# block 1

Figure 1. Clock distribution (block 1).
Scale: 4 px per um.
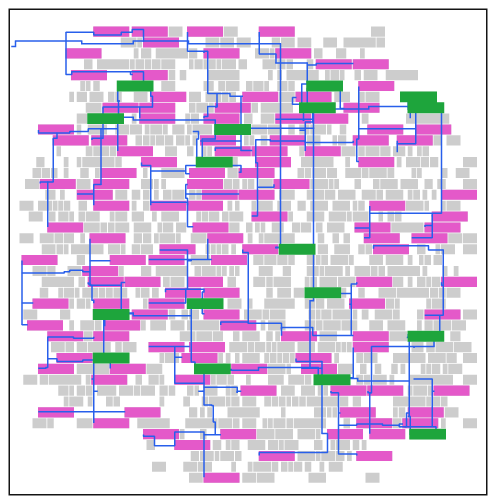

--- src/rtl/topk_pkg.sv ---
// topk_pkg: shared entry/state types and the rank-compare helper for topk_bubble.
package topk_pkg;
  localparam int TOPK_DW = 11;
  localparam int TOPK_DN = 15486;
  localparam int TOPK_IW = $clog2(TOPK_DN);
  localparam int MAX_DW = 32;
  typedef struct packed {
    logic vld;
    logic [TOPK_DW-1:0] data;
    logic [TOPK_IW-1:0] idx;
  } topk_entry_t;
  typedef enum logic {ACCUM, EMIT} topk_state_t;
  function automatic logic better(input logic [MAX_DW-1:0] a, input logic [MAX_DW-1:0] b, input logic mode_min);
    return mode_min ? (a < b) : (a > b);
  endfunction
endpackage

--- src/rtl/topk_slot.sv ---
// topk_slot: one ranked entry; takes the new sample, takes the entry above, or holds.
module topk_slot
  import topk_pkg::*;
#(
  parameter int DW = 11,
  parameter int IW = 14
) (
  input  logic          clk,
  input  logic          rst,
  input  logic          clr,
  input  logic          ins,
  input  logic          mode_min,
  input  logic [DW-1:0] new_data,
  input  logic [IW-1:0] new_idx,
  input  logic          up_win,
  input  logic          up_vld,
  input  logic [DW-1:0] up_data,
  input  logic [IW-1:0] up_idx,
  output logic          win,
  output logic          vld,
  output logic [DW-1:0] data,
  output logic [IW-1:0] idx
);
  typedef struct packed {
    logic vld;
    logic [DW-1:0] data;
    logic [IW-1:0] idx;
  } entry_t;
  entry_t q;
  // Strict compare keeps the earlier sample ahead on ties.
  assign win = !q.vld || better(MAX_DW'(new_data), MAX_DW'(q.data), mode_min);
  always_ff @(posedge clk or posedge rst)
    if (rst) q <= '0;
    else if (clr) q <= '0;
    else if (ins && up_win) q <= '{up_vld, up_data, up_idx};
    else if (ins && win) q <= '{1'b1, new_data, new_idx};
  assign vld = q.vld;
  assign data = q.data;
  assign idx = q.idx;
endmodule

--- src/rtl/topk_bubble.sv ---
// topk_bubble: keeps the K best samples of a framed stream and emits them ranked after in_last.
// Optional TOPK_OVF_CHECK_EN adds frame_ovf for frames longer than DATA_NUM.
module topk_bubble
  import topk_pkg::*;
#(
  parameter int DATA_WIDTH = 11,
  parameter int DATA_NUM = 15486,
  parameter int INDEX_WIDTH = $clog2(DATA_NUM),
  parameter int K = 4,
  parameter int RANK_WIDTH = (K > 1) ? $clog2(K) : 1
) (
  input  logic                   clk,
  input  logic                   rst,
  input  logic                   in_valid,
  output logic                   this_ready,
  input  logic [DATA_WIDTH-1:0]  in_data,
  input  logic                   in_last,
  input  logic                   mode_min,
  output logic                   out_valid,
  input  logic                   next_ready,
  output logic [DATA_WIDTH-1:0]  out_data,
  output logic [INDEX_WIDTH-1:0] out_index,
  output logic [RANK_WIDTH-1:0]  out_rank,
  output logic                   out_last
`ifdef TOPK_OVF_CHECK_EN
  ,
  output logic                   frame_ovf
`endif
);
  topk_state_t state;
  logic [INDEX_WIDTH-1:0] cnt;
  logic [RANK_WIDTH-1:0] rank;
  logic mid, mode_q, accept, mode_eff, done, unused;
  logic [K:0] win_x;
  logic [K+1:0] vld_x;
  logic [DATA_WIDTH-1:0] data_x [K+1];
  logic [INDEX_WIDTH-1:0] idx_x [K+1];
  logic [DATA_WIDTH-1:0] ent_data [K];
  logic [INDEX_WIDTH-1:0] ent_idx [K];
  logic [K-1:0] last_vec;
  assign accept = in_valid && this_ready;
  assign mode_eff = mid ? mode_q : mode_min;
  assign done = out_valid && next_ready && out_last;
  assign win_x[0] = 1'b0;
  assign vld_x[0] = 1'b0;
  assign vld_x[K+1] = 1'b0;
  assign data_x[0] = '0;
  assign idx_x[0] = '0;
  assign unused = win_x[K];
  // Slot i sees slot i-1 through the *_x chains; index 0 is a constant empty slot.
  for (genvar i = 0; i < K; i++) begin : g_slot
    topk_slot #(.DW(DATA_WIDTH), .IW(INDEX_WIDTH)) u_slot (
      .clk(clk),
      .rst(rst),
      .clr(done),
      .ins(accept),
      .mode_min(mode_eff),
      .new_data(in_data),
      .new_idx(cnt),
      .up_win(win_x[i]),
      .up_vld(vld_x[i]),
      .up_data(data_x[i]),
      .up_idx(idx_x[i]),
      .win(win_x[i+1]),
      .vld(vld_x[i+1]),
      .data(data_x[i+1]),
      .idx(idx_x[i+1])
    );
    assign ent_data[i] = data_x[i+1];
    assign ent_idx[i] = idx_x[i+1];
    assign last_vec[i] = !vld_x[i+2];
  end
  assign out_data = out_valid ? ent_data[rank] : '0;
  assign out_index = out_valid ? ent_idx[rank] : '0;
  assign out_rank = out_valid ? rank : '0;
  assign out_last = out_valid && last_vec[rank];
  always_ff @(posedge clk or posedge rst)
    if (rst) begin
      state <= ACCUM;
      this_ready <= 1'b0;
      out_valid <= 1'b0;
      cnt <= '0;
      rank <= '0;
      mid <= 1'b0;
      mode_q <= 1'b0;
    end else if (state == ACCUM) begin
      this_ready <= !(accept && in_last);
      if (accept) begin
        mid <= 1'b1;
        mode_q <= mode_eff;
        cnt <= (cnt == INDEX_WIDTH'(DATA_NUM - 1)) ? cnt : cnt + 1'b1;
        if (in_last) begin
          state <= EMIT;
          out_valid <= 1'b1;
        end
      end
    end else if (out_valid && next_ready) begin
      rank <= rank + 1'b1;
      if (out_last) begin
        state <= ACCUM;
        out_valid <= 1'b0;
        this_ready <= 1'b1;
        rank <= '0;
        cnt <= '0;
        mid <= 1'b0;
      end
    end
`ifdef TOPK_OVF_CHECK_EN
  logic sat;
  // sat marks that index DATA_NUM-1 is taken; any later beat is an overflow.
  always_ff @(posedge clk or posedge rst)
    if (rst) begin
      sat <= 1'b0;
      frame_ovf <= 1'b0;
    end else if (done) begin
      sat <= 1'b0;
      frame_ovf <= 1'b0;
    end else if (accept) begin
      if (cnt == INDEX_WIDTH'(DATA_NUM - 1)) sat <= 1'b1;
      if (sat) frame_ovf <= 1'b1;
    end
  a_no_ovf: assert property (@(posedge clk) disable iff (rst) !(accept && sat))
    else $error("topk_bubble: frame longer than DATA_NUM beats");
`endif
endmodule

--- config.mk ---
export PLATFORM = sky130hd
export DESIGN_NAME = topk_bubble
export DESIGN_NICKNAME = d
export VERILOG_FILES = /design/src/rtl/topk_pkg.sv /design/src/rtl/topk_slot.sv /design/src/rtl/topk_bubble.sv
export SDC_FILE = /design/constraint.sdc
export NUM_CORES = 1
export LEC_CHECK = 0
export CORE_AREA = 2 2 117 119
export DETAILED_ROUTE_END_ITERATION = 8
export DIE_AREA = 0 0 119 121
export GPL_ROUTABILITY_DRIVEN = 1
export PLACE_DENSITY = 0.82
export RECOVER_POWER = 25
export SYNTH_ARGS = -nofsm -noshare
export SYNTH_HDL_FRONTEND = slang
export SYNTH_SLANG_ARGS = --single-unit
--- constraint.sdc ---
create_clock -name clk -period 8.8 [get_ports clk]
set_input_delay 1.76 -clock clk [delete_from_list [all_inputs] [get_ports clk]]
set_output_delay 1.76 -clock clk [all_outputs]
set_load 0.1 [all_outputs]
# block 2

## src/rtl/alu_pipe_if.sv

```systemverilog
// ============================================================================
// Module   : alu_pipe_if
// Purpose  : Operand/result handshake bundle between the issue logic and alu_pipe.
// Revision : 1.0 - initial release
// ============================================================================
`default_nettype none

interface alu_pipe_if #(
  parameter int WIDTH = 32,
  parameter int TAG_W = 5
);
  logic             in_valid;
  logic             in_ready;
  logic [WIDTH-1:0] a;
  logic [WIDTH-1:0] b;
  logic [5:0]       fun;
  logic             sign;
  logic [TAG_W-1:0] tag_in;
  logic             out_valid;
  logic             out_ready;
  logic [WIDTH-1:0] result;
  logic [TAG_W-1:0] tag_out;
  logic             ovf_trap;
  logic             ovf_sticky;
  logic             clr_ovf;

  modport master (
    output in_valid, a, b, fun, sign, tag_in, out_ready, clr_ovf,
    input  in_ready, out_valid, result, tag_out, ovf_trap, ovf_sticky
  );

  modport slave (
    input  in_valid, a, b, fun, sign, tag_in, out_ready, clr_ovf,
    output in_ready, out_valid, result, tag_out, ovf_trap, ovf_sticky
  );
endinterface

`default_nettype wire

```

## src/rtl/alu_pipe.sv

```systemverilog
// ============================================================================
// Module   : alu_pipe
// Purpose  : WIDTH-generic 1/2-stage pipelined ALU with valid/ready flow, tag and overflow trap.
// Revision : 1.0 - initial release
// ============================================================================
`default_nettype none

module alu_pipe #(
  parameter int WIDTH       = 32,
  parameter int PIPE_STAGES = 2,
  parameter int TAG_W       = 5
) (
  input  wire logic clk,
  input  wire logic rst_n,
  alu_pipe_if.slave bus
);

  localparam int               c_SHW = $clog2(WIDTH);
  localparam int               c_M   = WIDTH - 1;
  localparam logic [WIDTH-1:0] c_ONE = {{(WIDTH-1){1'b0}}, 1'b1};

  // Everything the final group/compare select needs; this is what stage 1 registers.
  typedef struct packed {
    logic [1:0]       grp;
    logic [2:0]       cmp;
    logic [WIDTH-1:0] sum;
    logic             z;
    logic             n;
    logic             v;
    logic             a_zero;
    logic             a_msb;
    logic [WIDTH-1:0] logic_r;
    logic [WIDTH-1:0] shift_r;
    logic [TAG_W-1:0] tag;
  } payload_t;

  logic [WIDTH-1:0] w_bop;
  logic [WIDTH-1:0] w_sum;
  logic [c_SHW-1:0] w_sh;
  logic             w_v;
  payload_t         w_pl_in;

  logic             w_up_valid;
  payload_t         w_up_pl;
  logic             w_out_free;
  logic             w_out_load;

  logic             r_out_valid;
  logic [WIDTH-1:0] r_result;
  logic [TAG_W-1:0] r_tag;
  logic             r_trap;
  logic             r_sticky;

  assign w_bop = bus.fun[0] ? (~bus.b + c_ONE) : bus.b;
  assign w_sum = bus.a + w_bop;
  assign w_sh  = bus.a[c_SHW-1:0];
  assign w_v   = bus.sign
               & (bus.fun[0] ? (bus.a[c_M] != bus.b[c_M]) : (bus.a[c_M] == bus.b[c_M]))
               & (w_sum[c_M] != bus.a[c_M]);

  always_comb begin
    w_pl_in         = '0;
    w_pl_in.grp     = bus.fun[5:4];
    w_pl_in.cmp     = bus.fun[3:1];
    w_pl_in.sum     = w_sum;
    w_pl_in.z       = (w_sum == '0);
    w_pl_in.v       = w_v;
    w_pl_in.n       = bus.sign ? (w_sum[c_M] ^ w_v) : (bus.fun[0] & (bus.b > bus.a));
    w_pl_in.a_zero  = (bus.a == '0);
    w_pl_in.a_msb   = bus.a[c_M];
    w_pl_in.tag     = bus.tag_in;
    case (bus.fun[3:0])
      4'b1000: w_pl_in.logic_r = bus.a & bus.b;
      4'b1110: w_pl_in.logic_r = bus.a | bus.b;
      4'b0110: w_pl_in.logic_r = bus.a ^ bus.b;
      4'b0001: w_pl_in.logic_r = ~(bus.a | bus.b);
      4'b1010: w_pl_in.logic_r = bus.a;
      default: w_pl_in.logic_r = '0;
    endcase
    case (bus.fun[1:0])
      2'b00:   w_pl_in.shift_r = bus.b << w_sh;
      2'b01:   w_pl_in.shift_r = bus.b >> w_sh;
      2'b11:   w_pl_in.shift_r = $signed(bus.b) >>> w_sh;
      default: w_pl_in.shift_r = '0;
    endcase
  end

  function automatic logic [WIDTH-1:0] f_select(input payload_t p);
    logic c;
    case (p.cmp)
      3'b001:  c = p.z;
      3'b000:  c = !p.z;
      3'b010:  c = p.n;
      3'b110:  c = p.a_zero | p.a_msb;
      3'b101:  c = p.a_msb;
      3'b111:  c = !p.a_msb & !p.a_zero;
      default: c = 1'b0;
    endcase
    case (p.grp)
      2'b00:   f_select = p.sum;
      2'b01:   f_select = p.logic_r;
      2'b10:   f_select = p.shift_r;
      default: f_select = {{(WIDTH-1){1'b0}}, c};
    endcase
  endfunction

  assign w_out_free = !r_out_valid | bus.out_ready;
  assign w_out_load = w_up_valid & w_out_free;

  generate
    if (PIPE_STAGES == 1) begin : g_one_stage
      assign w_up_valid   = bus.in_valid;
      assign w_up_pl      = w_pl_in;
      assign bus.in_ready = w_out_free;
    end else begin : g_two_stage
      logic     r_s1_valid;
      payload_t r_s1;
      logic     w_s1_free;

      // Stage 1 can take a new op whenever its current one is leaving this cycle.
      assign w_s1_free    = !r_s1_valid | w_out_free;
      assign bus.in_ready = w_s1_free;
      assign w_up_valid   = r_s1_valid;
      assign w_up_pl      = r_s1;

      always_ff @(posedge clk or negedge rst_n) begin
        if (!rst_n) begin
          r_s1_valid <= 1'b0;
          r_s1       <= '0;
        end else if (bus.in_valid && w_s1_free) begin
          r_s1_valid <= 1'b1;
          r_s1       <= w_pl_in;
        end else if (w_out_free) begin
          r_s1_valid <= 1'b0;
        end
      end
    end
  endgenerate

  always_ff @(posedge clk or negedge rst_n) begin
    if (!rst_n) begin
      r_out_valid <= 1'b0;
      r_result    <= '0;
      r_tag       <= '0;
      r_trap      <= 1'b0;
    end else if (w_out_load) begin
      r_out_valid <= 1'b1;
      r_result    <= f_select(w_up_pl);
      r_tag       <= w_up_pl.tag;
      r_trap      <= w_up_pl.v & (w_up_pl.grp == 2'b00);
    end else if (bus.out_ready) begin
      r_out_valid <= 1'b0;
    end
  end

  // A trap delivered in the same cycle as a clear request takes priority.
  always_ff @(posedge clk or negedge rst_n) begin
    if (!rst_n) begin
      r_sticky <= 1'b0;
    end else if (r_out_valid && bus.out_ready && r_trap) begin
      r_sticky <= 1'b1;
    end else if (bus.clr_ovf) begin
      r_sticky <= 1'b0;
    end
  end

  assign bus.out_valid  = r_out_valid;
  assign bus.result     = r_result;
  assign bus.tag_out    = r_tag;
  assign bus.ovf_trap   = r_trap;
  assign bus.ovf_sticky = r_sticky;

endmodule

`default_nettype wire

```

## src/flat_wrapper.sv

```systemverilog
// flat-port wrapper written by rule: the top's interface ports become plain ports
module alu_pipe_flat 
#(
  parameter int WIDTH       = 32,
  parameter int PIPE_STAGES = 2,
  parameter int TAG_W       = 5
)
  (clk, rst_n, bus_in_valid, bus_a, bus_b, bus_fun, bus_sign, bus_tag_in, bus_out_ready, bus_clr_ovf, bus_in_ready, bus_out_valid, bus_result, bus_tag_out, bus_ovf_trap, bus_ovf_sticky);
  alu_pipe_if #(.WIDTH(WIDTH), .TAG_W(TAG_W)) bus_i ();
  input  wire logic clk;
  input  wire logic rst_n;
  input wire logic [$bits(bus_i.in_valid)-1:0] bus_in_valid;
  input wire logic [$bits(bus_i.a)-1:0] bus_a;
  input wire logic [$bits(bus_i.b)-1:0] bus_b;
  input wire logic [$bits(bus_i.fun)-1:0] bus_fun;
  input wire logic [$bits(bus_i.sign)-1:0] bus_sign;
  input wire logic [$bits(bus_i.tag_in)-1:0] bus_tag_in;
  input wire logic [$bits(bus_i.out_ready)-1:0] bus_out_ready;
  input wire logic [$bits(bus_i.clr_ovf)-1:0] bus_clr_ovf;
  output wire logic [$bits(bus_i.in_ready)-1:0] bus_in_ready;
  output wire logic [$bits(bus_i.out_valid)-1:0] bus_out_valid;
  output wire logic [$bits(bus_i.result)-1:0] bus_result;
  output wire logic [$bits(bus_i.tag_out)-1:0] bus_tag_out;
  output wire logic [$bits(bus_i.ovf_trap)-1:0] bus_ovf_trap;
  output wire logic [$bits(bus_i.ovf_sticky)-1:0] bus_ovf_sticky;
  assign bus_i.in_valid = bus_in_valid;
  assign bus_i.a = bus_a;
  assign bus_i.b = bus_b;
  assign bus_i.fun = bus_fun;
  assign bus_i.sign = bus_sign;
  assign bus_i.tag_in = bus_tag_in;
  assign bus_i.out_ready = bus_out_ready;
  assign bus_i.clr_ovf = bus_clr_ovf;
  assign bus_in_ready = bus_i.in_ready;
  assign bus_out_valid = bus_i.out_valid;
  assign bus_result = bus_i.result;
  assign bus_tag_out = bus_i.tag_out;
  assign bus_ovf_trap = bus_i.ovf_trap;
  assign bus_ovf_sticky = bus_i.ovf_sticky;
  alu_pipe #(.WIDTH(WIDTH), .PIPE_STAGES(PIPE_STAGES), .TAG_W(TAG_W)) u_core (.clk(clk), .rst_n(rst_n), .bus(bus_i));
endmodule
```

## config.mk

```make
export PLATFORM = sky130hd
export DESIGN_NAME = alu_pipe_flat
export DESIGN_NICKNAME = d
export VERILOG_FILES = /design/src/rtl/alu_pipe_if.sv /design/src/rtl/alu_pipe.sv /design/src/flat_wrapper.sv
export SDC_FILE = /design/constraint.sdc
export NUM_CORES = 1
export LEC_CHECK = 0
export CAP_MARGIN = 25
export CORE_ASPECT_RATIO = 1.2
export CORE_MARGIN = 2
export CORE_UTILIZATION = 44
export DETAILED_ROUTE_END_ITERATION = 8
export GPL_ROUTABILITY_DRIVEN = 0
export GPL_TIMING_DRIVEN = 0
export SYNTH_ARGS = -nofsm -noshare
export SYNTH_HDL_FRONTEND = slang
export SYNTH_SLANG_ARGS = --single-unit
```

## constraint.sdc

```tcl
create_clock -name clk -period 2.05 [get_ports clk]
set_input_delay 0.3075 -clock clk [delete_from_list [all_inputs] [get_ports clk]]
set_output_delay 0.3075 -clock clk [all_outputs]
set_load 0.01 [all_outputs]
```

# block 3

### config.mk
export PLATFORM = sky130hd
export DESIGN_NAME = id_ctrl_stage
export DESIGN_NICKNAME = d
export VERILOG_FILES = /design/src/rtl/mips_pkg.sv /design/src/rtl/ctrl_decode.sv /design/src/rtl/id_ctrl_stage.sv
export SDC_FILE = /design/constraint.sdc
export NUM_CORES = 1
export LEC_CHECK = 0
export ABC_AREA = 0
export CORE_UTILIZATION = 48
export CTS_BUF_LIST = sky130_fd_sc_hd__clkbuf_4 sky130_fd_sc_hd__clkbuf_8 sky130_fd_sc_hd__clkbuf_16
export DETAILED_ROUTE_END_ITERATION = 10
export PLACE_DENSITY_LB_ADDON = 0.25
export SYNTH_ARGS = -nofsm -noshare
export SYNTH_HDL_FRONTEND = slang
export SYNTH_HIERARCHICAL = 1
export SYNTH_SLANG_ARGS = --single-unit
export TNS_END_PERCENT = 100
### constraint.sdc
create_clock -name clk -period 2.4 [get_ports clk]
set_input_delay 0.48 -clock clk [delete_from_list [all_inputs] [get_ports clk]]
set_output_delay 0.48 -clock clk [all_outputs]
set_load 0.03 [all_outputs]
### src/rtl/mips_pkg.sv
// Shared MIPS decode constants: opcodes, funct codes, ALU ops, reg_dst codes and
// the bit layout of the 16-bit control bundle carried from ID to EX.
package mips_pkg;

    localparam logic [5:0] OP_RTYPE = 6'h00;
    localparam logic [5:0] OP_J     = 6'h02;
    localparam logic [5:0] OP_JAL   = 6'h03;
    localparam logic [5:0] OP_BEQ   = 6'h04;
    localparam logic [5:0] OP_BNE   = 6'h05;
    localparam logic [5:0] OP_ADDI  = 6'h08;
    localparam logic [5:0] OP_ADDIU = 6'h09;
    localparam logic [5:0] OP_ANDI  = 6'h0C;
    localparam logic [5:0] OP_ORI   = 6'h0D;
    localparam logic [5:0] OP_XORI  = 6'h0E;
    localparam logic [5:0] OP_LW    = 6'h23;
    localparam logic [5:0] OP_SW    = 6'h2B;

    localparam logic [5:0] FN_SLL  = 6'h00;
    localparam logic [5:0] FN_SRL  = 6'h02;
    localparam logic [5:0] FN_SRA  = 6'h03;
    localparam logic [5:0] FN_SLLV = 6'h04;
    localparam logic [5:0] FN_SRLV = 6'h06;
    localparam logic [5:0] FN_SRAV = 6'h07;
    localparam logic [5:0] FN_ADD  = 6'h20;
    localparam logic [5:0] FN_ADDU = 6'h21;
    localparam logic [5:0] FN_SUB  = 6'h22;
    localparam logic [5:0] FN_SUBU = 6'h23;
    localparam logic [5:0] FN_AND  = 6'h24;
    localparam logic [5:0] FN_OR   = 6'h25;
    localparam logic [5:0] FN_XOR  = 6'h26;
    localparam logic [5:0] FN_NOR  = 6'h27;
    localparam logic [5:0] FN_SLT  = 6'h2A;

    // ALU_ADD is zero so an all-zero bundle is a harmless NOP
    typedef enum logic [3:0] {
        ALU_ADD = 4'd0, ALU_SUB, ALU_AND, ALU_OR, ALU_XOR, ALU_NOR,
        ALU_SLT, ALU_SLL, ALU_SRL, ALU_SRA, ALU_LUI
    } alu_op_e;

    localparam logic [1:0] RDST_RT = 2'd0;
    localparam logic [1:0] RDST_RD = 2'd1;
    localparam logic [1:0] RDST_RA = 2'd2;

    localparam int CTRL_W         = 16;
    localparam int CB_SHAMT_VAR   = 0;
    localparam int CB_LINK        = 1;
    localparam int CB_JUMP        = 2;
    localparam int CB_BRANCH_NE   = 3;
    localparam int CB_BRANCH      = 4;
    localparam int CB_REG_WRITE   = 5;
    localparam int CB_ALU_SRC_IMM = 6;
    localparam int CB_MEM_TO_REG  = 7;
    localparam int CB_MEM_READ    = 8;
    localparam int CB_MEM_WRITE   = 9;
    localparam int CB_REG_DST     = 10;
    localparam int CB_ALU_OP      = 12;

endpackage

### src/rtl/ctrl_decode.sv
// Purely combinational instruction decode: control bundle, resolved destination,
// split instruction fields and which source registers the instruction really reads.
module ctrl_decode
    import mips_pkg::*;
#(
    parameter int REG_AW = 5
) (
    input  logic [31:0]       instr,
    output logic [CTRL_W-1:0] ctrl,
    output logic [REG_AW-1:0] rs,
    output logic [REG_AW-1:0] rt,
    output logic [REG_AW-1:0] wreg,
    output logic [15:0]       imm,
    output logic [4:0]        shamt,
    output logic              use_rs,
    output logic              use_rt,
    output logic              known
);

    logic [5:0]        op, fn;
    logic [REG_AW-1:0] rd;

    assign op    = instr[31:26];
    assign fn    = instr[5:0];
    assign rs    = REG_AW'(instr[25:21]);
    assign rt    = REG_AW'(instr[20:16]);
    assign rd    = REG_AW'(instr[15:11]);
    assign imm   = instr[15:0];
    assign shamt = instr[10:6];

    always_comb begin
        ctrl   = '0;
        use_rs = 1'b0;
        use_rt = 1'b0;
        known  = 1'b1;
        wreg   = '0;
        case (op)
            OP_RTYPE: begin
                ctrl[CB_REG_DST +: 2] = RDST_RD;
                ctrl[CB_REG_WRITE]    = 1'b1;
                use_rs = 1'b1;
                use_rt = 1'b1;
                case (fn)
                    FN_ADD, FN_ADDU: ctrl[CB_ALU_OP +: 4] = ALU_ADD;
                    FN_SUB, FN_SUBU: ctrl[CB_ALU_OP +: 4] = ALU_SUB;
                    FN_AND:          ctrl[CB_ALU_OP +: 4] = ALU_AND;
                    FN_OR:           ctrl[CB_ALU_OP +: 4] = ALU_OR;
                    FN_XOR:          ctrl[CB_ALU_OP +: 4] = ALU_XOR;
                    FN_NOR:          ctrl[CB_ALU_OP +: 4] = ALU_NOR;
                    FN_SLT:          ctrl[CB_ALU_OP +: 4] = ALU_SLT;
                    // constant shifts read only rt; variable shifts also read rs
                    FN_SLL: begin ctrl[CB_ALU_OP +: 4] = ALU_SLL; use_rs = 1'b0; end
                    FN_SRL: begin ctrl[CB_ALU_OP +: 4] = ALU_SRL; use_rs = 1'b0; end
                    FN_SRA: begin ctrl[CB_ALU_OP +: 4] = ALU_SRA; use_rs = 1'b0; end
                    FN_SLLV: begin ctrl[CB_ALU_OP +: 4] = ALU_SLL; ctrl[CB_SHAMT_VAR] = 1'b1; end
                    FN_SRLV: begin ctrl[CB_ALU_OP +: 4] = ALU_SRL; ctrl[CB_SHAMT_VAR] = 1'b1; end
                    FN_SRAV: begin ctrl[CB_ALU_OP +: 4] = ALU_SRA; ctrl[CB_SHAMT_VAR] = 1'b1; end
                    default: begin
                        ctrl   = '0;
                        use_rs = 1'b0;
                        use_rt = 1'b0;
                        known  = 1'b0;
                    end
                endcase
            end
            OP_ADDI, OP_ADDIU, OP_ANDI, OP_ORI, OP_XORI: begin
                ctrl[CB_ALU_SRC_IMM] = 1'b1;
                ctrl[CB_REG_WRITE]   = 1'b1;
                use_rs = 1'b1;
                if (op == OP_ANDI)      ctrl[CB_ALU_OP +: 4] = ALU_AND;
                else if (op == OP_ORI)  ctrl[CB_ALU_OP +: 4] = ALU_OR;
                else if (op == OP_XORI) ctrl[CB_ALU_OP +: 4] = ALU_XOR;
                else                    ctrl[CB_ALU_OP +: 4] = ALU_ADD;
            end
            OP_LW: begin
                ctrl[CB_ALU_SRC_IMM] = 1'b1;
                ctrl[CB_MEM_READ]    = 1'b1;
                ctrl[CB_MEM_TO_REG]  = 1'b1;
                ctrl[CB_REG_WRITE]   = 1'b1;
                use_rs = 1'b1;
            end
            OP_SW: begin
                ctrl[CB_ALU_SRC_IMM] = 1'b1;
                ctrl[CB_MEM_WRITE]   = 1'b1;
                use_rs = 1'b1;
                use_rt = 1'b1;
            end
            OP_BEQ, OP_BNE: begin
                ctrl[CB_ALU_OP +: 4] = ALU_SUB;
                ctrl[CB_BRANCH]      = 1'b1;
                ctrl[CB_BRANCH_NE]   = (op == OP_BNE);
                use_rs = 1'b1;
                use_rt = 1'b1;
            end
            OP_J: ctrl[CB_JUMP] = 1'b1;
            OP_JAL: begin
                ctrl[CB_JUMP]         = 1'b1;
                ctrl[CB_LINK]         = 1'b1;
                ctrl[CB_REG_WRITE]    = 1'b1;
                ctrl[CB_REG_DST +: 2] = RDST_RA;
            end
            default: known = 1'b0;
        endcase

        case (ctrl[CB_REG_DST +: 2])
            RDST_RD: wreg = rd;
            RDST_RA: wreg = REG_AW'(5'd31);
            default: wreg = rt;
        endcase
        // writes to $0 are architecturally discarded
        if (wreg == '0) ctrl[CB_REG_WRITE] = 1'b0;
    end

endmodule

### src/rtl/id_ctrl_stage.sv
// ID stage control: decode into the ID/EX register, load-use stall, branch flush and
// halt drain. Define CTRL_ILLEGAL_TRAP_EN to trap unknown encodings like a halt.
module id_ctrl_stage
    import mips_pkg::*;
#(
    parameter int          REG_AW       = 5,
    parameter int          DRAIN_CYCLES = 4,
    parameter logic [31:0] HALT_WORD    = 32'hFFFF_FFFF
) (
    input  logic              clk,
    input  logic              rst_n,
    input  logic              in_valid,
    input  logic [31:0]       in_instr,
    output logic              in_ready,
    input  logic              flush,
    output logic              out_valid,
    output logic [15:0]       out_ctrl,
    output logic [REG_AW-1:0] out_rs,
    output logic [REG_AW-1:0] out_rt,
    output logic [REG_AW-1:0] out_wreg,
    output logic [15:0]       out_imm,
    output logic [4:0]        out_shamt,
    output logic              halted,
    output logic              illegal
);

    typedef enum logic [1:0] {S_RUN, S_DRAIN, S_HALTED} state_e;

    state_e            state_q, state_d;
    logic [3:0]        cnt_q, cnt_d;

    logic              valid_q;
    logic [CTRL_W-1:0] ctrl_q;
    logic [REG_AW-1:0] rs_q, rt_q, wreg_q;
    logic [15:0]       imm_q;
    logic [4:0]        shamt_q;

    logic [CTRL_W-1:0] dec_ctrl;
    logic [REG_AW-1:0] dec_rs, dec_rt, dec_wreg;
    logic [15:0]       dec_imm;
    logic [4:0]        dec_shamt;
    logic              dec_use_rs, dec_use_rt, dec_known;

    logic hazard, is_halt, trap, accept, stop, load;

    ctrl_decode #(.REG_AW(REG_AW)) u_dec (
        .instr  (in_instr),
        .ctrl   (dec_ctrl),
        .rs     (dec_rs),
        .rt     (dec_rt),
        .wreg   (dec_wreg),
        .imm    (dec_imm),
        .shamt  (dec_shamt),
        .use_rs (dec_use_rs),
        .use_rt (dec_use_rt),
        .known  (dec_known)
    );

    // Hazard looks only at in_instr, never in_valid, so in_ready stays off the valid path
    assign hazard = valid_q & ctrl_q[CB_MEM_READ] & (wreg_q != '0) &
                    ((dec_use_rs & (dec_rs == wreg_q)) | (dec_use_rt & (dec_rt == wreg_q)));
    assign is_halt = (in_instr == HALT_WORD);

`ifdef CTRL_ILLEGAL_TRAP_EN
    assign trap = ~dec_known & ~is_halt;
`else
    logic unused_known;
    assign unused_known = dec_known;
    assign trap         = 1'b0;
`endif

    assign accept = in_valid & in_ready & ~flush;
    assign stop   = accept & (is_halt | trap);
    assign load   = accept & ~stop;

    always_ff @(posedge clk or negedge rst_n) begin
        if (!rst_n) begin
            state_q <= S_RUN;
            cnt_q   <= '0;
        end else begin
            state_q <= state_d;
            cnt_q   <= cnt_d;
        end
    end

    always_comb begin
        state_d = state_q;
        cnt_d   = cnt_q;
        case (state_q)
            S_RUN: begin
                if (stop) begin
                    state_d = S_DRAIN;
                    cnt_d   = 4'(DRAIN_CYCLES);
                end
            end
            S_DRAIN: begin
                // a flush here means the halt word was on the wrong path
                if (flush) begin
                    state_d = S_RUN;
                    cnt_d   = '0;
                end else if (cnt_q == 4'd1) begin
                    state_d = S_HALTED;
                    cnt_d   = '0;
                end else begin
                    cnt_d = cnt_q - 4'd1;
                end
            end
            S_HALTED: state_d = S_HALTED;
            default:  state_d = S_RUN;
        endcase
    end

    always_comb begin
        in_ready = 1'b0;
        halted   = 1'b0;
        case (state_q)
            S_RUN:    in_ready = flush | ~hazard;
            S_DRAIN:  in_ready = flush;
            S_HALTED: halted   = 1'b1;
            default:  in_ready = 1'b0;
        endcase
    end

    always_ff @(posedge clk or negedge rst_n) begin
        if (!rst_n) begin
            valid_q <= 1'b0;
            ctrl_q  <= '0;
            rs_q    <= '0;
            rt_q    <= '0;
            wreg_q  <= '0;
            imm_q   <= '0;
            shamt_q <= '0;
        end else if (load) begin
            valid_q <= 1'b1;
            ctrl_q  <= dec_ctrl;
            rs_q    <= dec_rs;
            rt_q    <= dec_rt;
            wreg_q  <= dec_wreg;
            imm_q   <= dec_imm;
            shamt_q <= dec_shamt;
        end else begin
            valid_q <= 1'b0;
            ctrl_q  <= '0;
            rs_q    <= '0;
            rt_q    <= '0;
            wreg_q  <= '0;
            imm_q   <= '0;
            shamt_q <= '0;
        end
    end

`ifdef CTRL_ILLEGAL_TRAP_EN
    logic illegal_q;
    always_ff @(posedge clk or negedge rst_n) begin
        if (!rst_n)               illegal_q <= 1'b0;
        else if (accept & trap)   illegal_q <= 1'b1;
    end
    assign illegal = illegal_q;
`else
    assign illegal = 1'b0;
`endif

    assign out_valid = valid_q;
    assign out_ctrl  = ctrl_q;
    assign out_rs    = rs_q;
    assign out_rt    = rt_q;
    assign out_wreg  = wreg_q;
    assign out_imm   = imm_q;
    assign out_shamt = shamt_q;

endmodule


==> gallery <==
Signal wires by layer.
panel A
Scale: 3 px per um.
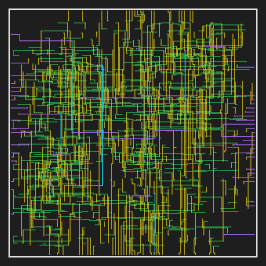
panel B
Scale: 1.5 px per um.
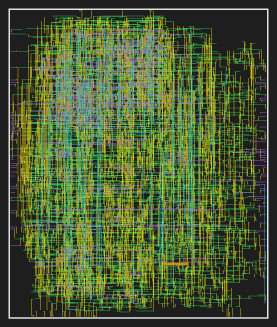
panel C
Scale: 2 px per um.
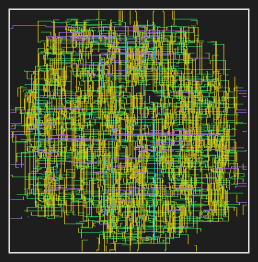
panel C -> block 1
panel B -> block 2
panel A -> block 3

Key to panel B:
layer	color	wire length
metal 1	green	24.9 mm
metal 4	cyan	5910 um
metal 5	orange	13.8 um
metal 3	purple	6110 um
metal 2	yellow	28.0 mm

Figure 2. Clock nets (block 1).
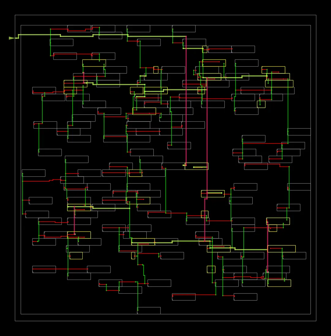
Clock net power: 0.000707 W
clock buffer count in the final layout: 22

## Picture notes: Figure 1
[clock drivers] green | count: 17
[flip-flops] magenta | count: 125
[clock wires] blue | length: 1720 um
routed clock nets	18
flops lie	spread over the die

==> results.sh, block 1 <==
# flow metrics
export IMPL_cts_resized=0
export IMPL_route_detailed_vias_per_inst=6.444
export IMPL_detail_route_wl_per_cell_um=20.43
export IMPL_fin_worst_hold_slack_ns=0.5133
export IMPL_unique_masters_post_synth=51
export IMPL_timing_hold_worst_class="reg2reg"
export IMPL_failed_checks="max-capacitance violations, max-slew violations"
export IMPL_timing_critical_path_cells="clkbuf_1 -> mux2i_1 -> o221a_1 -> clkdlybuf4s50_1"
export IMPL_max_cap_violations=3
export IMPL_dp_hpwl_mm=12.48
export IMPL_outcome="finished, violations left"
export IMPL_period_used=0.6803
export IMPL_fmax_mhz=167.0
export IMPL_syn2layout_area_growth_pct=13.73
export IMPL_tritoncts_clock_tree="yes"
export IMPL_detailed_place_area_sq_um=8175
export IMPL_cp_buffers_inverters=2
export IMPL_non_clock_inverter_count=45
export IMPL_cts_htree_levels=4
export IMPL_final_max_slew_viol_count=164
export IMPL_yosys_adder_share=0.07474
export IMPL_internal_power_w=0.001974
export IMPL_worstHoldStart="mode_q"
export IMPL_postRouteWirelength_mm=20.00
export IMPL_vias=6309
## block 1: cells in the mapped netlist (all sizes together), types with 6 or more instances
cell type,n
clkbuf,38
ha,46
buf,21
nand2,77
xor2,9
o21ai,63
o221a,26
a21oi,56
nor2,55
and2,29
nand4,11
a31oi,27
dfrtp,125
a211oi,6
o21a,17
inv,45
mux4,25
nand3,9
mux2i,52
## block 1: stage by stage
step	setup slack, ns	total power (W)
final	2.813	0.003767
after global routing	2.622	0.003978
after CTS	3.522	0.003751
after detailed placement	3.510	0.003030
after global placement	3.479	0.002952
after floorplan	3.712	0.002565
## block 1: registers in the layout (all words and copies together), names as in the netlist
name and cells:
cnt 14, out_valid 1, g_slot.u_slot.idx 56, g_slot.u_slot.vld 4
this_ready 1, state 1, mode_q 1, rank 2
mid 1, g_slot.u_slot.data 44
## block 1: routing by layer
metal | routed length (um) | vias to the layer above | part of all wire | GRT usage
met5 | 0 | - | 0 | 0
met4 | 591 | 0 | 0.030 | 0.1443
met3 | 1343 | 52 | 0.067 | 0.06156
met2 | 9786 | 271 | 0.49 | 0.4741
met1 | 8283 | 3150 | 0.41 | 0.3728
li1 | - | 2836 | - | -
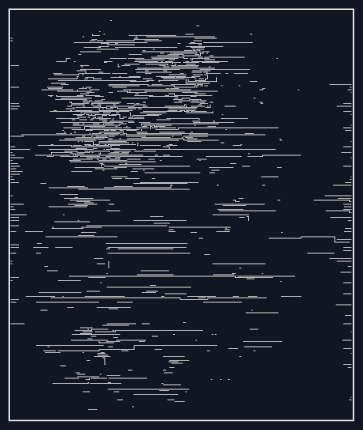
Figure 3: block 2, metal 3.
Scale: 2 px per um.
longest straight run	83.0 um
share of all routed wire	9.4%
main direction	horizontal

Figure 4. Clock nets (block 2).
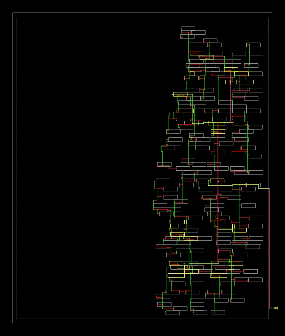
clock skew after layout: 0.006146 ns
TritonCTS Buffers: 17
clock buffer count in the final layout: 20
count of sequential standard cells: 152

==> results.sh, block 2 <==
# flow metrics
export IMPL_yosys_dominant_comb_family="AND-OR/OR-AND gates"
export IMPL_clock_sinks=152
export IMPL_post_synth_inst_count=1794
export IMPL_crit_arrival_ns=4.61
export IMPL_dieArea_sq_um=35100
export IMPL_final_critical_path_setup_slack_ns=-2.208
export IMPL_drt_pass1_iter_count=7
export IMPL_synth_edff_count=0
export IMPL_finalSetupViolCount=54
export IMPL_failed_checks="negative setup slack"
export IMPL_io_pin_count=122
export IMPL_layout_cells_non_filler=2532
export IMPL_detail_route_wl_per_cell_um=25.66
export IMPL_outcome="finished, violations left"
export IMPL_finalCoreUtilization=0.6332
export IMPL_unique_masters_post_synth=71
export IMPL_diodes=0
export IMPL_fp_nets=2011
export IMPL_finalNetCount=2286
export IMPL_syn_area_sq_um=14790
export IMPL_max_cap_violations=0
export IMPL_maxSlewHeadroom=0.4878
[block 2: registers in the layout, indices dropped and copies added (netlist names)]
register / flops
u_core.g_two_stage.r_s1: 111
u_core.bus.result: 32
u_core.bus.tag_out: 5
u_core.bus.ovf_sticky: 1
u_core.bus.ovf_trap: 1
u_core.g_two_stage.r_s1_valid: 1
u_core.bus.out_valid: 1
[block 2: routing by layer]
layer / track usage / vias up / share of wire / wire [um]
met5: 0 / - / 0.00020 / 13
met4: 0.2231 / 2 / 0.091 / 5908
met1: 0.4596 / 7686 / 0.38 / 24910
li1: - / 7107 / - / -
met3: 0.06549 / 341 / 0.094 / 6108
met2: 0.5596 / 1129 / 0.43 / 28020
[block 2: area by class of cell]
class	count	share of cell area
inverters	86	0.01597
multi-input cells	1408	0.5675
clock buffers	20	0.02128
well taps	450	0.02682
clock inverters	12	0.01061
plain buffers	136	0.05453
flip-flops and latches	152	0.1812
repair buffers	268	0.1221
[block 2: where the power goes]
part	total (W)	internal (W)	leakage, nW	switching (W)
sequential	0.00391	0.00354	1.95	0.000374
combinational	0.00627	0.00282	6.72	0.00345
clock	0.00353	0.00231	0.320	0.00121
Figure 5. Clock nets (block 3).
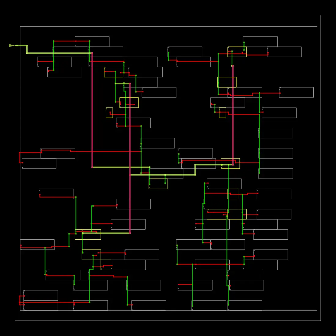
clock skew after layout: 0.007587 ns
count of sequential standard cells: 59

Figure 6. Clock distribution (block 3).
Scale: 6 px per um.
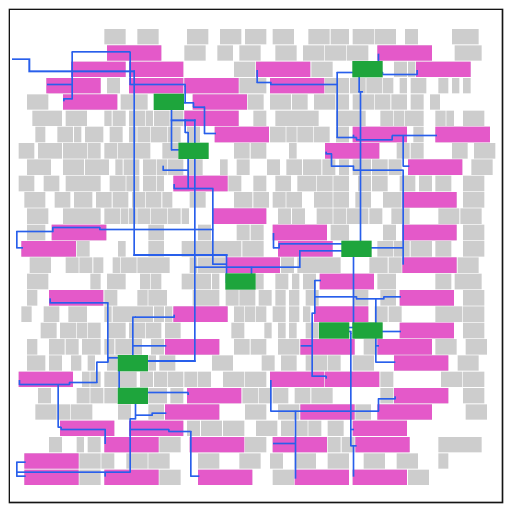
[flip-flops] magenta | count: 59
[clock drivers] green | count: 9
[clock wires] blue | length: 764 um
flops lie	spread over the die

==> results.sh, block 3 <==
# flow metrics
export IMPL_outcome="finished, violations left"
export IMPL_failed_checks="negative setup slack"
export IMPL_clock_sinks=59
export IMPL_final_critical_path_setup_slack_ns=-0.1118
export IMPL_critical_path_startpoint="in_instr[18]"
export IMPL_period_used=1.047
export IMPL_grt_use_met1=0.2856
export IMPL_clock_tree_root_cell="sky130_fd_sc_hd__clkbuf_8"
export IMPL_ant_nets=0
export IMPL_met2_length_mm=3.730
export IMPL_tightest_slew_ns=0.5759
export IMPL_tritoncts_num_buffers=9
export IMPL_final_max_slew_viol_count=0
export IMPL_dieHeight_um=81.97
export IMPL_finalSetupViolCount=1
export IMPL_post_synth_cell_area_avg_sq_um=10.40
export IMPL_finalCoreUtilization=0.7358
export IMPL_layout_cell_share_with_drive_strength_beyond_1=0.2770
export IMPL_fin_worst_hold_slack_ns=0.1400
export IMPL_internal_power_w=0.001630
export IMPL_fin_crit_ns=2.512
export IMPL_place_detailed_instances=482
export IMPL_p_sw_w=0.0005795
export IMPL_syn2layout_area_growth_pct=45.29
export IMPL_dp_hpwl_mm=5.544
export IMPL_groute_usage_overall=0.2403
export IMPL_regToRegSetupSlack_ns=0.34
export IMPL_fmax_mhz=398.1
block 3: power groups by stage:
stage	Clock, W	Sequential (W)	Combinational (W)
2_1_floorplan	0	0.00110	0.000137
6_report	0.000783	0.00103	0.000395
3_3_place_gp	0	0.00105	0.000385
4_1_cts	0.000800	0.00103	0.000393
5_1_grt	0.000843	0.00103	0.000427
3_5_place_dp	0	0.00105	0.000391
block 3: area by class of cell:
cell class / instances / share of cell area
Clock buffer: 12 / 0.03423
Timing Repair Buffer: 157 / 0.3159
Sequential cell: 59 / 0.3311
Multi-Input combinational cell: 184 / 0.2851
Clock inverter: 3 / 0.003367
Tap cell: 75 / 0.02104
Inverter: 11 / 0.009259
block 3: critical path, cell delays in order:
cell and delay, ns:
sky130_fd_sc_hd__clkdlybuf4s50_1 0.51, sky130_fd_sc_hd__xnor2_1 0.14, sky130_fd_sc_hd__nand4_1 0.18, sky130_fd_sc_hd__o22ai_2 0.20
sky130_fd_sc_hd__buf_4 0.13, sky130_fd_sc_hd__a21oi_2 0.05, sky130_fd_sc_hd__o21ba_2 0.21, sky130_fd_sc_hd__buf_6 0.13

# block 4

Figure 7. Metal 3 (block 4).
Scale: 6 px per um.
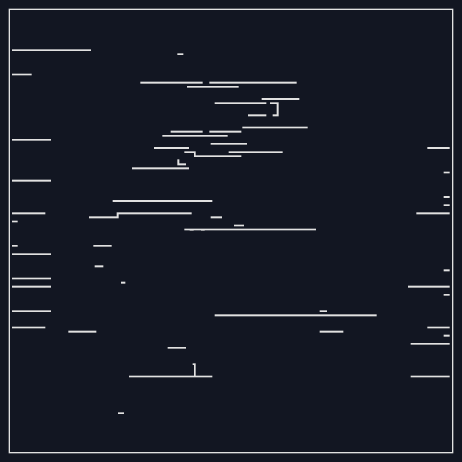

**src/rtl/msg_link_pkg.sv**
```systemverilog
// msg_link_pkg: shared state encoding and character tables for the ASCII message link
package msg_link_pkg;
  typedef enum logic [1:0] {HUNT, TRACK, LOCKED} state_t;
  localparam int MSG_A_LEN = 9;
  localparam int MSG_B_LEN = 7;
  localparam logic [0:MSG_A_LEN-1][7:0] MSG_A = {8'h47, 8'h75, 8'h61, 8'h74, 8'h65, 8'h6D, 8'h61, 8'h6C, 8'h61};
  localparam logic [0:MSG_B_LEN-1][7:0] MSG_B = {8'h51, 8'h51, 8'h75, 8'h65, 8'h74, 8'h7A, 8'h61};
endpackage

```
**src/rtl/msg_char_rom.sv**
```systemverilog
// msg_char_rom: expected character and end-of-frame flag for a message index
module msg_char_rom
  import msg_link_pkg::*;
(
  input  logic       i_msg_sel,
  input  logic [3:0] i_idx,
  output logic [7:0] o_char,
  output logic       o_is_last
);
  always_comb begin
    o_char = i_msg_sel ? (i_idx < 4'(MSG_B_LEN) ? MSG_B[i_idx[2:0]] : 8'h00)
                       : (i_idx < 4'(MSG_A_LEN) ? MSG_A[i_idx] : 8'h00);
    o_is_last = i_idx == (i_msg_sel ? 4'(MSG_B_LEN - 1) : 4'(MSG_A_LEN - 1));
  end
endmodule

```
**src/rtl/msg_stream_rx.sv**
```systemverilog
// msg_stream_rx: frame aligner/lock tracker for the ASCII message byte stream
module msg_stream_rx
  import msg_link_pkg::*;
#(
  parameter int LOCK_FRAMES = 2,
  parameter int CNT_W = 16
) (
  input  logic             clk,
  input  logic             reset,
  input  logic [7:0]       i_data_in,
  input  logic             i_data_valid,
  input  logic [1:0]       i_select,
  output logic             o_locked,
  output logic             o_frame_ok,
  output logic [CNT_W-1:0] o_frame_cnt,
  output logic             o_err_pulse,
  output logic [7:0]       o_err_cnt,
  output logic [3:0]       o_char_idx
);
  state_t r_state, w_state_n;
  logic [3:0] r_idx, w_idx_n, r_good, w_good_n;
  logic [CNT_W-1:0] r_frame_cnt, w_frame_cnt_n;
  logic [7:0] r_err_cnt, w_err_cnt_n, w_exp, w_first;
  logic r_sel_prev, r_locked, r_frame_ok, r_err_pulse;
  logic w_sel, w_last, w_match, w_fok_n, w_ep_n;
  assign w_sel = i_select[1] ^ i_select[0];
  assign w_first = w_sel ? MSG_B[0] : MSG_A[0];
  assign w_match = i_data_in == w_exp;
  msg_char_rom u_rom (
    .i_msg_sel(w_sel),
    .i_idx    (r_idx),
    .o_char   (w_exp),
    .o_is_last(w_last)
  );
  // A select change takes priority over the byte on the same edge and discards it
  always_comb begin
    w_state_n = r_state;
    w_idx_n = r_idx;
    w_good_n = r_good;
    w_frame_cnt_n = r_frame_cnt;
    w_err_cnt_n = r_err_cnt;
    w_fok_n = 1'b0;
    w_ep_n = 1'b0;
    if (w_sel != r_sel_prev) begin
      w_state_n = HUNT;
      w_idx_n = 4'd0;
      w_good_n = 4'd0;
    end else if (i_data_valid) begin
      if (w_match && r_state == HUNT) begin
        w_state_n = TRACK;
        w_idx_n = 4'd1;
      end else if (w_match && !w_last) begin
        w_idx_n = r_idx + 4'd1;
      end else if (w_match) begin
        w_idx_n = 4'd0;
        w_fok_n = 1'b1;
        w_frame_cnt_n = r_frame_cnt + CNT_W'(r_frame_cnt != '1);
        w_good_n = r_state == TRACK ? r_good + 4'd1 : r_good;
        w_state_n = (r_state == TRACK && r_good + 4'd1 == 4'(LOCK_FRAMES)) ? LOCKED : r_state;
      end else begin
        w_good_n = 4'd0;
        w_state_n = i_data_in == w_first ? TRACK : HUNT;
        w_idx_n = i_data_in == w_first ? 4'd1 : 4'd0;
        w_ep_n = r_state == LOCKED;
        w_err_cnt_n = r_err_cnt + 8'(r_state == LOCKED && r_err_cnt != 8'hFF);
      end
    end
  end
  always_ff @(posedge clk or posedge reset) begin
    if (reset) begin
      r_state <= HUNT;
      r_idx <= 4'd0;
      r_good <= 4'd0;
      r_sel_prev <= 1'b0;
      r_locked <= 1'b0;
      r_frame_ok <= 1'b0;
      r_err_pulse <= 1'b0;
      r_frame_cnt <= '0;
      r_err_cnt <= 8'd0;
    end else begin
      r_state <= w_state_n;
      r_idx <= w_idx_n;
      r_good <= w_good_n;
      r_sel_prev <= w_sel;
      r_locked <= w_state_n == LOCKED;
      r_frame_ok <= w_fok_n;
      r_err_pulse <= w_ep_n;
      r_frame_cnt <= w_frame_cnt_n;
      r_err_cnt <= w_err_cnt_n;
    end
  end
  assign o_locked = r_locked;
  assign o_frame_ok = r_frame_ok;
  assign o_err_pulse = r_err_pulse;
  assign o_frame_cnt = r_frame_cnt;
  assign o_err_cnt = r_err_cnt;
  assign o_char_idx = r_idx;
endmodule

```
**config.mk**
```make
export PLATFORM = sky130hd
export DESIGN_NAME = msg_stream_rx
export DESIGN_NICKNAME = d
export VERILOG_FILES = /design/src/rtl/msg_link_pkg.sv /design/src/rtl/msg_char_rom.sv /design/src/rtl/msg_stream_rx.sv
export SDC_FILE = /design/constraint.sdc
export NUM_CORES = 1
export LEC_CHECK = 0
export ABC_AREA = 1
export CORE_MARGIN = 2
export CORE_UTILIZATION = 56
export CTS_BUF_LIST = sky130_fd_sc_hd__clkbuf_4 sky130_fd_sc_hd__clkbuf_8
export DETAILED_ROUTE_END_ITERATION = 16
export GPL_ROUTABILITY_DRIVEN = 0
export GPL_TIMING_DRIVEN = 0
export PLACE_DENSITY = 0.87
export RECOVER_POWER = 25
export SLEW_MARGIN = 15
export SYNTH_ARGS = -nofsm -noshare
export SYNTH_HDL_FRONTEND = slang
export SYNTH_HIERARCHICAL = 1
export SYNTH_SLANG_ARGS = --single-unit
```
**constraint.sdc**
```tcl
create_clock -name clk -period 2.75 [get_ports clk]
set_input_delay 0.6875 -clock clk [delete_from_list [all_inputs] [get_ports clk]]
set_output_delay 0.6875 -clock clk [all_outputs]
set_load 0.05 [all_outputs]
```
# block 5

`src/rtl/mpd_io_pkg.sv`:
```
// Shared constants for the pad configuration bank: config word
// bit positions, word width and commit FSM state encoding.
package mpd_io_pkg;

   localparam int CFG_W     = 12;
   localparam int DM_W      = 3;

   localparam int B_OUT_VAL = 11;
   localparam int B_OEB_VAL = 10;
   localparam int B_IEB_VAL = 9;
   localparam int B_OUT_OVR = 8;
   localparam int B_OEB_OVR = 7;
   localparam int B_IEB_OVR = 6;
   localparam int B_SLOW    = 5;
   localparam int B_VTRIP   = 4;
   localparam int B_IBMODE  = 3;
   localparam int B_DM_LSB  = 0;

   typedef enum logic [1:0] {
      ST_IDLE   = 2'd0,
      ST_PEND   = 2'd1,
      ST_COMMIT = 2'd2
   } cfg_state_e;

   // Channel index width, never narrower than one bit.
   function automatic int idx_w(input int n);
      return (n > 1) ? $clog2(n) : 1;
   endfunction

endpackage

```
`src/rtl/mpd_io_cfg_bank_if.sv`:
```
// Shadow-write / commit bus of the pad configuration bank.
// Master drives writes and commits; slave is the bank.
interface mpd_io_cfg_bank_if #(
   parameter int IW = 3
);
   import mpd_io_pkg::*;

   logic             wr_valid;
   logic             wr_ready;
   logic [IW-1:0]    wr_idx;
   logic [CFG_W-1:0] wr_data;
   logic             cfg_commit;
   logic             cfg_applied;
   logic             cfg_err;

   modport master (
      output wr_valid, wr_idx, wr_data, cfg_commit,
      input  wr_ready, cfg_applied, cfg_err
   );

   modport slave (
      input  wr_valid, wr_idx, wr_data, cfg_commit,
      output wr_ready, cfg_applied, cfg_err
   );

endinterface

```
`src/rtl/mpd_io_pad_mux.sv`:
```
// One pad channel: splits a config word into pad controls and
// applies the out/oeb/ieb override muxes.
module mpd_io_pad_mux
   import mpd_io_pkg::*;
(
   input  logic [CFG_W-1:0] cfg_i,
   input  logic             sys_out_i,
   input  logic             sys_oeb_i,
   input  logic             sys_ieb_i,
   output logic             pad_out_o,
   output logic             pad_oeb_o,
   output logic             pad_ieb_o,
   output logic             slow_o,
   output logic             vtrip_o,
   output logic             ib_mode_o,
   output logic [DM_W-1:0]  dm_o
);

   // Override bit selects the config value over the system value.
   always_comb begin
      pad_out_o = cfg_i[B_OUT_OVR] ? cfg_i[B_OUT_VAL] : sys_out_i;
      pad_oeb_o = cfg_i[B_OEB_OVR] ? cfg_i[B_OEB_VAL] : sys_oeb_i;
      pad_ieb_o = cfg_i[B_IEB_OVR] ? cfg_i[B_IEB_VAL] : sys_ieb_i;
      slow_o    = cfg_i[B_SLOW];
      vtrip_o   = cfg_i[B_VTRIP];
      ib_mode_o = cfg_i[B_IBMODE];
      dm_o      = cfg_i[B_DM_LSB +: DM_W];
   end

endmodule

```
`src/rtl/mpd_io_cfg_bank.sv`:
```
// Pad configuration bank: shadow/active registers, commit FSM.
// MPD_IO_CFG_READBACK_EN adds a registered active readback port.
module mpd_io_cfg_bank
   import mpd_io_pkg::*;
#(
   parameter int               NUM_IO       = 8,
   parameter logic [CFG_W-1:0] CFG_DEFAULTS = 12'h001,
   parameter logic [NUM_IO-1:0] FABRIC_MASK = '1
) (
   input  logic                   clk,
   input  logic                   resetn,
   input  logic                   fabric_done,
   mpd_io_cfg_bank_if.slave       bus,
   output logic [NUM_IO-1:0]      pad_gpio_slow_sel,
   output logic [NUM_IO-1:0]      pad_gpio_vtrip_sel,
   output logic [NUM_IO-1:0]      pad_gpio_ib_mode_sel,
   output logic [3*NUM_IO-1:0]    pad_gpio_dm,
   input  logic [NUM_IO-1:0]      pad_gpio_in,
   output logic [NUM_IO-1:0]      sys_gpio_in,
   output logic [NUM_IO-1:0]      pad_gpio_out,
   output logic [NUM_IO-1:0]      pad_gpio_oeb,
   output logic [NUM_IO-1:0]      pad_gpio_ieb,
   input  logic [NUM_IO-1:0]      sys_gpio_out,
   input  logic [NUM_IO-1:0]      sys_gpio_oeb,
   input  logic [NUM_IO-1:0]      sys_gpio_ieb
`ifdef MPD_IO_CFG_READBACK_EN
   ,
   input  logic [idx_w(NUM_IO)-1:0] rd_idx,
   output logic [CFG_W-1:0]         rd_data
`endif
);

   localparam int IW = idx_w(NUM_IO);

   logic [CFG_W-1:0] shadow_q [NUM_IO];
   logic [CFG_W-1:0] shadow_d [NUM_IO];
   logic [CFG_W-1:0] active_q [NUM_IO];
   logic [CFG_W-1:0] active_d [NUM_IO];
   cfg_state_e       state_q, state_d;
   logic             applied_q, applied_d;
   logic             err_q, err_d;
   logic             wr_fire;
   logic             idx_ok;

   assign bus.wr_ready    = (state_q != ST_COMMIT);
   assign bus.cfg_applied = applied_q;
   assign bus.cfg_err     = err_q;
   assign wr_fire = bus.wr_valid && bus.wr_ready;
   assign idx_ok  = 32'(bus.wr_idx) < 32'(NUM_IO);
   assign sys_gpio_in = pad_gpio_in;

   // Commit FSM; commits seen outside IDLE are absorbed.
   always_comb begin
      state_d   = state_q;
      applied_d = (state_q == ST_COMMIT);
      err_d     = err_q | (wr_fire & ~idx_ok);
      unique case (state_q)
         ST_IDLE:
            if (bus.cfg_commit)
               state_d = fabric_done ? ST_COMMIT : ST_PEND;
         ST_PEND:
            if (fabric_done) state_d = ST_COMMIT;
         ST_COMMIT:
            state_d = ST_IDLE;
         default:
            state_d = ST_IDLE;
      endcase
   end

   // Shadow takes accepted writes; active copies masked channels.
   always_comb begin
      for (int i = 0; i < NUM_IO; i++) begin
         shadow_d[i] = shadow_q[i];
         active_d[i] = active_q[i];
         if (wr_fire && bus.wr_idx == IW'(i))
            shadow_d[i] = bus.wr_data;
         if (state_q == ST_COMMIT && FABRIC_MASK[i])
            active_d[i] = shadow_q[i];
      end
   end

   // State registers; reset discards any in-flight commit.
   always_ff @(posedge clk or negedge resetn) begin
      if (!resetn) begin
         state_q   <= ST_IDLE;
         applied_q <= 1'b0;
         err_q     <= 1'b0;
         for (int i = 0; i < NUM_IO; i++) begin
            shadow_q[i] <= CFG_DEFAULTS;
            active_q[i] <= CFG_DEFAULTS;
         end
      end else begin
         state_q   <= state_d;
         applied_q <= applied_d;
         err_q     <= err_d;
         for (int i = 0; i < NUM_IO; i++) begin
            shadow_q[i] <= shadow_d[i];
            active_q[i] <= active_d[i];
         end
      end
   end

   for (genvar g = 0; g < NUM_IO; g++) begin : g_ch
      logic [CFG_W-1:0] eff;
      // Until fabric is configured every channel runs on defaults.
      assign eff = fabric_done ? active_q[g] : CFG_DEFAULTS;
      mpd_io_pad_mux u_mux (
         .cfg_i     (eff),
         .sys_out_i (sys_gpio_out[g]),
         .sys_oeb_i (sys_gpio_oeb[g]),
         .sys_ieb_i (sys_gpio_ieb[g]),
         .pad_out_o (pad_gpio_out[g]),
         .pad_oeb_o (pad_gpio_oeb[g]),
         .pad_ieb_o (pad_gpio_ieb[g]),
         .slow_o    (pad_gpio_slow_sel[g]),
         .vtrip_o   (pad_gpio_vtrip_sel[g]),
         .ib_mode_o (pad_gpio_ib_mode_sel[g]),
         .dm_o      (pad_gpio_dm[3*g +: 3])
      );
   end

`ifdef MPD_IO_CFG_READBACK_EN
   logic [CFG_W-1:0] rd_q, rd_d;

   // Select active word; out-of-range index reads zero.
   always_comb begin
      rd_d = '0;
      for (int i = 0; i < NUM_IO; i++)
         if (rd_idx == IW'(i)) rd_d = active_q[i];
   end

   // One-cycle registered readback.
   always_ff @(posedge clk or negedge resetn) begin
      if (!resetn) rd_q <= '0;
      else         rd_q <= rd_d;
   end

   assign rd_data = rd_q;
`endif

endmodule

```
`src/flat_wrapper.sv`:
```
// flat-port wrapper written by rule: the top's interface ports become plain ports
module mpd_io_cfg_bank_flat import mpd_io_pkg::*;
#(
   parameter int               NUM_IO       = 8,
   parameter logic [CFG_W-1:0] CFG_DEFAULTS = 12'h001,
   parameter logic [NUM_IO-1:0] FABRIC_MASK = '1
)
  (clk, resetn, fabric_done, pad_gpio_slow_sel, pad_gpio_vtrip_sel, pad_gpio_ib_mode_sel, pad_gpio_dm, pad_gpio_in, sys_gpio_in, pad_gpio_out, pad_gpio_oeb, pad_gpio_ieb, sys_gpio_out, sys_gpio_oeb, sys_gpio_ieb, bus_wr_valid, bus_wr_idx, bus_wr_data, bus_cfg_commit, bus_wr_ready, bus_cfg_applied, bus_cfg_err);
  mpd_io_cfg_bank_if #(.IW(3)) bus_i ();
  input  logic clk;
  input  logic resetn;
  input  logic fabric_done;
  output logic [NUM_IO-1:0] pad_gpio_slow_sel;
  output logic [NUM_IO-1:0] pad_gpio_vtrip_sel;
  output logic [NUM_IO-1:0] pad_gpio_ib_mode_sel;
  output logic [3*NUM_IO-1:0] pad_gpio_dm;
  input  logic [NUM_IO-1:0] pad_gpio_in;
  output logic [NUM_IO-1:0] sys_gpio_in;
  output logic [NUM_IO-1:0] pad_gpio_out;
  output logic [NUM_IO-1:0] pad_gpio_oeb;
  output logic [NUM_IO-1:0] pad_gpio_ieb;
  input  logic [NUM_IO-1:0] sys_gpio_out;
  input  logic [NUM_IO-1:0] sys_gpio_oeb;
  input  logic [NUM_IO-1:0] sys_gpio_ieb;
  input wire logic [$bits(bus_i.wr_valid)-1:0] bus_wr_valid;
  input wire logic [$bits(bus_i.wr_idx)-1:0] bus_wr_idx;
  input wire logic [$bits(bus_i.wr_data)-1:0] bus_wr_data;
  input wire logic [$bits(bus_i.cfg_commit)-1:0] bus_cfg_commit;
  output wire logic [$bits(bus_i.wr_ready)-1:0] bus_wr_ready;
  output wire logic [$bits(bus_i.cfg_applied)-1:0] bus_cfg_applied;
  output wire logic [$bits(bus_i.cfg_err)-1:0] bus_cfg_err;
  assign bus_i.wr_valid = bus_wr_valid;
  assign bus_i.wr_idx = bus_wr_idx;
  assign bus_i.wr_data = bus_wr_data;
  assign bus_i.cfg_commit = bus_cfg_commit;
  assign bus_wr_ready = bus_i.wr_ready;
  assign bus_cfg_applied = bus_i.cfg_applied;
  assign bus_cfg_err = bus_i.cfg_err;
  mpd_io_cfg_bank #(.NUM_IO(NUM_IO), .CFG_DEFAULTS(CFG_DEFAULTS), .FABRIC_MASK(FABRIC_MASK)) u_core (.clk(clk), .resetn(resetn), .fabric_done(fabric_done), .bus(bus_i), .pad_gpio_slow_sel(pad_gpio_slow_sel), .pad_gpio_vtrip_sel(pad_gpio_vtrip_sel), .pad_gpio_ib_mode_sel(pad_gpio_ib_mode_sel), .pad_gpio_dm(pad_gpio_dm), .pad_gpio_in(pad_gpio_in), .sys_gpio_in(sys_gpio_in), .pad_gpio_out(pad_gpio_out), .pad_gpio_oeb(pad_gpio_oeb), .pad_gpio_ieb(pad_gpio_ieb), .sys_gpio_out(sys_gpio_out), .sys_gpio_oeb(sys_gpio_oeb), .sys_gpio_ieb(sys_gpio_ieb));
endmodule
```
`config.mk`:
```
export PLATFORM = sky130hd
export DESIGN_NAME = mpd_io_cfg_bank_flat
export DESIGN_NICKNAME = d
export VERILOG_FILES = /design/src/rtl/mpd_io_pkg.sv /design/src/rtl/mpd_io_cfg_bank_if.sv /design/src/rtl/mpd_io_pad_mux.sv /design/src/rtl/mpd_io_cfg_bank.sv /design/src/flat_wrapper.sv
export SDC_FILE = /design/constraint.sdc
export NUM_CORES = 1
export LEC_CHECK = 0
export CAP_MARGIN = 20
export CORE_MARGIN = 3
export CORE_UTILIZATION = 25
export CTS_CLUSTER_SIZE = 8
export DETAILED_ROUTE_END_ITERATION = 7
export GPL_ROUTABILITY_DRIVEN = 0
export SYNTH_ARGS = -nofsm -noshare
export SYNTH_HDL_FRONTEND = slang
export SYNTH_SLANG_ARGS = --single-unit
```
`constraint.sdc`:
```
create_clock -name clk -period 5.3 [get_ports clk]
set_clock_uncertainty 0.1 [all_clocks]
set_input_delay 1.325 -clock clk [delete_from_list [all_inputs] [get_ports clk]]
set_output_delay 1.325 -clock clk [all_outputs]
set_load 0.02 [all_outputs]
```
# block 6

**config.mk**
```make
export PLATFORM = sky130hd
export DESIGN_NAME = multi_code_converter_flat
export DESIGN_NICKNAME = d
export VERILOG_FILES = /design/src/rtl/multi_code_converter_if.sv /design/src/rtl/multi_code_converter.sv /design/src/flat_wrapper.sv
export SDC_FILE = /design/constraint.sdc
export NUM_CORES = 1
export LEC_CHECK = 0
export ABC_AREA = 0
export CORE_MARGIN = 4
export CORE_UTILIZATION = 30
export DETAILED_ROUTE_END_ITERATION = 8
export GPL_TIMING_DRIVEN = 0
export PLACE_DENSITY = 0.51
export SYNTH_ARGS = -nofsm -noshare
export SYNTH_HDL_FRONTEND = slang
export SYNTH_SLANG_ARGS = --single-unit
```
**constraint.sdc**
```tcl
create_clock -name clk -period 6.4 [get_ports clk]
set_input_delay 1.28 -clock clk [delete_from_list [all_inputs] [get_ports clk]]
set_output_delay 1.28 -clock clk [all_outputs]
set_load 0.01 [all_outputs]
```
**src/rtl/multi_code_converter_if.sv**
```systemverilog
// Handshake bundle for multi_code_converter: input word channel and result channel.
// The converter is on the slave side and the producer/consumer is on the master side.
interface multi_code_converter_if #(parameter int DIGITS = 4);
  logic                  in_valid;
  logic                  in_ready;
  logic [1:0]            mode;
  logic [4*DIGITS-1:0]   din;
  logic                  out_valid;
  logic                  out_ready;
  logic [4*DIGITS-1:0]   dout;
  logic                  err;

  modport master (
    output in_valid, mode, din, out_ready,
    input  in_ready, out_valid, dout, err
  );

  modport slave (
    input  in_valid, mode, din, out_ready,
    output in_ready, out_valid, dout, err
  );
endinterface

```
**src/rtl/multi_code_converter.sv**
```systemverilog
// Digit-serial 4-bit code converter (BCD<->XS3, bin<->Gray), one nibble per clock.
// Define CONV_ERR_EN to compile in illegal-code detection; otherwise err is tied to 0.
module multi_code_converter #(
    parameter int DIGITS = 4
) (
    input  logic                     clk,
    input  logic                     rst_n,
    multi_code_converter_if.slave    bus,
    output logic [1:0]               dbg_state
);
    localparam int W     = 4 * DIGITS;
    localparam int IDX_W = (DIGITS > 1) ? $clog2(DIGITS) : 1;

    typedef enum logic [1:0] {IDLE = 2'd0, CONV = 2'd1, DONE = 2'd2} state_t;

    state_t           state;
    logic [IDX_W-1:0] idx;
    logic [W-1:0]     lat_din;
    logic [1:0]       lat_mode;
    logic [W-1:0]     result;
    logic [W-1:0]     res_next;
    logic [W-1:0]     dout_q;
    logic [3:0]       cur;
    logic [3:0]       conv;
    logic             in_ready_q;
    logic             out_valid_q;
    logic             last;

    // Handshakes: a transfer happens on a rising edge where valid && ready are both
    // high; valid never waits on ready and, once raised, is held with its data
    // stable until that transfer edge.
    always_comb begin
        cur  = lat_din[4*int'(idx) +: 4];
        conv = cur;
        case (lat_mode)
            2'b00: conv = cur + 4'd3;
            2'b01: conv = cur - 4'd3;
            2'b10: conv = cur ^ {1'b0, cur[3:1]};
            2'b11: conv = {cur[3], ^cur[3:2], ^cur[3:1], ^cur[3:0]};
            default: conv = cur;
        endcase
        res_next = result;
        res_next[4*int'(idx) +: 4] = conv;
        last = (idx == IDX_W'(DIGITS - 1));
    end

    always_ff @(posedge clk or negedge rst_n) begin
        if (!rst_n) begin
            state       <= IDLE;
            in_ready_q  <= 1'b1;
            out_valid_q <= 1'b0;
            dout_q      <= '0;
            idx         <= '0;
            lat_din     <= '0;
            lat_mode    <= 2'b00;
            result      <= '0;
        end else begin
            case (state)
                IDLE: begin
                    if (bus.in_valid && in_ready_q) begin
                        lat_din    <= bus.din;
                        lat_mode   <= bus.mode;
                        idx        <= '0;
                        result     <= '0;
                        in_ready_q <= 1'b0;
                        state      <= CONV;
                    end
                end
                CONV: begin
                    result <= res_next;
                    if (last) begin
                        // Final digit goes straight into dout so the result appears with out_valid.
                        idx         <= '0;
                        dout_q      <= res_next;
                        out_valid_q <= 1'b1;
                        state       <= DONE;
                    end else begin
                        idx <= idx + IDX_W'(1);
                    end
                end
                DONE: begin
                    if (bus.out_ready) begin
                        out_valid_q <= 1'b0;
                        in_ready_q  <= 1'b1;
                        state       <= IDLE;
                    end
                end
                default: begin
                    out_valid_q <= 1'b0;
                    in_ready_q  <= 1'b1;
                    state       <= IDLE;
                end
            endcase
        end
    end

    assign bus.in_ready  = in_ready_q;
    assign bus.out_valid = out_valid_q;
    assign bus.dout      = dout_q;
    assign dbg_state     = state;

`ifdef CONV_ERR_EN
    logic bad;
    logic err_acc;
    logic err_q;

    always_comb begin
        bad = 1'b0;
        case (lat_mode)
            2'b00:   bad = (cur > 4'd9);
            2'b01:   bad = (cur < 4'd3) || (cur > 4'd12);
            default: bad = 1'b0;
        endcase
    end

    always_ff @(posedge clk or negedge rst_n) begin
        if (!rst_n) begin
            err_acc <= 1'b0;
            err_q   <= 1'b0;
        end else if (state == IDLE && bus.in_valid && in_ready_q) begin
            err_acc <= 1'b0;
        end else if (state == CONV) begin
            err_acc <= err_acc | bad;
            if (last) err_q <= err_acc | bad;
        end
    end

    assign bus.err = err_q;
`else
    assign bus.err = 1'b0;
`endif
endmodule

```
**src/flat_wrapper.sv**
```systemverilog
// flat-port wrapper written by rule: the top's interface ports become plain ports
module multi_code_converter_flat 
#(
    parameter int DIGITS = 4
)
  (clk, rst_n, dbg_state, bus_in_valid, bus_mode, bus_din, bus_out_ready, bus_in_ready, bus_out_valid, bus_dout, bus_err);
  multi_code_converter_if #(.DIGITS(DIGITS)) bus_i ();
  input  logic clk;
  input  logic rst_n;
  output logic [1:0] dbg_state;
  input wire logic [$bits(bus_i.in_valid)-1:0] bus_in_valid;
  input wire logic [$bits(bus_i.mode)-1:0] bus_mode;
  input wire logic [$bits(bus_i.din)-1:0] bus_din;
  input wire logic [$bits(bus_i.out_ready)-1:0] bus_out_ready;
  output wire logic [$bits(bus_i.in_ready)-1:0] bus_in_ready;
  output wire logic [$bits(bus_i.out_valid)-1:0] bus_out_valid;
  output wire logic [$bits(bus_i.dout)-1:0] bus_dout;
  output wire logic [$bits(bus_i.err)-1:0] bus_err;
  assign bus_i.in_valid = bus_in_valid;
  assign bus_i.mode = bus_mode;
  assign bus_i.din = bus_din;
  assign bus_i.out_ready = bus_out_ready;
  assign bus_in_ready = bus_i.in_ready;
  assign bus_out_valid = bus_i.out_valid;
  assign bus_dout = bus_i.dout;
  assign bus_err = bus_i.err;
  multi_code_converter #(.DIGITS(DIGITS)) u_core (.clk(clk), .rst_n(rst_n), .bus(bus_i), .dbg_state(dbg_state));
endmodule
```
# block 7

===== src/rtl/hamming_secded_tx.sv =====
// SECDED Hamming encoder with UART-style serial transmitter.
// Accepts a 4-bit nibble via valid/ready, builds the 8-bit even-parity SECDED
// codeword {g0,w3,w2,w1,p2,w0,p1,p0}, XORs in an error mask, presents it in
// parallel and shifts it out LSB first framed by one start and one stop bit.
//
// Ports:
//   clk        system clock, rising edge
//   rst        synchronous active-high reset
//   data_in    data nibble {w3,w2,w1,w0}
//   err_mask   bit-flip mask XORed into the codeword (0 = clean)
//   in_valid   data_in/err_mask valid
//   in_ready   block can accept a word (IDLE), decoded from the state register
//   codeword   transmitted codeword (after mask), held until next accept
//   cw_valid   one-cycle pulse: codeword updated
//   tx_serial  serial line, idle high
//   tx_busy    frame in progress
//   done       one-cycle pulse: frame complete
module hamming_secded_tx #(
    parameter int unsigned CLKS_PER_BIT = 4
) (
    input  logic       clk,
    input  logic       rst,
    input  logic [3:0] data_in,
    input  logic [7:0] err_mask,
    input  logic       in_valid,
    output logic       in_ready,
    output logic [7:0] codeword,
    output logic       cw_valid,
    output logic       tx_serial,
    output logic       tx_busy,
    output logic       done
);

    localparam int unsigned BAUD_W = 10;
    localparam int unsigned BIT_W  = 3;
    localparam int unsigned CW_W   = 8;

    typedef enum logic [1:0] {
        IDLE  = 2'd0,
        START = 2'd1,
        DATA  = 2'd2,
        STOP  = 2'd3
    } state_e;

    state_e              state_q, state_d;
    logic [BAUD_W-1:0]   baud_q, baud_d;
    logic [BIT_W-1:0]    bit_q, bit_d;
    logic [CW_W-1:0]     cw_q, cw_d;
    logic                cw_valid_q, cw_valid_d;
    logic                tx_q, tx_d;
    logic                busy_q, busy_d;
    logic                done_q, done_d;

    logic                baud_wrap;
    logic [BIT_W-1:0]    bit_nxt;

    // Parity bits cover the classic Hamming(7,4) positions; g0 makes the
    // whole byte even parity and is computed before any mask is applied.
    function automatic logic [CW_W-1:0] encode(input logic [3:0] w);
        logic [CW_W-1:0] c;
        c[0] = w[0] ^ w[1] ^ w[3];
        c[1] = w[0] ^ w[2] ^ w[3];
        c[2] = w[0];
        c[3] = w[1] ^ w[2] ^ w[3];
        c[4] = w[1];
        c[5] = w[2];
        c[6] = w[3];
        c[7] = ^c[6:0];
        return c;
    endfunction

    // State and output registers.
    always_ff @(posedge clk) begin
        if (rst) begin
            state_q    <= IDLE;
            baud_q     <= '0;
            bit_q      <= '0;
            cw_q       <= '0;
            cw_valid_q <= 1'b0;
            tx_q       <= 1'b1;
            busy_q     <= 1'b0;
            done_q     <= 1'b0;
        end else begin
            state_q    <= state_d;
            baud_q     <= baud_d;
            bit_q      <= bit_d;
            cw_q       <= cw_d;
            cw_valid_q <= cw_valid_d;
            tx_q       <= tx_d;
            busy_q     <= busy_d;
            done_q     <= done_d;
        end
    end

    assign baud_wrap = (baud_q == BAUD_W'(CLKS_PER_BIT - 1));
    assign bit_nxt   = bit_q + BIT_W'(1);

    // Next-state logic; the line value for the next bit period is loaded on
    // the same edge the state advances so tx_serial stays glitch-free.
    always_comb begin
        state_d    = state_q;
        baud_d     = baud_q;
        bit_d      = bit_q;
        cw_d       = cw_q;
        cw_valid_d = 1'b0;
        tx_d       = tx_q;
        busy_d     = busy_q;
        done_d     = 1'b0;

        unique case (state_q)
            IDLE: begin
                if (in_valid) begin
                    state_d    = START;
                    cw_d       = encode(data_in) ^ err_mask;
                    cw_valid_d = 1'b1;
                    tx_d       = 1'b0;
                    busy_d     = 1'b1;
                    baud_d     = '0;
                    bit_d      = '0;
                end
            end
            START: begin
                if (baud_wrap) begin
                    state_d = DATA;
                    baud_d  = '0;
                    tx_d    = cw_q[0];
                end else begin
                    baud_d = baud_q + BAUD_W'(1);
                end
            end
            DATA: begin
                if (baud_wrap) begin
                    baud_d = '0;
                    if (bit_q == BIT_W'(CW_W - 1)) begin
                        state_d = STOP;
                        bit_d   = '0;
                        tx_d    = 1'b1;
                    end else begin
                        bit_d = bit_nxt;
                        tx_d  = cw_q[bit_nxt];
                    end
                end else begin
                    baud_d = baud_q + BAUD_W'(1);
                end
            end
            STOP: begin
                if (baud_wrap) begin
                    state_d = IDLE;
                    baud_d  = '0;
                    tx_d    = 1'b1;
                    busy_d  = 1'b0;
                    done_d  = 1'b1;
                end else begin
                    baud_d = baud_q + BAUD_W'(1);
                end
            end
            default: begin
                state_d = IDLE;
            end
        endcase
    end

    assign in_ready  = (state_q == IDLE);
    assign codeword  = cw_q;
    assign cw_valid  = cw_valid_q;
    assign tx_serial = tx_q;
    assign tx_busy   = busy_q;
    assign done      = done_q;

endmodule


===== config.mk =====
export PLATFORM = sky130hd
export DESIGN_NAME = hamming_secded_tx
export DESIGN_NICKNAME = d
export VERILOG_FILES = /design/src/rtl/hamming_secded_tx.sv
export SDC_FILE = /design/constraint.sdc
export NUM_CORES = 1
export LEC_CHECK = 0
export CORE_MARGIN = 2
export CORE_UTILIZATION = 50
export CTS_BUF_LIST = sky130_fd_sc_hd__clkbuf_4 sky130_fd_sc_hd__clkbuf_8 sky130_fd_sc_hd__clkbuf_16
export CTS_CLUSTER_SIZE = 30
export DETAILED_ROUTE_END_ITERATION = 10
export PLACE_DENSITY = 0.77
export SLEW_MARGIN = 20
export SYNTH_ARGS = -nofsm -noshare
export SYNTH_HDL_FRONTEND = slang
export SYNTH_SLANG_ARGS = --single-unit

===== constraint.sdc =====
create_clock -name clk -period 5.45 [get_ports clk]
set_input_delay 0.545 -clock clk [delete_from_list [all_inputs] [get_ports clk]]
set_output_delay 0.545 -clock clk [all_outputs]
set_load 0.01 [all_outputs]

Figure 8. Metal 3 (block 5).
Scale: 2 px per um.
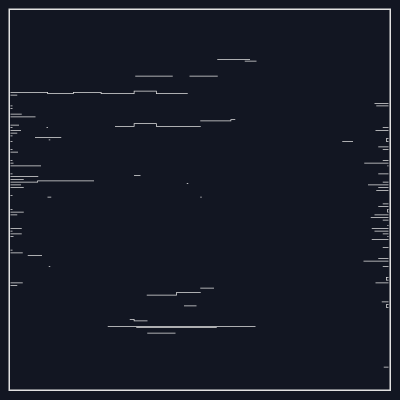
longest straight run	73.6 um
nets with wire on the layer	83

Figure 9. Signal wires by layer (block 5).
Scale: 1.5 px per um.
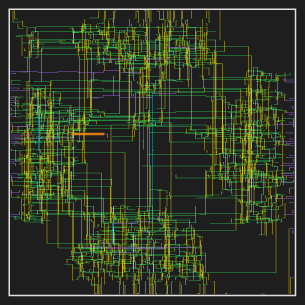
layer	color	wire length
metal 4	cyan	244 um
metal 2	yellow	9780 um
metal 1	green	10300 um
metal 3	purple	753 um
metal 5	orange	20.2 um

==> results.sh, block 5 <==
# flow metrics
export IMPL_finalNetCount=889
export IMPL_cts_repair_timing_setup_buffer_count=0
export IMPL_xor_area_frac=0
export IMPL_finalSetupViolCount=0
export IMPL_cts_htree_levels=4
export IMPL_yosys_dominant_comb_family="simple AND/OR/NAND/NOR gates"
export IMPL_diodes=0
export IMPL_critical_path_class="in2out"
export IMPL_crit_path_start_kind="input pin"
export IMPL_timing_hold_worst_class="reg2reg"
export IMPL_largest_net_degree_at_the_start_of_global_routing=104
export IMPL_outcome="complete, no violations"
export IMPL_row_count=66
export IMPL_grt_busiest_layer="met2"
export IMPL_simple_gate_share=0.1867
export IMPL_end_kind="output port"
export IMPL_synth_edff_count=0
-- block 5: worst max-delay path, cell delays in order --
cell	delay, ns
sky130_fd_sc_hd__buf_2	0.23
sky130_fd_sc_hd__buf_4	0.27
sky130_fd_sc_hd__nand2_1	0.09
sky130_fd_sc_hd__mux2_2	0.23
sky130_fd_sc_hd__clkdlybuf4s50_1	0.59
-- block 5: sequential cells by signal, summed over array words and instances, names as in the netlist --
signal	cells
u_core.active_q	96
u_core.bus.cfg_applied	1
u_core.shadow_q	96
u_core.state_q	2
-- block 5: cells in the final DEF (no fill, tap or decap), drive strengths merged --
cell           count
and2              40
and3               1
and4b              1
buf                8
clkbuf            20
clkdlybuf4s50    115
clkinv             5
clkinvlp           1
conb               1
dfrtp            179
dfstp             16
inv                9
mux2             120
nand2            313
nand2b             9
nand3              2
nand4              1
nor2               2
nor2b              1
nor3b              3
nor4               1
o21bai             1
or4b               1
-- block 5: layout make-up --
type	count	area (sq um)
tap	442	553.0
multi-input combinational	497	2957
sequential	195	4900
inverter	2	8.758
timing repair buffer	124	1251
clock buffer	19	452.9
clock inverter	13	111.4
fill	3377	22720
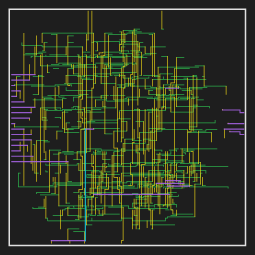
Figure 10: block 7, signal wires by layer.
Scale: 4 px per um.
layer	color	wire length
metal 2	yellow	1440 um
metal 4	cyan	27.9 um
metal 1	green	1360 um
metal 3	purple	138 um

Figure 11. Clock nets (block 7).
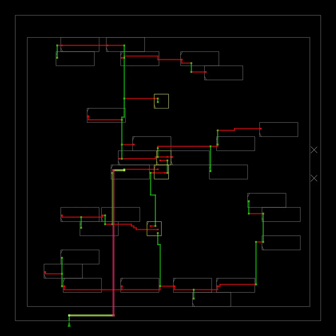
clock skew after layout: 0.001613 ns
TritonCTS Buffers: 3
clock buffer count in the final layout: 4
Clock net power: 0.0000898 W
count of sequential standard cells: 27

==> results.sh, block 7 <==
# flow metrics
export IMPL_critical_path_startpoint="state_q[0]"
export IMPL_yosys_cells=167
export IMPL_syn2layout_area_growth_pct=18.17
export IMPL_power_static_leakage_nw=0.6151
export IMPL_dieArea_sq_um=3441
export IMPL_detailed_place_area_sq_um=1735
export IMPL_netlist_area_leader_share=0.3618
export IMPL_failed_checks="design-rule violations"
export IMPL_whs_endpoint="bit_q[2]"
export IMPL_outcome="finished, violations left"
export IMPL_synth_seq_share=0.3618
export IMPL_ys_top_cells_by_area="sky130_fd_sc_hd__dfxtp_1, sky130_fd_sc_hd__xnor2_1, sky130_fd_sc_hd__ha_1, sky130_fd_sc_hd__mux2i_1, sky130_fd_sc_hd__nor2_1"
export IMPL_layout_cells_non_filler=219
export IMPL_unique_masters_post_synth=42
export IMPL_io_pin_count=28
export IMPL_detail_route_drc_violations=2
-- block 7: kinds of logic (layout without fill, tap and decap cells) --
| kind of cell | after synthesis | after routing |
|---|---|---|
| simple gates | 60 | 60 |
| mux | 8 | 8 |
| flops | 27 | 27 |
| xor+xnor | 14 | 14 |
| compound gates | 38 | 38 |
| fa+ha+maj | 8 | 8 |
| buf+inv | 12 | 33 |
-- block 7: final cells by class --
type	count	area (sq um)	area share
flip-flops and latches	27	540.5	0.3062
inverters	2	7.507	0.004252
multi-input cells	128	878.3	0.4975
clock buffers	4	30.03	0.01701
repair buffers	27	270.3	0.1531
well taps	31	38.79	0.02197
-- block 7: power breakdown --
part           switching (W)  internal (W)
registers          0.0000370      0.000236
clock network      0.0000563     0.0000335
logic               0.000189      0.000166
-- block 7: layer usage --
metal | global-route usage | vias up | wire [um]
li1 | - | 649 | -
met1 | 0.2469 | 566 | 1362
met2 | 0.3210 | 35 | 1443
met3 | 0.02418 | 2 | 138
met4 | 0.06169 | 0 | 27
met5 | 0 | - | 0
-- block 7: registers in the layout, summed over array words and instances (netlist names) --
signal and flops:
tx_busy 1, bit_q 3, state_q 2, baud_q 10, done 1, cw_valid 1, codeword 8, tx_serial 1
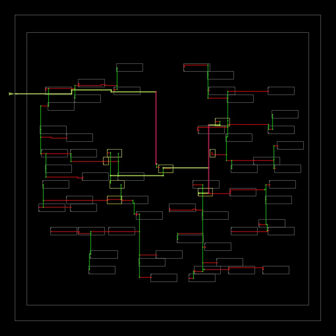
Figure 12: block 6, clock nets.
clock skew after layout: 0.008593 ns
clock latency reported for the late side of the worst-skew pair: 0.31 ns

Figure 13. Clock distribution (block 6).
Scale: 4 px per um.
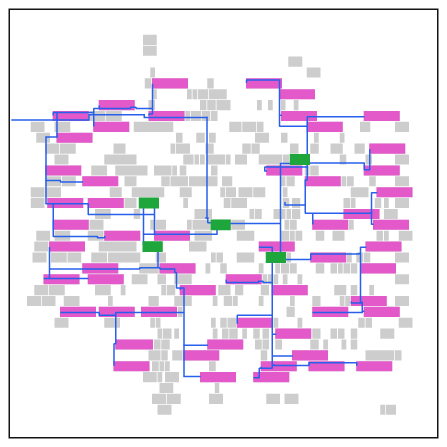
[clock drivers] green | count: 5
[clock wires] blue | length: 725 um
[flip-flops] magenta | count: 56
routed clock nets	6

==> results.sh, block 6 <==
# flow metrics
export IMPL_syn_area_sq_um=2925
export IMPL_ys_top_cells_by_area="sky130_fd_sc_hd__dfrtp_1, sky130_fd_sc_hd__mux2_2, sky130_fd_sc_hd__nand2_1, sky130_fd_sc_hd__ha_1, sky130_fd_sc_hd__o21ai_0"
export IMPL_outcome="complete, no violations"
export IMPL_end_kind="flop"
export IMPL_max_cap_violations=0
export IMPL_synth_area_leader_cell="sky130_fd_sc_hd__dfrtp_1"
export IMPL_syn2layout_area_growth_pct=23.23
export IMPL_p_seq_frac=0.320
export IMPL_maxPowerGroup="combinational logic"
export IMPL_dieHeight_um=106.7
export IMPL_detailed_place_area_sq_um=3512
export IMPL_critical_path_startpoint="u_core.idx[0]"
export IMPL_power_clock_total_w=0.000202
export IMPL_worstHoldStart="u_core.bus.dout[2]"
export IMPL_final_critical_path_setup_slack_ns=3.414
export IMPL_period_used=0.4665
export IMPL_timing_hold_worst_class="reg2reg"
export IMPL_grt_pass1_wl_mm=11.66
export IMPL_asyncSetResetFlopFracSynth=1.000
export IMPL_switching_share=0.4339
export IMPL_postCtsHoldBufs=0
export IMPL_die_x_um=106.7
export IMPL_diodes=0
[block 6: critical path, cell delays in order (launching register included)]
cell,delay [ns]
sky130_fd_sc_hd__dfrtp_1,0.51
sky130_fd_sc_hd__buf_6,0.19
sky130_fd_sc_hd__mux4_2,0.58
sky130_fd_sc_hd__ha_1,0.37
sky130_fd_sc_hd__a21oi_1,0.23
sky130_fd_sc_hd__a21boi_0,0.26
sky130_fd_sc_hd__mux2i_1,0.23
sky130_fd_sc_hd__o2111a_2,0.37
sky130_fd_sc_hd__o22ai_1,0.13
[block 6: cell families after synthesis]
family,share of synthesized area
compound gates,0.1634
simple gates,0.1206
flops,0.4795
buf+inv,0.04918
mux,0.1151
fa+ha+maj,0.04106
xor+xnor,0.02994
other cells,0.001282
[block 6: layout make-up]
type / instances / area, sq um
fillers: 976 / 5767
flip-flops and latches: 56 / 1403
multi-input cells: 187 / 1379
repair buffers: 42 / 425.4
well taps: 129 / 161.4
clock buffers: 6 / 82.58
inverters: 22 / 82.58
plain buffers: 13 / 61.31
clock inverters: 2 / 10.01
Figure 14. Signal wires by layer (block 4).
Scale: 4 px per um.
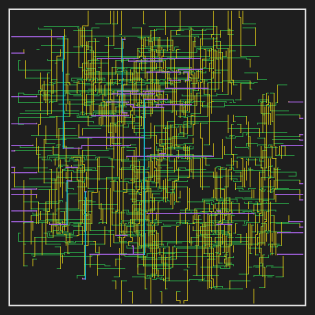
layer	color	wire length
metal 4	cyan	117 um
metal 3	purple	344 um
metal 2	yellow	3020 um
metal 1	green	2820 um

Figure 15. Selected gate families (block 4).
Scale: 4 px per um.
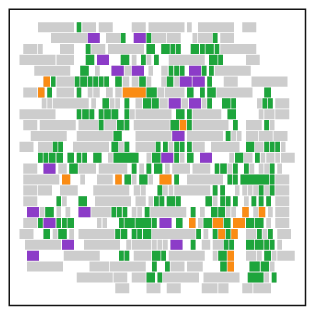
family	color	cells
xor and xnor cells	purple	21
nand cells	green	187
aoi and oai cells	orange	16

About Figure 7:
nets with wire on the layer	49
longest straight run	26.7 um
main direction	horizontal
share of all routed wire	5.5%

==> results.sh, block 4 <==
# flow metrics
export IMPL_irDropWorstVdd_uv=374.9
export IMPL_crit_path_start_kind="input pin"
export IMPL_signal_buffers=55
export IMPL_post_synth_ao_oa_area_fraction=0.03361
export IMPL_cp_top_family="simple AND/OR/NAND/NOR gates"
export IMPL_floorplan_initialDensity=0.5792
export IMPL_simple_gate_share=0.4148
export IMPL_first_global_vias=2271
export IMPL_port_buffers=43
export IMPL_rsz0062_at_grt="false"
export IMPL_vias=2611
export IMPL_n_fill_cell=373
export IMPL_clock_sinks=38
export IMPL_outcome="complete, no violations"
export IMPL_largest_net_degree_at_the_start_of_global_routing=29
export IMPL_unique_masters_post_synth=32
export IMPL_synth_yosys_chip_area_sq_um=2718
export IMPL_fin_crit_ns=2.517
export IMPL_asyncSetResetFlopFracSynth=1.000
export IMPL_grt_remaining_overflow=0
export IMPL_finalCoreUtilization=0.7347
export IMPL_share_comb_of_total_power=0.143
export IMPL_design_power_total_w=0.001229
## block 4: power groups by stage
| stage | clock (W) | sequential, W | combinational (W) |
|---|---|---|---|
| 3_5_place_dp | 0 | 0.000583 | 0.000165 |
| 4_1_cts | 0.000491 | 0.000572 | 0.000168 |
| 3_3_place_gp | 0 | 0.000582 | 0.000158 |
| 6_report | 0.000482 | 0.000572 | 0.000175 |
| 2_1_floorplan | 0 | 0.000600 | 0.0000919 |
| 5_1_grt | 0.000512 | 0.000572 | 0.000191 |
## block 4: state kept, by name, summed over array words and instances (netlist names)
| signal | count |
|---|---|
| o_frame_ok | 1 |
| o_err_pulse | 1 |
| r_good | 4 |
| r_sel_prev | 1 |
| r_state | 2 |
| o_frame_cnt | 16 |
| o_err_cnt | 8 |
| o_char_idx | 4 |
| o_locked | 1 |
## block 4: path summary, 6_finish.rpt
check	to	cells past startpoint	startpoint
setup / recovery	o_frame_cnt[3]	19	i_select[1]
hold / removal	r_good[3]	2	r_good[3]
setup reg to reg	o_frame_cnt[14]	11	o_frame_cnt[9]
hold reg to reg	r_good[3]	2	r_good[3]
max in group asynchronous	o_char_idx[0]	3	reset
min in group asynchronous	o_frame_cnt[10]	2	reset


==> gallery <==
Metal 3.
shot_01.png
Scale: 8 px per um.
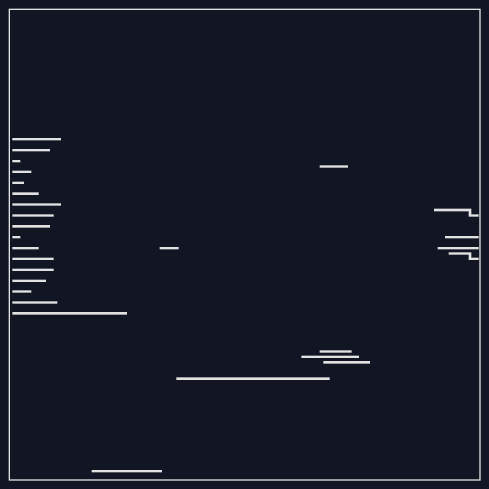
shot_02.png
Scale: 4 px per um.
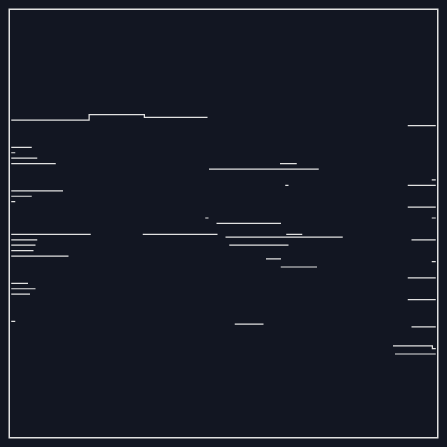
shot_03.png
Scale: 6 px per um.
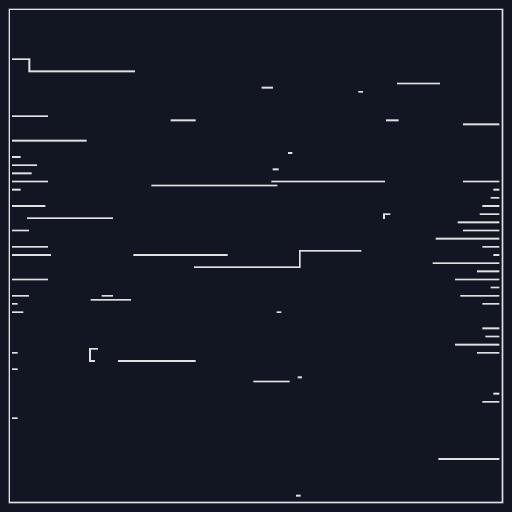
shot_04.png
Scale: 4 px per um.
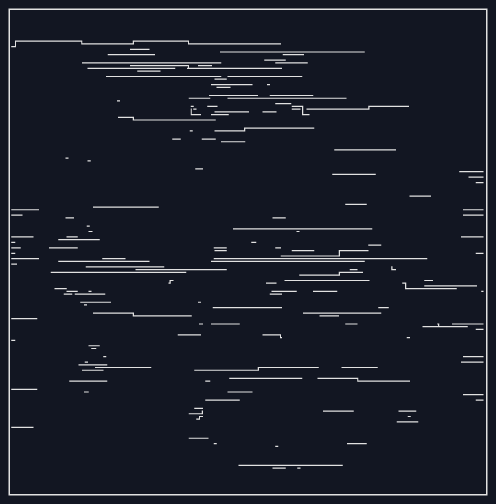
| picture | from |
|---|---|
| shot_03.png | block 3 |
| shot_02.png | block 6 |
| shot_04.png | block 1 |
| shot_01.png | block 7 |
- smallest die: shot_01.png
- largest die: shot_04.png

Key to shot_01.png:
wire length on this layer	138 um
longest straight run	18.9 um
main direction	horizontal
nets with wire on the layer	27
share of all routed wire	4.7%


## Gallery

Selected gate families.
image #1
Scale: 3 px per um.
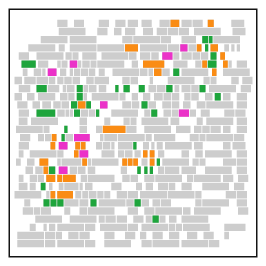
image #2
Scale: 2 px per um.
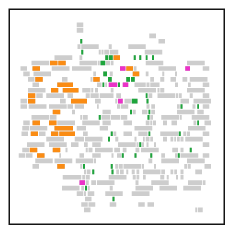
image #3
Scale: 1.5 px per um.
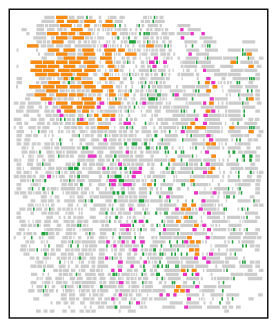
image #4
Scale: 2 px per um.
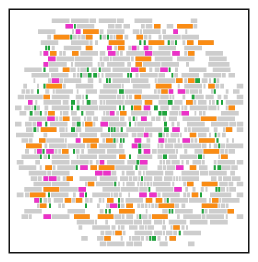
image #5
Scale: 4 px per um.
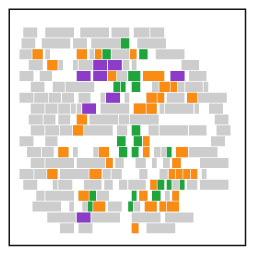
image #6
Scale: 1.5 px per um.
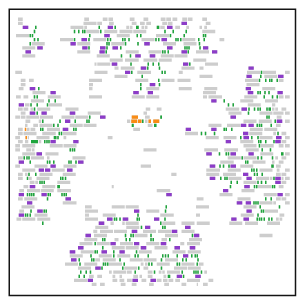
- image #4 = block 1
- image #1 = block 3
- image #6 = block 5
- image #2 = block 6
- image #3 = block 2
- image #5 = block 7
Of these, most cells: image #3

Power and IR drop assume default switching activity.
